==================== fifo_axis_reader
File: config.mk
export PLATFORM = sky130hd
export DESIGN_NAME = fifo_axis_reader
export DESIGN_NICKNAME = d
export VERILOG_FILES = /design/src/rtl/fifo_axis_reader.sv
export SDC_FILE = /design/constraint.sdc
export NUM_CORES = 1
export LEC_CHECK = 0
export ABC_AREA = 1
export CAP_MARGIN = 20
export CORE_ASPECT_RATIO = 0.7
export CORE_MARGIN = 5
export CORE_UTILIZATION = 57
export DETAILED_ROUTE_END_ITERATION = 10
export PLACE_DENSITY = 0.86
export SYNTH_ARGS = -nofsm -noshare
export SYNTH_HDL_FRONTEND = slang
export SYNTH_SLANG_ARGS = --single-unit
File: constraint.sdc
create_clock -name clk -period 4.3 [get_ports clk]
set_input_delay 0.43 -clock clk [delete_from_list [all_inputs] [get_ports clk]]
set_output_delay 0.43 -clock clk [all_outputs]
set_load 0.02 [all_outputs]
File: src/rtl/fifo_axis_reader.sv
// Drains an upstream FWFT-less FIFO (data one cycle after rd_en) into an AXI-Stream master with tlast framing.
// Optional FIFO_AXIS_READER_STATS_EN adds a 32-bit completed-frame counter output.
module fifo_axis_reader #(
    parameter int WIDTH     = 32,
    parameter int FRAME_LEN = 16
) (
    input  logic             clk,
    input  logic             rst,
    input  logic             enable,
    input  logic             fifo_empty,
    input  logic [WIDTH-1:0] data_out,
    output logic             rd_en,
    output logic [WIDTH-1:0] m_axis_tdata,
    output logic             m_axis_tvalid,
    input  logic             m_axis_tready,
    output logic             m_axis_tlast,
    output logic             busy
`ifdef FIFO_AXIS_READER_STATS_EN
    ,
    output logic [31:0]      frame_count
`endif
);

    typedef enum logic [1:0] {IDLE, ACTIVE, FINISH} state_t;

    localparam logic [15:0] LAST_IDX = 16'(FRAME_LEN - 1);

    state_t           state_q, state_d;
    logic [15:0]      idx_q, idx_d;
    logic             inflight_q, inflight_d;
    logic             inflight_last_q, inflight_last_d;
    logic [1:0]       occ_q, occ_d;
    logic [WIDTH-1:0] data0_q, data0_d, data1_q, data1_d;
    logic             last0_q, last0_d, last1_q, last1_d;

    logic             pop;
    logic             rd_last;
    logic [1:0]       pending;
    logic [1:0]       occ_pop;

    assign m_axis_tvalid = (occ_q != 2'd0);
    assign m_axis_tdata  = data0_q;
    assign m_axis_tlast  = last0_q & m_axis_tvalid;
    assign busy          = (state_q != IDLE) || inflight_q || (occ_q != 2'd0);

    assign pop     = m_axis_tvalid && m_axis_tready;
    assign occ_pop = occ_q - {1'b0, pop};
    // Words that will sit in the buffer once the in-flight read lands and the head pops.
    assign pending = occ_pop + {1'b0, inflight_q};
    assign rd_last = (idx_q == LAST_IDX);
    assign rd_en   = ((state_q == ACTIVE) || (state_q == FINISH)) && !fifo_empty
                     && (pending < 2'd2);

    always_comb begin
        idx_d           = idx_q;
        inflight_d      = rd_en;
        inflight_last_d = rd_en && rd_last;
        occ_d           = occ_pop;
        data0_d         = data0_q;
        data1_d         = data1_q;
        last0_d         = last0_q;
        last1_d         = last1_q;
        state_d         = state_q;

        if (rd_en) begin
            idx_d = rd_last ? 16'd0 : idx_q + 16'd1;
        end

        if (pop) begin
            data0_d = data1_q;
            last0_d = last1_q;
        end

        if (inflight_q) begin
            if (occ_pop == 2'd0) begin
                data0_d = data_out;
                last0_d = inflight_last_q;
            end else begin
                data1_d = data_out;
                last1_d = inflight_last_q;
            end
            occ_d = occ_pop + 2'd1;
        end

        // Frame-boundary decisions use the index after this cycle's read.
        case (state_q)
            IDLE: begin
                if (enable) state_d = ACTIVE;
            end
            ACTIVE: begin
                if (!enable) state_d = (idx_d == 16'd0) ? IDLE : FINISH;
            end
            FINISH: begin
                if (enable)                 state_d = ACTIVE;
                else if (idx_d == 16'd0)    state_d = IDLE;
            end
            default: state_d = IDLE;
        endcase
    end

    always_ff @(posedge clk or posedge rst) begin
        if (rst) begin
            state_q         <= IDLE;
            idx_q           <= '0;
            inflight_q      <= 1'b0;
            inflight_last_q <= 1'b0;
            occ_q           <= '0;
            data0_q         <= '0;
            data1_q         <= '0;
            last0_q         <= 1'b0;
            last1_q         <= 1'b0;
        end else begin
            state_q         <= state_d;
            idx_q           <= idx_d;
            inflight_q      <= inflight_d;
            inflight_last_q <= inflight_last_d;
            occ_q           <= occ_d;
            data0_q         <= data0_d;
            data1_q         <= data1_d;
            last0_q         <= last0_d;
            last1_q         <= last1_d;
        end
    end

`ifdef FIFO_AXIS_READER_STATS_EN
    logic [31:0] frame_count_q;

    always_ff @(posedge clk or posedge rst) begin
        if (rst) begin
            frame_count_q <= '0;
        end else if (pop && m_axis_tlast) begin
            frame_count_q <= frame_count_q + 32'd1;
        end
    end

    assign frame_count = frame_count_q;
`endif

endmodule

==================== led_matrix_scanner_flat
`src/rtl/led_matrix_scanner_pkg.sv`:
```
// led_matrix_pkg: shared constants and types for the LED matrix scanner.
// Provides the default board geometry, the frame type and the scan FSM states.
package led_matrix_pkg;

    localparam int ROWS = 16;
    localparam int COLS = 16;

    typedef logic [ROWS-1:0][COLS-1:0] frame_t;

    typedef enum logic [1:0] {
        IDLE,
        DRIVE,
        BLANK
    } scan_state_t;

endpackage

```
`src/rtl/led_matrix_scanner_if.sv`:
```
// led_matrix_scanner_if: frame handshake from the generation engine.
// master: drives red_in/grn_in/frame_valid; slave: drives frame_ready.
interface led_matrix_scanner_if #(
    parameter int ROWS = 16,
    parameter int COLS = 16
);
    import led_matrix_pkg::*;

    logic [ROWS-1:0][COLS-1:0] red_in;
    logic [ROWS-1:0][COLS-1:0] grn_in;
    logic                      frame_valid;
    logic                      frame_ready;

    modport master (
        output red_in,
        output grn_in,
        output frame_valid,
        input  frame_ready
    );

    modport slave (
        input  red_in,
        input  grn_in,
        input  frame_valid,
        output frame_ready
    );

endinterface

```
`src/rtl/led_matrix_scanner_timer.sv`:
```
// scan_timer: up-counter cleared by load, with a terminal-count flag.
// Ports: CLOCK_50, reset, load (clear to 0), term (terminal value), tc.
module scan_timer
#(
    parameter int WIDTH = 11
) (
    input  logic             CLOCK_50,
    input  logic             reset,
    input  logic             load,
    input  logic [WIDTH-1:0] term,
    output logic             tc
);
    import led_matrix_pkg::*;

    logic [WIDTH-1:0] count;

    always_ff @(posedge CLOCK_50) begin
        if (reset || load) begin
            count <= '0;
        end else begin
            count <= count + WIDTH'(1);
        end
    end

    assign tc = (count == term);

endmodule

```
`src/rtl/led_matrix_scanner.sv`:
```
// led_matrix_scanner: double-buffered row scanner for a bicolour LED matrix.
// Ports: CLOCK_50, reset, bus (frame handshake), row_n, col_red, col_grn,
// frame_done (one-cycle pulse when row 0 is redriven after a full scan).
module led_matrix_scanner
#(
    parameter int ROWS         = 16,
    parameter int COLS         = 16,
    parameter int DWELL_CYCLES = 2048,
    parameter int BLANK_CYCLES = 16
) (
    input  logic                CLOCK_50,
    input  logic                reset,
    led_matrix_scanner_if.slave bus,
    output logic [ROWS-1:0]     row_n,
    output logic [COLS-1:0]     col_red,
    output logic [COLS-1:0]     col_grn,
    output logic                frame_done
);
    import led_matrix_pkg::*;

    localparam int TMAX = (DWELL_CYCLES > BLANK_CYCLES) ? DWELL_CYCLES
                                                        : BLANK_CYCLES;
    localparam int TW   = (TMAX > 1) ? $clog2(TMAX) : 1;
    localparam int RW   = (ROWS > 1) ? $clog2(ROWS) : 1;

    localparam logic [TW-1:0] DWELL_T = TW'(DWELL_CYCLES - 1);
    localparam logic [TW-1:0] BLANK_T = TW'(BLANK_CYCLES - 1);
    localparam logic [RW-1:0] ROW_MAX = RW'(ROWS - 1);

    logic [ROWS-1:0][COLS-1:0] shd_red, shd_grn;
    logic [ROWS-1:0][COLS-1:0] act_red, act_grn;
    logic                      pending;
    logic [RW-1:0]             row, row_nx;
    scan_state_t               state, state_nx;

    logic                      accept, swap, wrap, wrap_q;
    logic                      tmr_load, tmr_tc;
    logic [TW-1:0]             tmr_term;

    logic [ROWS-1:0]           row_n_d;
    logic [COLS-1:0]           col_red_d, col_grn_d;

    assign bus.frame_ready = !pending;
    assign accept          = bus.frame_valid && !pending;

    scan_timer #(
        .WIDTH (TW)
    ) u_timer (
        .CLOCK_50 (CLOCK_50),
        .reset    (reset),
        .load     (tmr_load),
        .term     (tmr_term),
        .tc       (tmr_tc)
    );

    always_comb begin
        state_nx = state;
        row_nx   = row;
        swap     = 1'b0;
        wrap     = 1'b0;
        tmr_load = 1'b0;
        tmr_term = DWELL_T;
        unique case (state)
            IDLE: begin
                tmr_load = 1'b1;
                if (pending) begin
                    swap     = 1'b1;
                    state_nx = DRIVE;
                    row_nx   = '0;
                end
            end
            DRIVE: begin
                if (tmr_tc) begin
                    tmr_load = 1'b1;
                    state_nx = BLANK;
                end
            end
            BLANK: begin
                tmr_term = BLANK_T;
                if (tmr_tc) begin
                    tmr_load = 1'b1;
                    state_nx = DRIVE;
                    if (row == ROW_MAX) begin
                        // Frame boundary: the only point the active buffer
                        // may change, so a scan never mixes two frames.
                        row_nx = '0;
                        wrap   = 1'b1;
                        swap   = pending;
                    end else begin
                        row_nx = row + RW'(1);
                    end
                end
            end
            default: begin
                state_nx = IDLE;
            end
        endcase
    end

    always_comb begin
        row_n_d   = '1;
        col_red_d = '0;
        col_grn_d = '0;
        if (state == DRIVE) begin
            row_n_d[row] = 1'b0;
            col_red_d    = act_red[row];
            col_grn_d    = act_grn[row];
        end
    end

    always_ff @(posedge CLOCK_50) begin
        if (reset) begin
            state      <= IDLE;
            row        <= '0;
            pending    <= 1'b0;
            shd_red    <= '0;
            shd_grn    <= '0;
            act_red    <= '0;
            act_grn    <= '0;
            wrap_q     <= 1'b0;
            row_n      <= '1;
            col_red    <= '0;
            col_grn    <= '0;
            frame_done <= 1'b0;
        end else begin
            state  <= state_nx;
            row    <= row_nx;
            wrap_q <= wrap;
            // Outputs lag the state by one clock, so the pulse is delayed
            // once more to line up with the visible row-0 drive.
            frame_done <= wrap_q;
            if (accept) begin
                shd_red <= bus.red_in;
                shd_grn <= bus.grn_in;
                pending <= 1'b1;
            end else if (swap) begin
                pending <= 1'b0;
            end
            if (swap) begin
                act_red <= shd_red;
                act_grn <= shd_grn;
            end
            row_n   <= row_n_d;
            col_red <= col_red_d;
            col_grn <= col_grn_d;
        end
    end

endmodule

```
`src/flat_wrapper.sv`:
```
// flat-port wrapper written by rule: the top's interface ports become plain ports
module led_matrix_scanner_flat import led_matrix_pkg::*;
#(
    parameter int ROWS         = 16,
    parameter int COLS         = 16,
    parameter int DWELL_CYCLES = 2048,
    parameter int BLANK_CYCLES = 16
)
  (CLOCK_50, reset, row_n, col_red, col_grn, frame_done, bus_red_in, bus_grn_in, bus_frame_valid, bus_frame_ready);
  led_matrix_scanner_if #(.ROWS(ROWS), .COLS(COLS)) bus_i ();
  input  logic CLOCK_50;
  input  logic reset;
  output logic [ROWS-1:0] row_n;
  output logic [COLS-1:0] col_red;
  output logic [COLS-1:0] col_grn;
  output logic frame_done;
  input wire logic [$bits(bus_i.red_in)-1:0] bus_red_in;
  input wire logic [$bits(bus_i.grn_in)-1:0] bus_grn_in;
  input wire logic [$bits(bus_i.frame_valid)-1:0] bus_frame_valid;
  output wire logic [$bits(bus_i.frame_ready)-1:0] bus_frame_ready;
  assign bus_i.red_in = bus_red_in;
  assign bus_i.grn_in = bus_grn_in;
  assign bus_i.frame_valid = bus_frame_valid;
  assign bus_frame_ready = bus_i.frame_ready;
  led_matrix_scanner #(.ROWS(ROWS), .COLS(COLS), .DWELL_CYCLES(DWELL_CYCLES), .BLANK_CYCLES(BLANK_CYCLES)) u_core (.CLOCK_50(CLOCK_50), .reset(reset), .bus(bus_i), .row_n(row_n), .col_red(col_red), .col_grn(col_grn), .frame_done(frame_done));
endmodule
```
`config.mk`:
```
export PLATFORM = sky130hd
export DESIGN_NAME = led_matrix_scanner_flat
export DESIGN_NICKNAME = d
export VERILOG_FILES = /design/src/rtl/led_matrix_scanner_pkg.sv /design/src/rtl/led_matrix_scanner_if.sv /design/src/rtl/led_matrix_scanner_timer.sv /design/src/rtl/led_matrix_scanner.sv /design/src/flat_wrapper.sv
export SDC_FILE = /design/constraint.sdc
export NUM_CORES = 2
export LEC_CHECK = 0
export ABC_AREA = 1
export CAP_MARGIN = 20
export CORE_UTILIZATION = 30
export CTS_BUF_LIST = sky130_fd_sc_hd__clkbuf_4 sky130_fd_sc_hd__clkbuf_8
export DETAILED_ROUTE_END_ITERATION = 6
export RECOVER_POWER = 25
export REMOVE_ABC_BUFFERS = 1
export SLEW_MARGIN = 20
export SYNTH_ARGS = -nofsm -noshare
export SYNTH_HDL_FRONTEND = slang
export SYNTH_HIERARCHICAL = 1
export SYNTH_SLANG_ARGS = --single-unit
```
`constraint.sdc`:
```
create_clock -name CLOCK_50 -period 2.7 [get_ports CLOCK_50]
set_input_delay 0.405 -clock CLOCK_50 [delete_from_list [all_inputs] [get_ports CLOCK_50]]
set_output_delay 0.405 -clock CLOCK_50 [all_outputs]
set_load 0.005 [all_outputs]
```
==================== scara_joint_stepper
File: config.mk
export PLATFORM = sky130hd
export DESIGN_NAME = scara_joint_stepper
export DESIGN_NICKNAME = d
export VERILOG_FILES = /design/src/rtl/scara_joint_stepper.sv
export SDC_FILE = /design/constraint.sdc
export NUM_CORES = 1
export LEC_CHECK = 0
export ABC_AREA = 1
export CORE_AREA = 2 2 146 148
export DETAILED_ROUTE_END_ITERATION = 8
export DIE_AREA = 0 0 148 150
export GPL_TIMING_DRIVEN = 0
export PLACE_DENSITY = 0.64
export SETUP_SLACK_MARGIN = 0.02
export SLEW_MARGIN = 20
export SYNTH_ARGS = -nofsm -noshare
export SYNTH_HDL_FRONTEND = slang
export SYNTH_SLANG_ARGS = --single-unit
File: constraint.sdc
create_clock -name clk -period 2.8 [get_ports clk]
set_input_delay 0.28 -clock clk [delete_from_list [all_inputs] [get_ports clk]]
set_output_delay 0.28 -clock clk [all_outputs]
set_load 0.05 [all_outputs]
File: src/rtl/scara_joint_stepper.sv
// Multi-axis step/dir generator: drives every joint toward a latched signed target
// at a shared step rate and reports completion or abort with one-cycle pulses.
module scara_joint_stepper #(
  parameter int NUM_AXES = 2,
  parameter int POS_W    = 14,
  parameter int DIV_W    = 16,
  parameter int PULSE_W  = 4
) (
  input  logic                      clk,
  input  logic                      reset,
  input  logic [NUM_AXES*POS_W-1:0] target_pos,
  input  logic [DIV_W-1:0]          step_period,
  input  logic                      target_valid,
  output logic                      target_ready,
  input  logic                      abort,
  output logic [NUM_AXES-1:0]       step,
  output logic [NUM_AXES-1:0]       dir,
  output logic [NUM_AXES*POS_W-1:0] cur_pos,
  output logic                      busy,
  output logic                      done,
  output logic                      aborted
);

  localparam logic [1:0] S_IDLE  = 2'd0;
  localparam logic [1:0] S_MOVE  = 2'd1;
  localparam logic [1:0] S_DONE  = 2'd2;
  localparam logic [1:0] S_ABORT = 2'd3;

  localparam int              PCW        = (PULSE_W < 2) ? 1 : $clog2(PULSE_W);
  localparam logic [DIV_W-1:0] MIN_PERIOD = DIV_W'(2 * PULSE_W);

  logic [1:0]                r_state;
  logic [NUM_AXES*POS_W-1:0] r_tgt;
  logic [NUM_AXES*POS_W-1:0] r_pos;
  logic [DIV_W-1:0]          r_period;
  logic [DIV_W-1:0]          r_cnt;
  logic [PCW-1:0]            r_pulseCnt;
  logic [NUM_AXES-1:0]       r_step;
  logic [NUM_AXES-1:0]       r_dir;
  logic                      r_busy;
  logic                      r_done;
  logic                      r_aborted;

  logic [NUM_AXES-1:0]       w_atTarget;
  logic [NUM_AXES-1:0]       w_newDir;
  logic [NUM_AXES*POS_W-1:0] w_stepPos;
  logic [DIV_W-1:0]          w_effPeriod;
  logic                      w_allAt;
  logic                      w_tick;

  // Period is widened so a pulse always has at least PULSE_W low cycles after it.
  assign w_effPeriod = (step_period < MIN_PERIOD) ? MIN_PERIOD : step_period;
  assign w_allAt     = &w_atTarget;
  assign w_tick      = (r_cnt == (r_period - DIV_W'(1)));

  always_comb begin
    w_atTarget = '0;
    w_newDir   = '0;
    w_stepPos  = '0;
    for (int i = 0; i < NUM_AXES; i++) begin
      w_atTarget[i] = (r_pos[i*POS_W +: POS_W] == r_tgt[i*POS_W +: POS_W]);
      w_newDir[i]   = ($signed(target_pos[i*POS_W +: POS_W]) > $signed(r_pos[i*POS_W +: POS_W]));
      w_stepPos[i*POS_W +: POS_W] = r_dir[i] ? (r_pos[i*POS_W +: POS_W] + POS_W'(1))
                                             : (r_pos[i*POS_W +: POS_W] - POS_W'(1));
    end
  end

  always_ff @(posedge clk or posedge reset) begin
    if (reset) begin
      r_state    <= S_IDLE;
      r_tgt      <= '0;
      r_pos      <= '0;
      r_period   <= MIN_PERIOD;
      r_cnt      <= '0;
      r_pulseCnt <= '0;
      r_step     <= '0;
      r_dir      <= '0;
      r_busy     <= 1'b0;
      r_done     <= 1'b0;
      r_aborted  <= 1'b0;
    end else begin
      r_done    <= 1'b0;
      r_aborted <= 1'b0;
      if (r_step != '0) begin
        if (r_pulseCnt == '0) r_step <= '0;
        else                  r_pulseCnt <= r_pulseCnt - PCW'(1);
      end
      case (r_state)
        S_IDLE: begin
          if (target_valid) begin
            r_tgt    <= target_pos;
            r_period <= w_effPeriod;
            r_dir    <= w_newDir;
            r_cnt    <= '0;
            r_busy   <= 1'b1;
            r_state  <= S_MOVE;
          end
        end
        S_MOVE: begin
          // Abort wins over both completion and a pending tick, and cuts any live pulse.
          if (abort) begin
            r_step    <= '0;
            r_busy    <= 1'b0;
            r_aborted <= 1'b1;
            r_state   <= S_ABORT;
          end else if (w_allAt && (r_step == '0)) begin
            r_busy  <= 1'b0;
            r_done  <= 1'b1;
            r_state <= S_DONE;
          end else begin
            r_cnt <= w_tick ? '0 : (r_cnt + DIV_W'(1));
            if (w_tick && !w_allAt) begin
              r_step     <= ~w_atTarget;
              r_pulseCnt <= PCW'(PULSE_W - 1);
              for (int i = 0; i < NUM_AXES; i++) begin
                if (!w_atTarget[i]) r_pos[i*POS_W +: POS_W] <= w_stepPos[i*POS_W +: POS_W];
              end
            end
          end
        end
        S_DONE:  r_state <= S_IDLE;
        default: r_state <= S_IDLE;
      endcase
    end
  end

  assign target_ready = (r_state == S_IDLE);
  assign step         = r_step;
  assign dir          = r_dir;
  assign cur_pos      = r_pos;
  assign busy         = r_busy;
  assign done         = r_done;
  assign aborted      = r_aborted;

endmodule

==================== sobel_host_ctrl
## src/rtl/sobel_host_ctrl.sv

```systemverilog
// sobel_host_ctrl: streams a frame into sobel_top, runs it under a watchdog, streams the result back out
module sobel_host_ctrl #(
    parameter int ADDR_WIDTH  = 16,
    parameter int DATA_WIDTH  = 8,
    parameter int N_PIX       = 65536,
    parameter int TIMEOUT_CYC = 2**20
) (
    input  logic                  clk_i,
    input  logic                  rst_i,
    input  logic                  in_valid_i,
    input  logic [DATA_WIDTH-1:0] in_data_i,
    output logic                  in_ready_o,
    output logic                  out_valid_o,
    output logic [DATA_WIDTH-1:0] out_data_o,
    output logic                  out_last_o,
    input  logic                  out_ready_i,
    output logic                  busy_o,
    output logic                  done_o,
    output logic                  timeout_o,
    output logic                  start_o,
    input  logic                  finish_i,
    output logic                  wr_en_imem_o,
    output logic [ADDR_WIDTH-1:0] addr_imem_o,
    output logic [DATA_WIDTH-1:0] data_imem_o,
    output logic                  rd_en_omem_o,
    output logic [ADDR_WIDTH-1:0] addr_omem_o,
    input  logic [DATA_WIDTH-1:0] data_omem_i
);
    localparam int TW = $clog2(TIMEOUT_CYC + 1);
    localparam logic [ADDR_WIDTH-1:0] LAST = ADDR_WIDTH'(N_PIX - 1);
    localparam logic [TW-1:0] WD_LAST = TW'(TIMEOUT_CYC - 1);

    typedef enum logic [2:0] {IDLE, LOAD, START, RUN, UNLOAD} state_t;

    state_t                state_q, state_d;
    logic [ADDR_WIDTH-1:0] ld_cnt_q, ld_cnt_d, rd_addr_q, rd_addr_d, out_cnt_q, out_cnt_d;
    logic [TW-1:0]         wd_q, wd_d;
    logic                  rd_done_q, rd_done_d, inflight_q, timeout_q, timeout_d;
    logic [DATA_WIDTH-1:0] fifo_q [2];
    logic                  wr_ptr_q, rd_ptr_q;
    logic [1:0]            fcnt_q;
    logic                  pop, issue;

    assign in_ready_o   = (state_q == LOAD) & ~rst_i;
    assign wr_en_imem_o = in_valid_i & in_ready_o;
    assign addr_imem_o  = in_ready_o ? ld_cnt_q : '0;
    assign data_imem_o  = rst_i ? '0 : in_data_i;
    assign start_o      = (state_q == START) & ~rst_i;
    assign busy_o       = (state_q == START || state_q == RUN || state_q == UNLOAD) & ~rst_i;
    assign timeout_o    = timeout_q & ~rst_i;
    assign rd_en_omem_o = (state_q == UNLOAD) & ~rst_i;
    assign addr_omem_o  = rd_en_omem_o ? rd_addr_q : '0;
    assign out_valid_o  = rd_en_omem_o & (fcnt_q != 2'd0);
    assign out_data_o   = out_valid_o ? fifo_q[rd_ptr_q] : '0;
    assign out_last_o   = out_valid_o & (out_cnt_q == LAST);
    assign pop          = out_valid_o & out_ready_i;
    assign done_o       = pop & (out_cnt_q == LAST);
    // A slot freed by this cycle's pop counts as room, so reads keep pace at one pixel per cycle
    assign issue        = rd_en_omem_o & ~rd_done_q & ((3'(fcnt_q) + 3'(inflight_q)) < (3'd2 + 3'(pop)));

    // Next-state logic for the frame sequencer and its counters
    always_comb begin
        state_d   = state_q;
        ld_cnt_d  = ld_cnt_q;
        rd_addr_d = rd_addr_q;
        out_cnt_d = out_cnt_q;
        rd_done_d = rd_done_q;
        timeout_d = timeout_q;
        wd_d      = '0;
        case (state_q)
            IDLE: state_d = LOAD;
            LOAD: if (wr_en_imem_o) begin
                ld_cnt_d = (ld_cnt_q == LAST) ? '0 : ld_cnt_q + 1'b1;
                state_d  = (ld_cnt_q == LAST) ? START : LOAD;
            end
            START: begin
                timeout_d = 1'b0;
                state_d   = RUN;
            end
            RUN: if (finish_i) state_d = UNLOAD;
                 else if (wd_q == WD_LAST) begin
                     timeout_d = 1'b1;
                     state_d   = LOAD;
                 end else wd_d = wd_q + 1'b1;
            UNLOAD: begin
                if (issue) begin
                    rd_done_d = rd_addr_q == LAST;
                    rd_addr_d = (rd_addr_q == LAST) ? rd_addr_q : rd_addr_q + 1'b1;
                end
                if (pop) out_cnt_d = out_cnt_q + 1'b1;
                if (done_o) begin
                    state_d   = LOAD;
                    rd_addr_d = '0;
                    out_cnt_d = '0;
                    rd_done_d = 1'b0;
                end
            end
            default: state_d = IDLE;
        endcase
    end

    // Sequencer state and counter registers
    always_ff @(posedge clk_i) begin
        if (rst_i) begin
            state_q    <= IDLE;
            ld_cnt_q   <= '0;
            rd_addr_q  <= '0;
            out_cnt_q  <= '0;
            wd_q       <= '0;
            rd_done_q  <= 1'b0;
            inflight_q <= 1'b0;
            timeout_q  <= 1'b0;
        end else begin
            state_q    <= state_d;
            ld_cnt_q   <= ld_cnt_d;
            rd_addr_q  <= rd_addr_d;
            out_cnt_q  <= out_cnt_d;
            wd_q       <= wd_d;
            rd_done_q  <= rd_done_d;
            inflight_q <= issue;
            timeout_q  <= timeout_d;
        end
    end

    // Two-entry result FIFO fed by read data arriving one cycle after each issued read
    always_ff @(posedge clk_i) begin
        if (rst_i) begin
            wr_ptr_q <= 1'b0;
            rd_ptr_q <= 1'b0;
            fcnt_q   <= 2'd0;
        end else begin
            if (inflight_q) begin
                fifo_q[wr_ptr_q] <= data_omem_i;
                wr_ptr_q         <= ~wr_ptr_q;
            end
            if (pop) rd_ptr_q <= ~rd_ptr_q;
            fcnt_q <= fcnt_q + 2'(inflight_q) - 2'(pop);
        end
    end
endmodule
```

## config.mk

```make
export PLATFORM = sky130hd
export DESIGN_NAME = sobel_host_ctrl
export DESIGN_NICKNAME = d
export VERILOG_FILES = /design/src/rtl/sobel_host_ctrl.sv
export SDC_FILE = /design/constraint.sdc
export NUM_CORES = 1
export LEC_CHECK = 0
export ABC_AREA = 0
export CORE_ASPECT_RATIO = 1.2
export CORE_MARGIN = 2
export CORE_UTILIZATION = 30
export DETAILED_ROUTE_END_ITERATION = 8
export PLACE_DENSITY_LB_ADDON = 0.15
export SYNTH_ARGS = -nofsm -noshare
export SYNTH_HDL_FRONTEND = slang
export SYNTH_SLANG_ARGS = --single-unit
```

## constraint.sdc

```tcl
create_clock -name clk_i -period 2.4 [get_ports clk_i]
set_clock_uncertainty 0.15 [all_clocks]
set_input_delay 0.24 -clock clk_i [delete_from_list [all_inputs] [get_ports clk_i]]
set_output_delay 0.24 -clock clk_i [all_outputs]
set_load 0.05 [all_outputs]
```


==> gallery <==
Placement density heat map.
image #1
The bar under the picture is 20 um long. 12 x 14 tiles, from dark purple (low) to yellow (high), 0 to 100% covered.
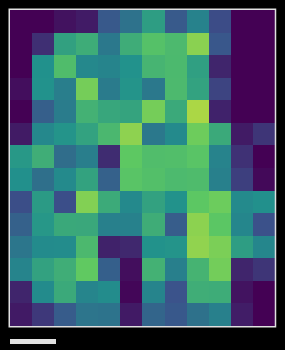
image #2
The bar under the picture is 100 um long. 20 x 20 tiles, from dark purple (low) to yellow (high), 0 to 100% covered.
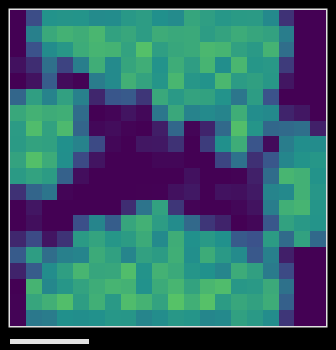
image #3
The bar under the picture is 20 um long. 11 x 8 tiles, from dark purple (low) to yellow (high), 0 to 100% covered.
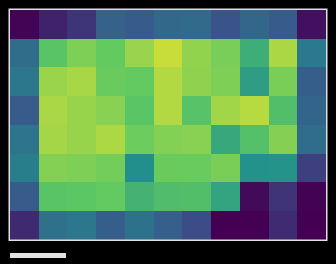
image #4
The bar under the picture is 50 um long. 15 x 15 tiles, from dark purple (low) to yellow (high), 0 to 100% covered.
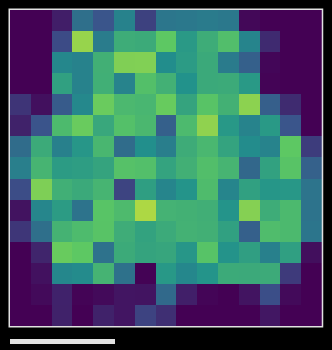
Image #2 comes from led_matrix_scanner_flat.
Image #1 comes from sobel_host_ctrl.
Image #3 comes from fifo_axis_reader.
Image #4 comes from scara_joint_stepper.
The one with the largest die is image #2.

Key to image #4:
- nearly empty tiles: 17%
- mean over tiles: 40%
- emptiest ninth of the die: top right

sobel_host_ctrl/route_heat.png
23 x 28 tiles, from dark purple (low) to yellow (high), scaled to the fullest tile. Values are wire area over tile area, all layers added.
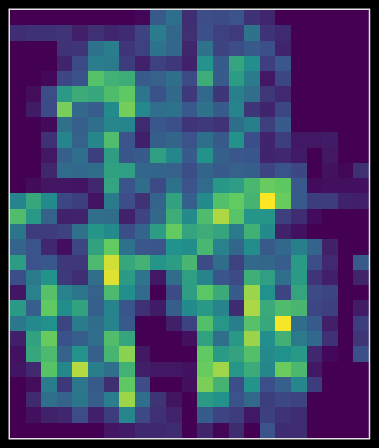
- tiles over half the peak: 19%
- nearly empty tiles: 21%
- emptiest ninth of the die: top right
- densest ninth of the die: middle
- mean over tiles: 0.11
- fullest tile: 0.41
GRT Util Overall: 14.6%
final WL: 11600 um
routed via count: 4084
WL per Instance: 13.7 um

==> summary.txt, sobel_host_ctrl <==
impl run done, here's what came out: outcome finished with violations, failing checks negative setup slack, first-pass GRT wire length 18900 um, dominant power group sequential cells, Worst Hold Class flip-flop to flip-flop, setup_tns -1.07 ns, hold endpoint wd_q[0], final setup violation count 23, Hold Path Cell Cnt 1, leak pwr 2.51 nW, # Taps 204, xor/xnor share 10.0%, crit-path cells or4b_4 -> or3_4 -> or3_4 -> buf_6 -> buf_6 -> or3_1 -> a21oi_1, setup ws final -0.120 ns, Routed Antenna Nets 0, deepest clock path buffer count 2, total clock buffers created by CTS 9, layout cell share with drive strength beyond 1 27.9%
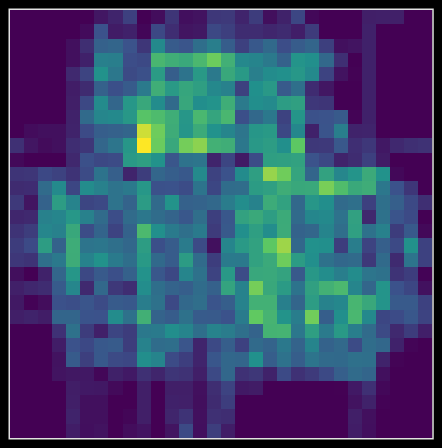
scara_joint_stepper/route_heat.png
30 x 30 tiles, from dark purple (low) to yellow (high), scaled to the fullest tile. Values are wire area over tile area, all layers added.
- tiles over half the peak: 16%
- fullest tile: 0.62
- mean over tiles: 0.16
- nearly empty tiles: 21%
GRT Util Overall: 20.5%
routed via count: 7263
final WL: 22100 um
WL per Instance: 15.1 um

scara_joint_stepper/clock_nets.png
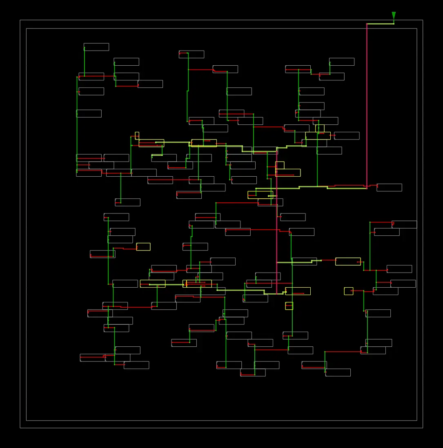
clock buffers: 12
clk sinks: 99
total clock buffers created by CTS: 9
clk latency late pin: 0.35 ns
clock-net power: 1.23 mW

==> summary.txt, scara_joint_stepper <==
impl run done, here's what came out: Post-Synthesis Cells 1080, Adder Share, Synth 9.34%, first-pass GRT wire length 35800 um, synthesized cell area 7660 um^2, Seq/total area 26.9%, register area 2480 um^2, die area 22200 um^2, Synth flops 99, Tmin final 2.56 ns, Synth Warn # 0, largest net degree at the start of global routing 32, DRT iter0 DRCs 554, xor/xnor share 7.09%, M1 wire length 10400 um, crit-path max FO 6, Startpoint Class flip-flop, RD Place Congestion 0.870, sequential group share of total power 29.1%, Clk pwr share 16.6%, PwrDens 804 nW/um^2, dominant power group combinational logic, mi-comb count 816, pre-CTS WS 0.0423 ns, Seq power 2.15 mW, Commonest Layout Cell nand2_1, Die Y 150 um, outcome completed
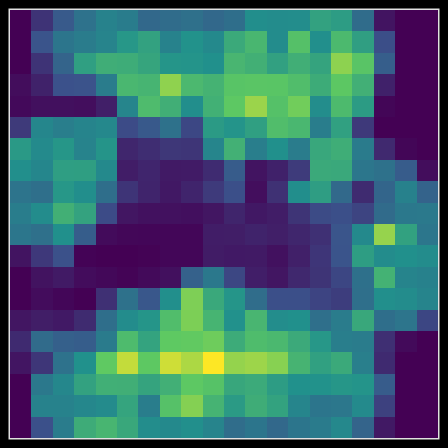
led_matrix_scanner_flat/route_heat.png
20 x 20 tiles, from dark purple (low) to yellow (high), scaled to the fullest tile. Values are wire area over tile area, all layers added.
- tiles over half the peak: 31%
- fullest tile: 0.43
- densest ninth of the die: bottom middle
- mean over tiles: 0.16
routed via count: 45400
final WL: 159000 um

==> summary.txt, led_matrix_scanner_flat <==
impl run done, here's what came out: Sw Ratio 35.4%, Clk pwr share 30.0%, fin crit share 93.0%, Psw 19.7 mW, Int Power 36.0 mW, met3 Usage GRT 2.92%, Reg clk slew, reported paths 0.06 ns, CTS root buffer clkbuf_8, clk latency late pin 0.94 ns, PwrDens 914 nW/um^2, logic share of the area 32.2%, outcome completed, Levels on crit path 2, clock buffers 300, synthesized cell area 47700 um^2, initial antenna violation count 5, leak pwr 26.0 nW, setup_tns 0 ns, largest net degree at the start of global routing 130, clk sinks 1092, Seq/total area 35.9%, R2R Path Start u_core/state[0], most frequent cells in the layout nand2_1 (1407), dfxtp_1 (1090), inv_1 (1044)
fifo_axis_reader/clock_nets.png
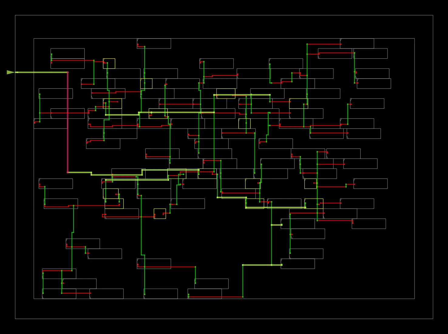
clk latency late pin: 0.36 ns
clock-net power: 0.561 mW
clock buffers: 9
seq_cells: 88

fifo_axis_reader/ff_map.png
The bar under the picture is 20 um long. Other sequential cells in the stronger grey, the rest of the logic in the fainter grey.
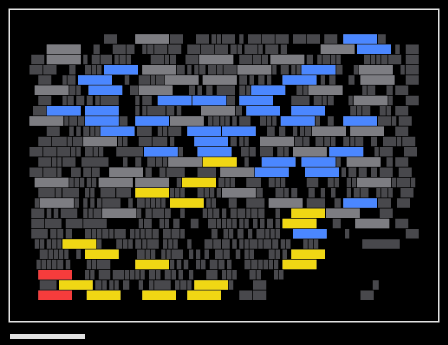
- blue: `data1_q` (placed flops 32)
- yellow: `idx_q` (placed flops 16)
- red: `state_q` (placed flops 2)
- not coloured: 38
Seq/total area: 41.8%
fin util: 71.9%

==> summary.txt, fifo_axis_reader <==
impl run done, here's what came out: Slowest Stage Delay on Critical Path 0.72 ns, post-CTS setup buffers 0, Worst Max-Slew Pin Slew 1.00 ns, outcome completed, xor/xnor share 1.02%, post-route DRC violation count 0, RSZ-0062 raised after global routing no, grt total ovfl 0, fillcell total 586, pre-CTS WS 0.956 ns, DRT iter0 DRCs 290, critical path class flip-flop to output port, Routed Antenna Nets 0, Top cell area share 51.4%, ys async rst share 100%, post-synthesis net count 573, crit path capture rd_en, nets 634, Pre-Place Util 58.5%, most used routing layer in global routing met2, Levels on crit path 11, final total power 3.49 mW, n_diodes 0, die area 9370 um^2

==================== sweep_sequencer
sweep_sequencer/ff_map.png
The bar under the picture is 50 um long. Other sequential cells in the stronger grey, the rest of the logic in the fainter grey.
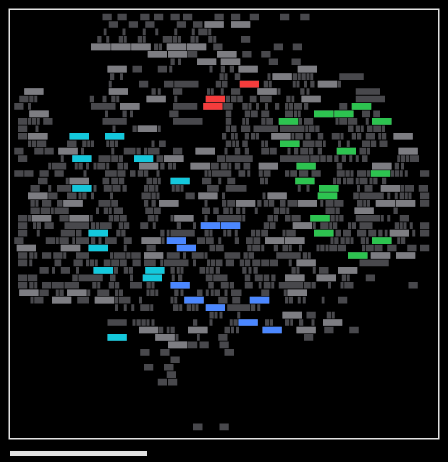

[config.mk]
export PLATFORM = sky130hd
export DESIGN_NAME = sweep_sequencer
export DESIGN_NICKNAME = d
export VERILOG_FILES = /design/src/rtl/sweep_pkg.sv /design/src/rtl/sweep_settle_timer.sv /design/src/rtl/sweep_sequencer.sv
export SDC_FILE = /design/constraint.sdc
export NUM_CORES = 1
export LEC_CHECK = 0
export CORE_MARGIN = 1
export CORE_UTILIZATION = 25
export DETAILED_ROUTE_END_ITERATION = 8
export SYNTH_ARGS = -nofsm -noshare
export SYNTH_HDL_FRONTEND = slang
export SYNTH_SLANG_ARGS = --single-unit
[constraint.sdc]
create_clock -name clk -period 9.55 [get_ports clk]
set_input_delay 1.91 -clock clk [delete_from_list [all_inputs] [get_ports clk]]
set_output_delay 1.91 -clock clk [all_outputs]
set_load 0.1 [all_outputs]
[src/rtl/sweep_pkg.sv]
// rtl/sweep_pkg.sv - shared types and default widths for the DC sweep sequencer
package sweep_pkg;

  localparam int DAC_W_DEF    = 12;
  localparam int ADC_W_DEF    = 12;
  localparam int NPTS_W_DEF   = 10;
  localparam int SETTLE_W_DEF = 16;

  typedef enum logic [2:0] {
    ST_IDLE,
    ST_LOAD,
    ST_SETTLE,
    ST_CONVERT,
    ST_EMIT,
    ST_DONE
  } sweep_state_e;

  typedef struct packed {
    logic [NPTS_W_DEF-1:0] index;
    logic [DAC_W_DEF-1:0]  code;
    logic [ADC_W_DEF-1:0]  sample;
  } sweep_rec_t;

endpackage

[src/rtl/sweep_settle_timer.sv]
// rtl/sweep_settle_timer.sv - loadable saturating down-counter with a zero flag
module sweep_settle_timer #(
  parameter int W = 16
) (
  input  logic         clk,
  input  logic         rst_n,
  input  logic         load,
  input  logic [W-1:0] load_val,
  output logic         zero
);

  logic [W-1:0] count_q, count_d;

  always_comb begin
    count_d = count_q;
    if (load) begin
      count_d = load_val;
    end else if (count_q != '0) begin
      count_d = count_q - W'(1);
    end
  end

  always_ff @(posedge clk) begin
    if (!rst_n) begin
      count_q <= '0;
    end else begin
      count_q <= count_d;
    end
  end

  assign zero = (count_q == '0);

endmodule

[src/rtl/sweep_sequencer.sv]
// rtl/sweep_sequencer.sv - DC sweep controller: load DAC code, settle, convert, emit record
module sweep_sequencer
  import sweep_pkg::*;
#(
  parameter int DAC_W    = DAC_W_DEF,
  parameter int ADC_W    = ADC_W_DEF,
  parameter int NPTS_W   = NPTS_W_DEF,
  parameter int SETTLE_W = SETTLE_W_DEF
) (
  input  logic                clk,
  input  logic                rst_n,
  input  logic                start,
  input  logic                abort,
  input  logic [DAC_W-1:0]    cfg_start_code,
  input  logic [DAC_W-1:0]    cfg_step_code,
  input  logic [NPTS_W-1:0]   cfg_num_points,
  input  logic [SETTLE_W-1:0] cfg_settle,
  output logic                busy,
  output logic                done,
  output logic [DAC_W-1:0]    dac_code,
  output logic                dac_load,
  output logic                adc_req,
  input  logic                adc_ack,
  input  logic [ADC_W-1:0]    adc_data,
  output logic                res_valid,
  input  logic                res_ready,
  output logic [NPTS_W-1:0]   res_index,
  output logic [DAC_W-1:0]    res_code,
  output logic [ADC_W-1:0]    res_sample
);

  sweep_state_e        state_q, state_d;
  logic [DAC_W-1:0]    step_q, step_d;
  logic [DAC_W-1:0]    dac_code_q, dac_code_d;
  logic [NPTS_W-1:0]   num_q, num_d;
  logic [NPTS_W-1:0]   idx_q, idx_d;
  logic [SETTLE_W-1:0] settle_q, settle_d;
  sweep_rec_t          rec_q, rec_d;
  logic                busy_q, busy_d;
  logic                done_q, done_d;
  logic                dac_load_q, dac_load_d;
  logic                adc_req_q, adc_req_d;
  logic                res_valid_q, res_valid_d;

  logic                timer_load;
  logic                timer_zero;
  logic [SETTLE_W-1:0] timer_val;

  // SETTLE is skipped entirely for settle==0, so the counter only needs settle-1.
  assign timer_load = (state_q == ST_LOAD);
  assign timer_val  = settle_q - SETTLE_W'(1);

  sweep_settle_timer #(
    .W(SETTLE_W)
  ) u_settle_timer (
    .clk      (clk),
    .rst_n    (rst_n),
    .load     (timer_load),
    .load_val (timer_val),
    .zero     (timer_zero)
  );

  always_comb begin
    state_d    = state_q;
    step_d     = step_q;
    dac_code_d = dac_code_q;
    num_d      = num_q;
    idx_d      = idx_q;
    settle_d   = settle_q;
    rec_d      = rec_q;

    if (abort) begin
      state_d = ST_IDLE;
    end else begin
      case (state_q)
        ST_IDLE: begin
          if (start) begin
            step_d   = cfg_step_code;
            num_d    = cfg_num_points;
            settle_d = cfg_settle;
            idx_d    = '0;
            if (cfg_num_points == '0) begin
              state_d = ST_DONE;
            end else begin
              dac_code_d = cfg_start_code;
              state_d    = ST_LOAD;
            end
          end
        end
        ST_LOAD: begin
          state_d = (settle_q == '0) ? ST_CONVERT : ST_SETTLE;
        end
        ST_SETTLE: begin
          if (timer_zero) begin
            state_d = ST_CONVERT;
          end
        end
        ST_CONVERT: begin
          if (adc_ack) begin
            rec_d.index  = idx_q;
            rec_d.code   = dac_code_q;
            rec_d.sample = adc_data;
            state_d      = ST_EMIT;
          end
        end
        ST_EMIT: begin
          if (res_ready) begin
            if (idx_q == num_q - NPTS_W'(1)) begin
              state_d = ST_DONE;
            end else begin
              idx_d      = idx_q + NPTS_W'(1);
              dac_code_d = dac_code_q + step_q;
              state_d    = ST_LOAD;
            end
          end
        end
        ST_DONE: begin
          state_d = ST_IDLE;
        end
        default: begin
          state_d = ST_IDLE;
        end
      endcase
    end

    // Outputs are registered from the next state so they line up with state_q.
    busy_d      = (state_d != ST_IDLE);
    done_d      = (state_d == ST_DONE);
    dac_load_d  = (state_d == ST_LOAD);
    adc_req_d   = (state_d == ST_CONVERT);
    res_valid_d = (state_d == ST_EMIT);
  end

  always_ff @(posedge clk) begin
    if (!rst_n) begin
      state_q     <= ST_IDLE;
      step_q      <= '0;
      dac_code_q  <= '0;
      num_q       <= '0;
      idx_q       <= '0;
      settle_q    <= '0;
      rec_q       <= '0;
      busy_q      <= 1'b0;
      done_q      <= 1'b0;
      dac_load_q  <= 1'b0;
      adc_req_q   <= 1'b0;
      res_valid_q <= 1'b0;
    end else begin
      state_q     <= state_d;
      step_q      <= step_d;
      dac_code_q  <= dac_code_d;
      num_q       <= num_d;
      idx_q       <= idx_d;
      settle_q    <= settle_d;
      rec_q       <= rec_d;
      busy_q      <= busy_d;
      done_q      <= done_d;
      dac_load_q  <= dac_load_d;
      adc_req_q   <= adc_req_d;
      res_valid_q <= res_valid_d;
    end
  end

  assign busy       = busy_q;
  assign done       = done_q;
  assign dac_code   = dac_code_q;
  assign dac_load   = dac_load_q;
  assign adc_req    = adc_req_q;
  assign res_valid  = res_valid_q;
  assign res_index  = rec_q.index;
  assign res_code   = rec_q.code;
  assign res_sample = rec_q.sample;

endmodule
==================== cmn_age_matrix_flat
## src/rtl/cmn_age_matrix_if.sv

```systemverilog
// Allocation / age-matrix bundle between the age tracker and its users.
// The master side requests allocations and frees; the slave side is the tracker.
interface cmn_age_matrix_if #(
  parameter int WIDTH = 4
);
  localparam int CNT_W = $clog2(WIDTH + 1);

  logic             alloc_vld;
  logic             alloc_rdy;
  logic [WIDTH-1:0] alloc_onehot;
  logic [WIDTH-1:0] v_dealloc;
  logic [WIDTH-1:0] vv_matrix [WIDTH-1:0];
  logic [WIDTH-1:0] v_occupied;
  logic [WIDTH-1:0] oldest_onehot;
  logic [CNT_W-1:0] count;
  logic             full;
  logic             empty;

  modport master (
    output alloc_vld, v_dealloc,
    input  alloc_rdy, alloc_onehot, vv_matrix, v_occupied, oldest_onehot,
           count, full, empty
  );

  modport slave (
    input  alloc_vld, v_dealloc,
    output alloc_rdy, alloc_onehot, vv_matrix, v_occupied, oldest_onehot,
           count, full, empty
  );
endinterface

```

## src/rtl/cmn_age_matrix.sv

```systemverilog
// Age tracker producing the priority matrix for a matrix arbiter (oldest wins).
// Optional macro CMN_AGE_MATRIX_DEALLOC_BYPASS_EN lets same-cycle frees be reallocated.
module cmn_age_matrix #(
  parameter int WIDTH = 4
) (
  input logic             clk,
  input logic             rst,
  cmn_age_matrix_if.slave aif
);
  localparam int CNT_W = $clog2(WIDTH + 1);

  logic [WIDTH-1:0] occ_p0;
  logic [WIDTH-1:0] mat_p0  [WIDTH-1:0];
  logic [WIDTH-1:0] mat_nxt [WIDTH-1:0];
  logic [WIDTH-1:0] occ_nxt;
  logic [WIDTH-1:0] free_v;
  logic [WIDTH-1:0] alloc_oh;
  logic [WIDTH-1:0] dealloc_eff;
  logic [CNT_W-1:0] cnt;
  logic             fire;

  function automatic logic [CNT_W-1:0] popcnt(input logic [WIDTH-1:0] v);
    logic [CNT_W-1:0] c;
    c = '0;
    for (int i = 0; i < WIDTH; i++) c = c + CNT_W'(v[i]);
    return c;
  endfunction

  always_comb begin
`ifdef CMN_AGE_MATRIX_DEALLOC_BYPASS_EN
    free_v = ~(occ_p0 & ~aif.v_dealloc);
`else
    free_v = ~occ_p0;
`endif
    // Two's-complement trick isolates the lowest set bit; zero when nothing is free.
    alloc_oh = free_v & (-free_v);
  end

  assign aif.alloc_rdy    = |free_v;
  assign aif.alloc_onehot = alloc_oh;
  assign fire             = aif.alloc_vld & aif.alloc_rdy;
  assign dealloc_eff      = aif.v_dealloc & occ_p0;

  always_comb begin
    occ_nxt = occ_p0 & ~dealloc_eff;
    if (fire) occ_nxt = occ_nxt | alloc_oh;
    for (int i = 0; i < WIDTH; i++) begin
      mat_nxt[i] = dealloc_eff[i] ? '0 : (mat_p0[i] & ~dealloc_eff);
      if (fire) mat_nxt[i] = mat_nxt[i] & ~alloc_oh;
      // The new entry is younger than every entry that survives this cycle.
      if (fire && alloc_oh[i]) mat_nxt[i] = occ_p0 & ~aif.v_dealloc & ~alloc_oh;
    end
  end

  // Stage p0: occupancy and pairwise age state.
  always_ff @(posedge clk) begin
    if (rst) begin
      occ_p0 <= '0;
      for (int i = 0; i < WIDTH; i++) mat_p0[i] <= '0;
    end else begin
      occ_p0 <= occ_nxt;
      for (int i = 0; i < WIDTH; i++) mat_p0[i] <= mat_nxt[i];
    end
  end

  always_comb begin
    for (int i = 0; i < WIDTH; i++) begin
      aif.vv_matrix[i]     = mat_p0[i];
      aif.oldest_onehot[i] = occ_p0[i] & ~|(mat_p0[i] & occ_p0);
    end
  end

  assign cnt            = popcnt(occ_p0);
  assign aif.count      = cnt;
  assign aif.v_occupied = occ_p0;
  assign aif.full       = (cnt == CNT_W'(WIDTH));
  assign aif.empty      = (cnt == '0);
endmodule

```

## src/flat_wrapper.sv

```systemverilog
// flat-port wrapper written by rule: the top's interface ports become plain ports
module cmn_age_matrix_flat 
#(
  parameter int WIDTH = 4
)
  (clk, rst, aif_alloc_vld, aif_v_dealloc, aif_alloc_rdy, aif_alloc_onehot, aif_vv_matrix, aif_v_occupied, aif_oldest_onehot, aif_count, aif_full, aif_empty);
  cmn_age_matrix_if #(.WIDTH(WIDTH)) aif_i ();
  input logic clk;
  input logic rst;
  input wire logic [$bits(aif_i.alloc_vld)-1:0] aif_alloc_vld;
  input wire logic [$bits(aif_i.v_dealloc)-1:0] aif_v_dealloc;
  output wire logic [$bits(aif_i.alloc_rdy)-1:0] aif_alloc_rdy;
  output wire logic [$bits(aif_i.alloc_onehot)-1:0] aif_alloc_onehot;
  output wire logic [$bits(aif_i.vv_matrix)-1:0] aif_vv_matrix;
  output wire logic [$bits(aif_i.v_occupied)-1:0] aif_v_occupied;
  output wire logic [$bits(aif_i.oldest_onehot)-1:0] aif_oldest_onehot;
  output wire logic [$bits(aif_i.count)-1:0] aif_count;
  output wire logic [$bits(aif_i.full)-1:0] aif_full;
  output wire logic [$bits(aif_i.empty)-1:0] aif_empty;
  assign aif_i.alloc_vld = aif_alloc_vld;
  assign aif_i.v_dealloc = aif_v_dealloc;
  assign aif_alloc_rdy = aif_i.alloc_rdy;
  assign aif_alloc_onehot = aif_i.alloc_onehot;
  assign aif_vv_matrix = {>>{aif_i.vv_matrix}};
  assign aif_v_occupied = aif_i.v_occupied;
  assign aif_oldest_onehot = aif_i.oldest_onehot;
  assign aif_count = aif_i.count;
  assign aif_full = aif_i.full;
  assign aif_empty = aif_i.empty;
  cmn_age_matrix #(.WIDTH(WIDTH)) u_core (.clk(clk), .rst(rst), .aif(aif_i));
endmodule
```

## config.mk

```make
export PLATFORM = sky130hd
export DESIGN_NAME = cmn_age_matrix_flat
export DESIGN_NICKNAME = d
export VERILOG_FILES = /design/src/rtl/cmn_age_matrix_if.sv /design/src/rtl/cmn_age_matrix.sv /design/src/flat_wrapper.sv
export SDC_FILE = /design/constraint.sdc
export NUM_CORES = 1
export LEC_CHECK = 0
export CAP_MARGIN = 40
export CORE_ASPECT_RATIO = 0.9
export CORE_MARGIN = 4
export CORE_UTILIZATION = 35
export CTS_CLUSTER_DIAMETER = 120
export CTS_CLUSTER_SIZE = 8
export DETAILED_ROUTE_END_ITERATION = 10
export GPL_TIMING_DRIVEN = 0
export PLACE_DENSITY = 0.67
export SYNTH_ARGS = -nofsm -noshare
export SYNTH_HDL_FRONTEND = slang
export SYNTH_SLANG_ARGS = --single-unit
```

## constraint.sdc

```tcl
create_clock -name clk -period 3.13 [get_ports clk]
set_input_delay 0.4695 -clock clk [delete_from_list [all_inputs] [get_ports clk]]
set_output_delay 0.4695 -clock clk [all_outputs]
set_load 0.01 [all_outputs]
```

==================== conv_window_former
`src/rtl/conv_window_former.sv`:
```
// Sliding KERNEL_SIZE x KERNEL_SIZE window former (stride 1, no padding) fed one
// vertically aligned pixel column per transfer, with a single output register stage.
module conv_window_former #(
    parameter int KERNEL_SIZE = 3,
    parameter int DATA_WIDTH  = 16
) (
    input  logic                                      clk,
    input  logic                                      reset_n,
    input  logic                                      col_valid,
    output logic                                      col_ready,
    input  logic [KERNEL_SIZE*DATA_WIDTH-1:0]         col_data,
    input  logic                                      col_eol,
    input  logic                                      col_sof,
    output logic                                      win_valid,
    input  logic                                      win_ready,
    output logic [KERNEL_SIZE*KERNEL_SIZE*DATA_WIDTH-1:0] win_data,
    output logic [13:0]                               win_col,
    output logic [13:0]                               win_row,
    output logic                                      win_last,
    output logic                                      err_short
);

    localparam int          CW    = KERNEL_SIZE * DATA_WIDTH;
    localparam int          WW    = KERNEL_SIZE * KERNEL_SIZE * DATA_WIDTH;
    localparam logic [13:0] PRIME = 14'(KERNEL_SIZE - 1);

    logic [CW-1:0] shift_q [KERNEL_SIZE];
    logic [CW-1:0] shift_d [KERNEL_SIZE];
    logic [WW-1:0] win_next;
    logic [13:0]   col_cnt;
    logic [13:0]   row_cnt;
    logic [13:0]   eff_cnt;
    logic [13:0]   cnt_inc;
    logic [13:0]   base_row;
    logic          accept;
    logic          forms;

    assign col_ready = ~win_valid | win_ready;
    assign accept    = col_valid & col_ready;

    // A start-of-frame column restarts priming and row numbering on this very transfer.
    assign eff_cnt  = col_sof ? '0 : col_cnt;
    assign base_row = col_sof ? '0 : row_cnt;
    assign forms    = (eff_cnt >= PRIME);
    assign cnt_inc  = (eff_cnt == '1) ? eff_cnt : eff_cnt + 14'd1;

    always_comb begin
        for (int unsigned c = 0; c < KERNEL_SIZE - 1; c++) begin
            shift_d[c] = shift_q[c+1];
        end
        shift_d[KERNEL_SIZE-1] = col_data;
    end

    always_comb begin
        win_next = '0;
        for (int unsigned r = 0; r < KERNEL_SIZE; r++) begin
            for (int unsigned c = 0; c < KERNEL_SIZE; c++) begin
                win_next[(r*KERNEL_SIZE+c)*DATA_WIDTH +: DATA_WIDTH] = shift_d[c][r*DATA_WIDTH +: DATA_WIDTH];
            end
        end
    end

    always_ff @(posedge clk) begin
        if (!reset_n) begin
            for (int unsigned c = 0; c < KERNEL_SIZE; c++) begin
                shift_q[c] <= '0;
            end
            col_cnt   <= '0;
            row_cnt   <= '0;
            win_valid <= 1'b0;
            win_data  <= '0;
            win_col   <= '0;
            win_row   <= '0;
            win_last  <= 1'b0;
            err_short <= 1'b0;
        end else if (accept) begin
            shift_q <= shift_d;
            col_cnt <= col_eol ? '0 : cnt_inc;
            row_cnt <= base_row;
            if (forms) begin
                win_valid <= 1'b1;
                win_data  <= win_next;
                win_col   <= eff_cnt - PRIME;
                win_row   <= base_row;
                win_last  <= col_eol;
                if (col_eol) begin
                    row_cnt <= base_row + 14'd1;
                end
            end else begin
                win_valid <= 1'b0;
                if (col_eol) begin
                    err_short <= 1'b1;
                end
            end
        end else if (win_ready) begin
            win_valid <= 1'b0;
        end
    end

endmodule
```
`config.mk`:
```
export PLATFORM = sky130hd
export DESIGN_NAME = conv_window_former
export DESIGN_NICKNAME = d
export VERILOG_FILES = /design/src/rtl/conv_window_former.sv
export SDC_FILE = /design/constraint.sdc
export NUM_CORES = 1
export LEC_CHECK = 0
export CAP_MARGIN = 20
export CORE_AREA = 2 2 113 196
export CTS_BUF_LIST = sky130_fd_sc_hd__clkbuf_16
export DETAILED_ROUTE_END_ITERATION = 6
export DIE_AREA = 0 0 115 198
export PLACE_DENSITY = 0.83
export RECOVER_POWER = 50
export SYNTH_ARGS = -nofsm -noshare
export SYNTH_HDL_FRONTEND = slang
export SYNTH_SLANG_ARGS = --single-unit
export TNS_END_PERCENT = 100
```
`constraint.sdc`:
```
create_clock -name clk -period 3.9 [get_ports clk]
set_input_delay 0.78 -clock clk [delete_from_list [all_inputs] [get_ports clk]]
set_output_delay 0.78 -clock clk [all_outputs]
set_load 0.01 [all_outputs]
```
==================== gpr_wb_arbiter
===== config.mk =====
export PLATFORM = sky130hd
export DESIGN_NAME = gpr_wb_arbiter
export DESIGN_NICKNAME = d
export VERILOG_FILES = /design/src/rtl/gpr_wb_arbiter_pkg.sv /design/src/rtl/gpr_wb_queue.sv /design/src/rtl/gpr_wb_arbiter.sv
export SDC_FILE = /design/constraint.sdc
export NUM_CORES = 1
export LEC_CHECK = 0
export CORE_MARGIN = 10
export CORE_UTILIZATION = 55
export CTS_CLUSTER_SIZE = 25
export DETAILED_ROUTE_END_ITERATION = 10
export PLACE_DENSITY = 0.79
export REMOVE_ABC_BUFFERS = 1
export SLEW_MARGIN = 20
export SYNTH_ARGS = -nofsm -noshare
export SYNTH_HDL_FRONTEND = slang
export SYNTH_HIERARCHICAL = 1
export SYNTH_SLANG_ARGS = --single-unit

===== constraint.sdc =====
create_clock -name clk -period 12.2 [get_ports clk]
set_input_delay 2.44 -clock clk [delete_from_list [all_inputs] [get_ports clk]]
set_output_delay 2.44 -clock clk [all_outputs]
set_load 0.005 [all_outputs]

===== src/rtl/gpr_wb_arbiter_pkg.sv =====
// Shared types for the GPR write-back arbiter.
// Holds the register-index and data widths, and the layout of one queued
// mult/div result.
package gpr_wb_arbiter_pkg;

  localparam int unsigned RegW  = 5;
  localparam int unsigned DataW = 32;

  // live is cleared when a younger pipe write to the same register squashes it
  typedef struct packed {
    logic             live;
    logic [RegW-1:0]  rw;
    logic [DataW-1:0] wd;
    logic [DataW-1:0] pc;
  } md_entry_t;

endpackage


===== src/rtl/gpr_wb_queue.sv =====
// FIFO of mult/div results awaiting a free GPR write slot.
// Ports:
//   clk, reset              clock, async active-high reset
//   i_push, i_entry         store i_entry at tail (caller guarantees !o_full)
//   i_pop                   retire head (caller guarantees !o_empty)
//   i_squash, i_squash_rw   kill every queued entry targeting i_squash_rw
//   i_qa, i_qb              hazard query addresses
//   o_full, o_empty         occupancy flags
//   o_head                  entry at head
//   o_pend_a, o_pend_b      a live entry targets i_qa / i_qb (register 0 never pends)
module gpr_wb_queue
  import gpr_wb_arbiter_pkg::*;
#(
  parameter int unsigned DEPTH = 4,
  parameter int unsigned PW    = 2
) (
  input  logic            clk,
  input  logic            reset,
  input  logic            i_push,
  input  md_entry_t       i_entry,
  input  logic            i_pop,
  input  logic            i_squash,
  input  logic [RegW-1:0] i_squash_rw,
  input  logic [RegW-1:0] i_qa,
  input  logic [RegW-1:0] i_qb,
  output logic            o_full,
  output logic            o_empty,
  output md_entry_t       o_head,
  output logic            o_pend_a,
  output logic            o_pend_b
);

  md_entry_t     r_mem [DEPTH];
  logic [PW-1:0] r_head;
  logic [PW-1:0] r_tail;
  logic [PW:0]   r_count;

  always_ff @(posedge clk or posedge reset) begin
    if (reset) begin
      r_head  <= '0;
      r_tail  <= '0;
      r_count <= '0;
      for (int i = 0; i < DEPTH; i++) r_mem[i] <= '0;
    end else begin
      for (int i = 0; i < DEPTH; i++) begin
        if (i_squash && r_mem[i].rw == i_squash_rw) r_mem[i].live <= 1'b0;
      end
      // Popped slots are marked dead so pending lookup can scan all slots.
      if (i_pop) begin
        r_mem[r_head].live <= 1'b0;
        r_head             <= r_head + 1'b1;
      end
      // Written last: a same-cycle enqueue is younger than the squashing pipe write.
      if (i_push) begin
        r_mem[r_tail] <= i_entry;
        r_tail        <= r_tail + 1'b1;
      end
      unique case ({i_push, i_pop})
        2'b10:   r_count <= r_count + 1'b1;
        2'b01:   r_count <= r_count - 1'b1;
        default: r_count <= r_count;
      endcase
    end
  end

  assign o_full  = (r_count == (PW + 1)'(DEPTH));
  assign o_empty = (r_count == '0);
  assign o_head  = r_mem[r_head];

  always_comb begin
    o_pend_a = 1'b0;
    o_pend_b = 1'b0;
    for (int i = 0; i < DEPTH; i++) begin
      if (r_mem[i].live && r_mem[i].rw == i_qa) o_pend_a = 1'b1;
      if (r_mem[i].live && r_mem[i].rw == i_qb) o_pend_b = 1'b1;
    end
    if (i_qa == '0) o_pend_a = 1'b0;
    if (i_qb == '0) o_pend_b = 1'b0;
  end

endmodule


===== src/rtl/gpr_wb_arbiter.sv =====
// Sole writer of the GPR write port. The never-stalled pipeline W stage has
// priority; mult/div results are queued and drained into idle slots.
// Ports:
//   clk, reset                         clock, async active-high reset
//   pipe_we/rw/wd/pc                   pipeline W-stage write request
//   md_valid/md_ready, md_rw/wd/pc     mult/div result handshake
//   qa, qb -> pend_a, pend_b           per-register pending status for hazards
//   WE, RW, WD, pc                     registered GPR write port
// Optional: define GPR_WB_TRACE_EN to print one line per committed write.
module gpr_wb_arbiter
  import gpr_wb_arbiter_pkg::*;
#(
  parameter int unsigned DEPTH = 4,
  parameter int unsigned PW    = 2
) (
  input  logic             clk,
  input  logic             reset,
  input  logic             pipe_we,
  input  logic [RegW-1:0]  pipe_rw,
  input  logic [DataW-1:0] pipe_wd,
  input  logic [DataW-1:0] pipe_pc,
  input  logic             md_valid,
  output logic             md_ready,
  input  logic [RegW-1:0]  md_rw,
  input  logic [DataW-1:0] md_wd,
  input  logic [DataW-1:0] md_pc,
  input  logic [RegW-1:0]  qa,
  input  logic [RegW-1:0]  qb,
  output logic             pend_a,
  output logic             pend_b,
  output logic             WE,
  output logic [RegW-1:0]  RW,
  output logic [DataW-1:0] WD,
  output logic [DataW-1:0] pc
);

  logic             w_full;
  logic             w_empty;
  md_entry_t        w_head;
  md_entry_t        w_entry;
  logic             w_pipe_wr;
  logic             w_push;
  logic             w_pop;
  logic             w_we_d;
  logic [RegW-1:0]  w_rw_d;
  logic [DataW-1:0] w_wd_d;
  logic [DataW-1:0] w_pc_d;

  logic             r_we;
  logic [RegW-1:0]  r_rw;
  logic [DataW-1:0] r_wd;
  logic [DataW-1:0] r_pc;

  assign md_ready  = !w_full;
  assign w_pipe_wr = pipe_we && (pipe_rw != '0);
  // Writes to $0 complete the handshake but are dropped.
  assign w_push    = md_valid && md_ready && (md_rw != '0);
  assign w_pop     = !w_pipe_wr && !w_empty;
  assign w_entry   = '{live: 1'b1, rw: md_rw, wd: md_wd, pc: md_pc};

  gpr_wb_queue #(
    .DEPTH (DEPTH),
    .PW    (PW)
  ) u_queue (
    .clk         (clk),
    .reset       (reset),
    .i_push      (w_push),
    .i_entry     (w_entry),
    .i_pop       (w_pop),
    .i_squash    (w_pipe_wr),
    .i_squash_rw (pipe_rw),
    .i_qa        (qa),
    .i_qb        (qb),
    .o_full      (w_full),
    .o_empty     (w_empty),
    .o_head      (w_head),
    .o_pend_a    (pend_a),
    .o_pend_b    (pend_b)
  );

  // A dead head still consumes the slot, but issues no write.
  always_comb begin
    w_we_d = 1'b0;
    w_rw_d = r_rw;
    w_wd_d = r_wd;
    w_pc_d = r_pc;
    if (w_pipe_wr) begin
      w_we_d = 1'b1;
      w_rw_d = pipe_rw;
      w_wd_d = pipe_wd;
      w_pc_d = pipe_pc;
    end else if (w_pop && w_head.live) begin
      w_we_d = 1'b1;
      w_rw_d = w_head.rw;
      w_wd_d = w_head.wd;
      w_pc_d = w_head.pc;
    end
  end

  always_ff @(posedge clk or posedge reset) begin
    if (reset) begin
      r_we <= 1'b0;
      r_rw <= '0;
      r_wd <= '0;
      r_pc <= '0;
    end else begin
      r_we <= w_we_d;
      r_rw <= w_rw_d;
      r_wd <= w_wd_d;
      r_pc <= w_pc_d;
    end
  end

  assign WE = r_we;
  assign RW = r_rw;
  assign WD = r_wd;
  assign pc = r_pc;

`ifdef GPR_WB_TRACE_EN
  always_ff @(posedge clk) begin
    if (!reset && w_we_d) $display("%d@%h: $%d <= %h", $time, w_pc_d, w_rw_d, w_wd_d);
  end
`else
`endif

endmodule


conv_window_former/util_map.png
The bar under the picture is 20 um long. 12 x 20 tiles, from dark purple (low) to yellow (high), 0 to 100% covered.
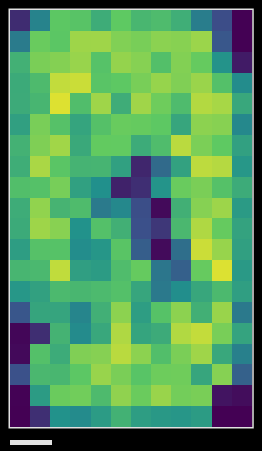
- mean over tiles: 62%
- fullest tile: 95%
- tiles over 75% full: 34%
Pre-Place Util: 53.7%
Core ar.: 21300 um^2
fin util: 68.0%

conv_window_former/clock_nets.png
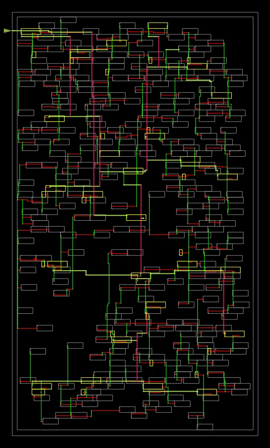
clock skew: 0.0242 ns
total clock buffers created by CTS: 26

==> summary.txt, conv_window_former <==
impl run done, here's what came out: Tool Warnings 30, Worst Max-Slew Pin Slew 1.32 ns, largest net degree at the start of global routing 197, PwrDens 407 nW/um^2, Non-Clock Buffer Count 254, Area contributors post-synth dfxtp_1 (52%), nand2_1 (18%), a21oi_1 (12%), combinational gate area 4830 um^2, sequential group share of total power 53.7%, dpl hpwl 21000 um, cell type with the largest total area dfxtp_1, hold endpoint win_data[111], hold slack 0.444 ns, Hold Path Origin shift_d[143], Rel. slew slack 12.0%, xor/xnor share 0.994%, nets 1678, seq_cells 299, Hold Path Cell Cnt 2, clock-net power 2.33 mW, buffer share of cell area 17.6%, vias in the first global route 9870, Startpoint Class input port, final total power 5.90 mW, outcome completed, die area 22800 um^2, Post-Synth AOI/OAI Area 16.3%, Sw Ratio 23.9%
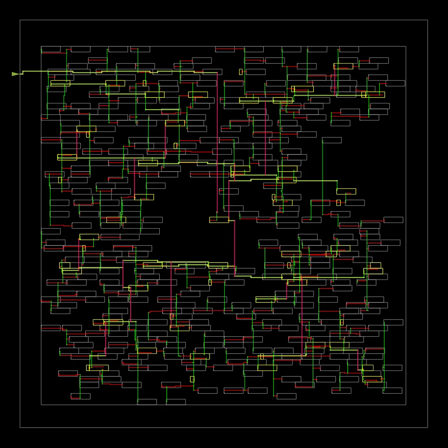
gpr_wb_arbiter/clock_nets.png
clock-net power: 1.08 mW
total clock buffers created by CTS: 39

gpr_wb_arbiter/ff_map.png
The bar under the picture is 50 um long. Other sequential cells in the stronger grey, the rest of the logic in the fainter grey.
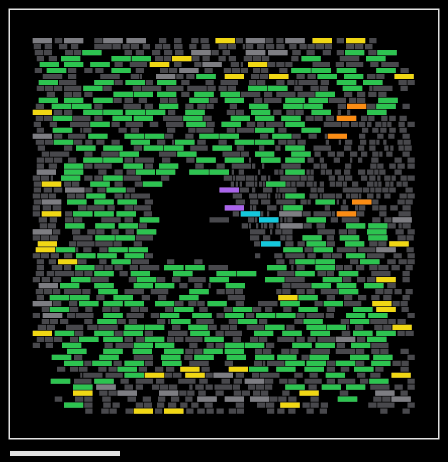
- orange: `RW` (placed flops 5)
- purple: `u_queue/r_tail` (placed flops 2)
- yellow: `WD` (placed flops 32; where all over the die)
- green: `u_queue/r_mem` (placed flops 280; where all over the die)
- cyan: `u_queue/r_count` (placed flops 3)
register area: 8940 um^2
Seq power: 2.20 mW
fin util: 68.1%
Seq/total area: 44.0%

==> summary.txt, gpr_wb_arbiter <==
impl run done, here's what came out: First-pass DRT Iterations 4, commonest cells in the netlist dfrtp_1 (357), mux2_2 (230), mux2_1 (174), Worst path most repeated cell clkdlybuf4s50_1, initial antenna violation count 4, deepest clock path buffer count 3, Post-Synthesis Cells 1072, Syn-to-layout area delta 21.0%, n_diodes 2, Pre-Place Util 56.3%, DRT iter0 DRCs 444, Rel. slew slack 33.4%, GRT Util Overall 19.9%, number of flip-flops in the largest register 280, leak pwr 8.50 nW, Die Y 195 um, Final Non-Filler Cells 1695, outcome completed, vias per cell 5.74
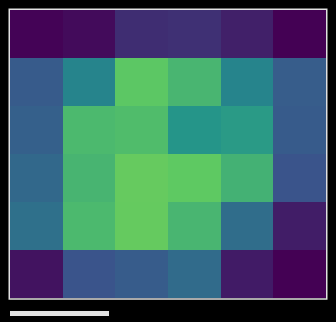
cmn_age_matrix_flat/util_map.png
The bar under the picture is 20 um long. 6 x 6 tiles, from dark purple (low) to yellow (high), 0 to 100% covered.
- densest ninth of the die: middle
- emptiest ninth of the die: bottom right
- fullest tile: 76%
- nearly empty tiles: 8.3%
Core ar.: 2550 um^2
Pre-Place Util: 38.3%
fin util: 56.4%

==> summary.txt, cmn_age_matrix_flat <==
impl run done, here's what came out: nets 154, slowest CP cell clkdlybuf4s50_1, M1 wire length 1340 um, CTS resizes 3, sequential group share of total power 54.7%, f_max 338 MHz, Top cell area share 41.0%, outcome completed, mi-comb count 72, clock buffers 4, clk sinks 20, top cell category logic gates, synthesized area per cell 9.87 um^2, H-tree depth 1, Post-Synth AOI/OAI Area 21.8%, layout cell share with drive strength beyond 1 12.0%, DRT iter0 DRCs 20, dpl hpwl 2130 um, Yosys top cell by instances dfxtp_1, Rows 17, Hold Path Cell Cnt 1, Worst Path Buf+Inv 4, deepest clock path buffer count 2, pre-CTS WS 0.189 ns, Adder Share, Synth 5.89%, crit path capture aif_count[1], final total power 0.476 mW, Synth Warn # 0
sweep_sequencer/util_map.png
The bar under the picture is 50 um long. 16 x 16 tiles, from dark purple (low) to yellow (high), 0 to 100% covered.
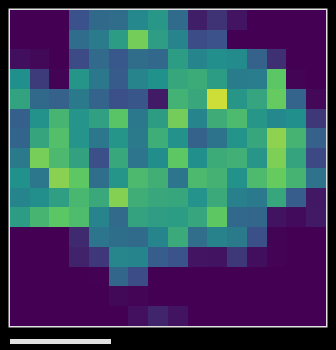
- emptiest ninth of the die: bottom right
- fullest tile: 92%
- tiles over 75% full: 3.9%
fin util: 34.4%
Core ar.: 23400 um^2

sweep_sequencer/clock_nets.png
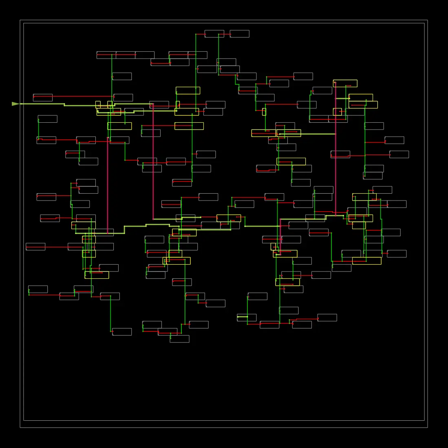
clock buffers: 24
clock skew: 0.00842 ns
clk sinks: 118
clock-net power: 0.687 mW

About sweep_sequencer/ff_map.png:
- blue: `num_q` (placed flops 10)
- green: `u_settle_timer.count_q` (placed flops 16)
- cyan: `step_q` (placed flops 12; where left middle)
- red: `state_q` (placed flops 3)
- not coloured: 77
Seq/total area: 29.4%
Seq power: 0.573 mW

==> summary.txt, sweep_sequencer <==
impl run done, here's what came out: simple share 26.1%, post-route cell area 8050 um^2, buffer share of cell area 15.4%, outcome completed, Non-Clock Buffer Count 126, met1 global-route usage 17.5%, final total power 1.61 mW, placed cell count 1165, total clock buffers created by CTS 17, met2 usage 24.4%, n_diodes 0, fillcell total 2499, Sw Ratio 28.7%, Comb power frac 21.7%, Rows 56, sequential group share of total power 35.6%, combinational gate area 3330 um^2

==> gallery <==
Routed metal, one colour a layer.
Two of the layers only.
shot_01.png
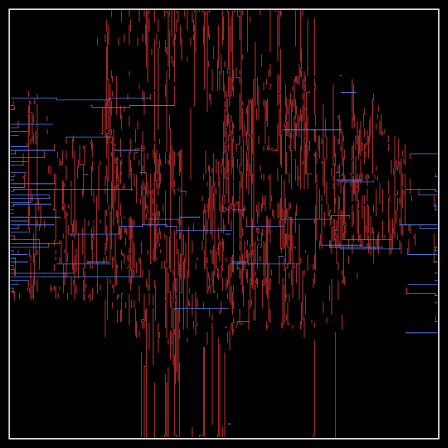
shot_02.png
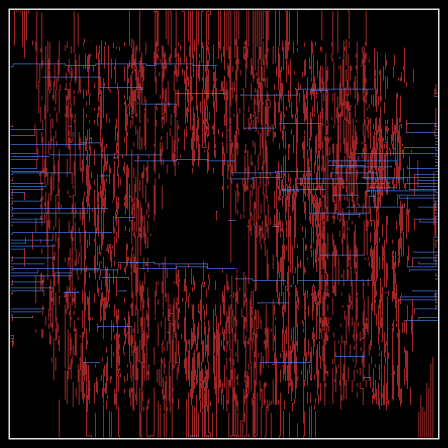
shot_03.png
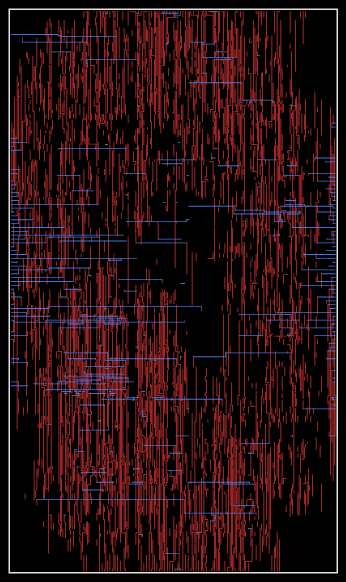
shot_04.png
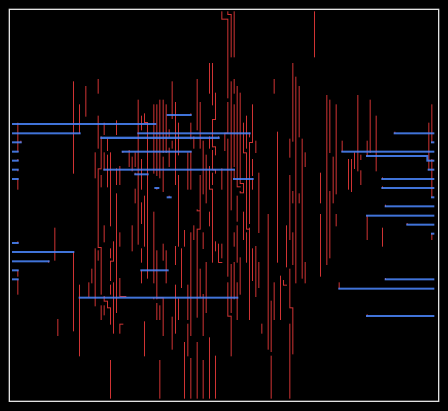
- least wire: shot_04.png
- shot_02.png = gpr_wb_arbiter
- shot_03.png = conv_window_former
- shot_01.png = sweep_sequencer
- shot_04.png = cmn_age_matrix_flat



## Gallery

Routed metal, one colour a layer.
Two of the layers only.
panel A
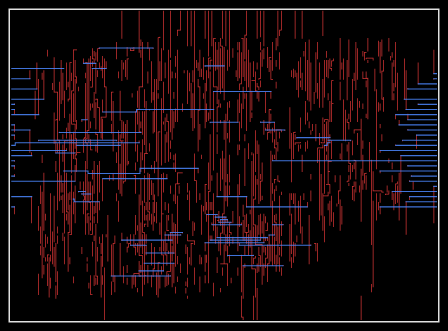
panel B
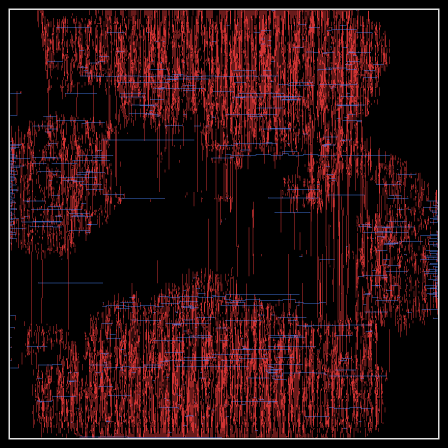
panel C
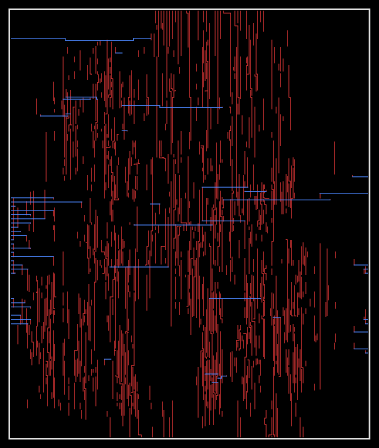
panel D
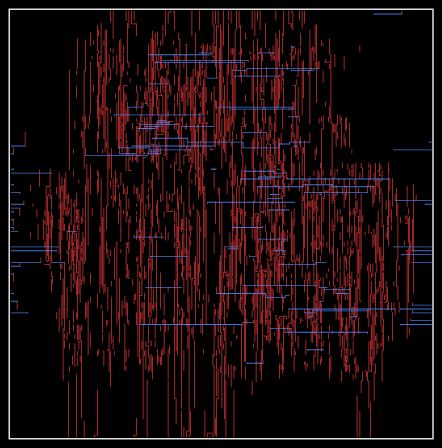
The one with the most wire is panel B.
The one with the least wire is panel A.
- fifo_axis_reader = panel A
- scara_joint_stepper = panel D
- led_matrix_scanner_flat = panel B
- sobel_host_ctrl = panel C


==> gallery <==
Clock wiring as the flow saved it.
Plate I
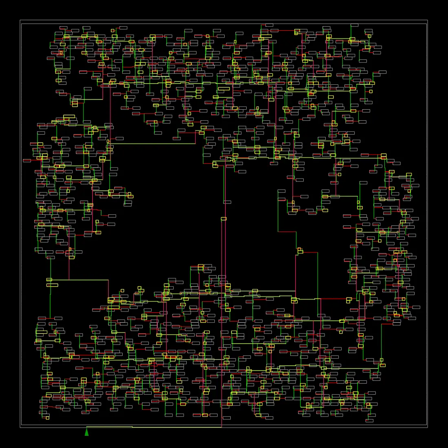
Plate II
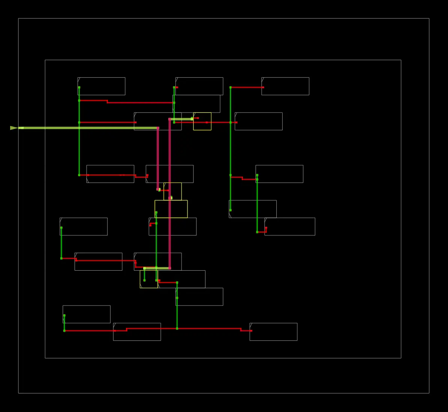
Plate III
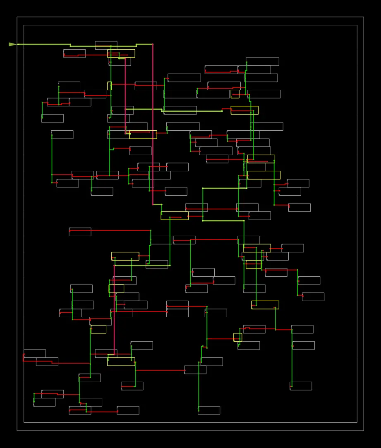
| from | picture |
|---|---|
| cmn_age_matrix_flat | Plate II |
| sobel_host_ctrl | Plate III |
| led_matrix_scanner_flat | Plate I |

Power figures rest on the tool's default switching activity, not on a simulated workload.
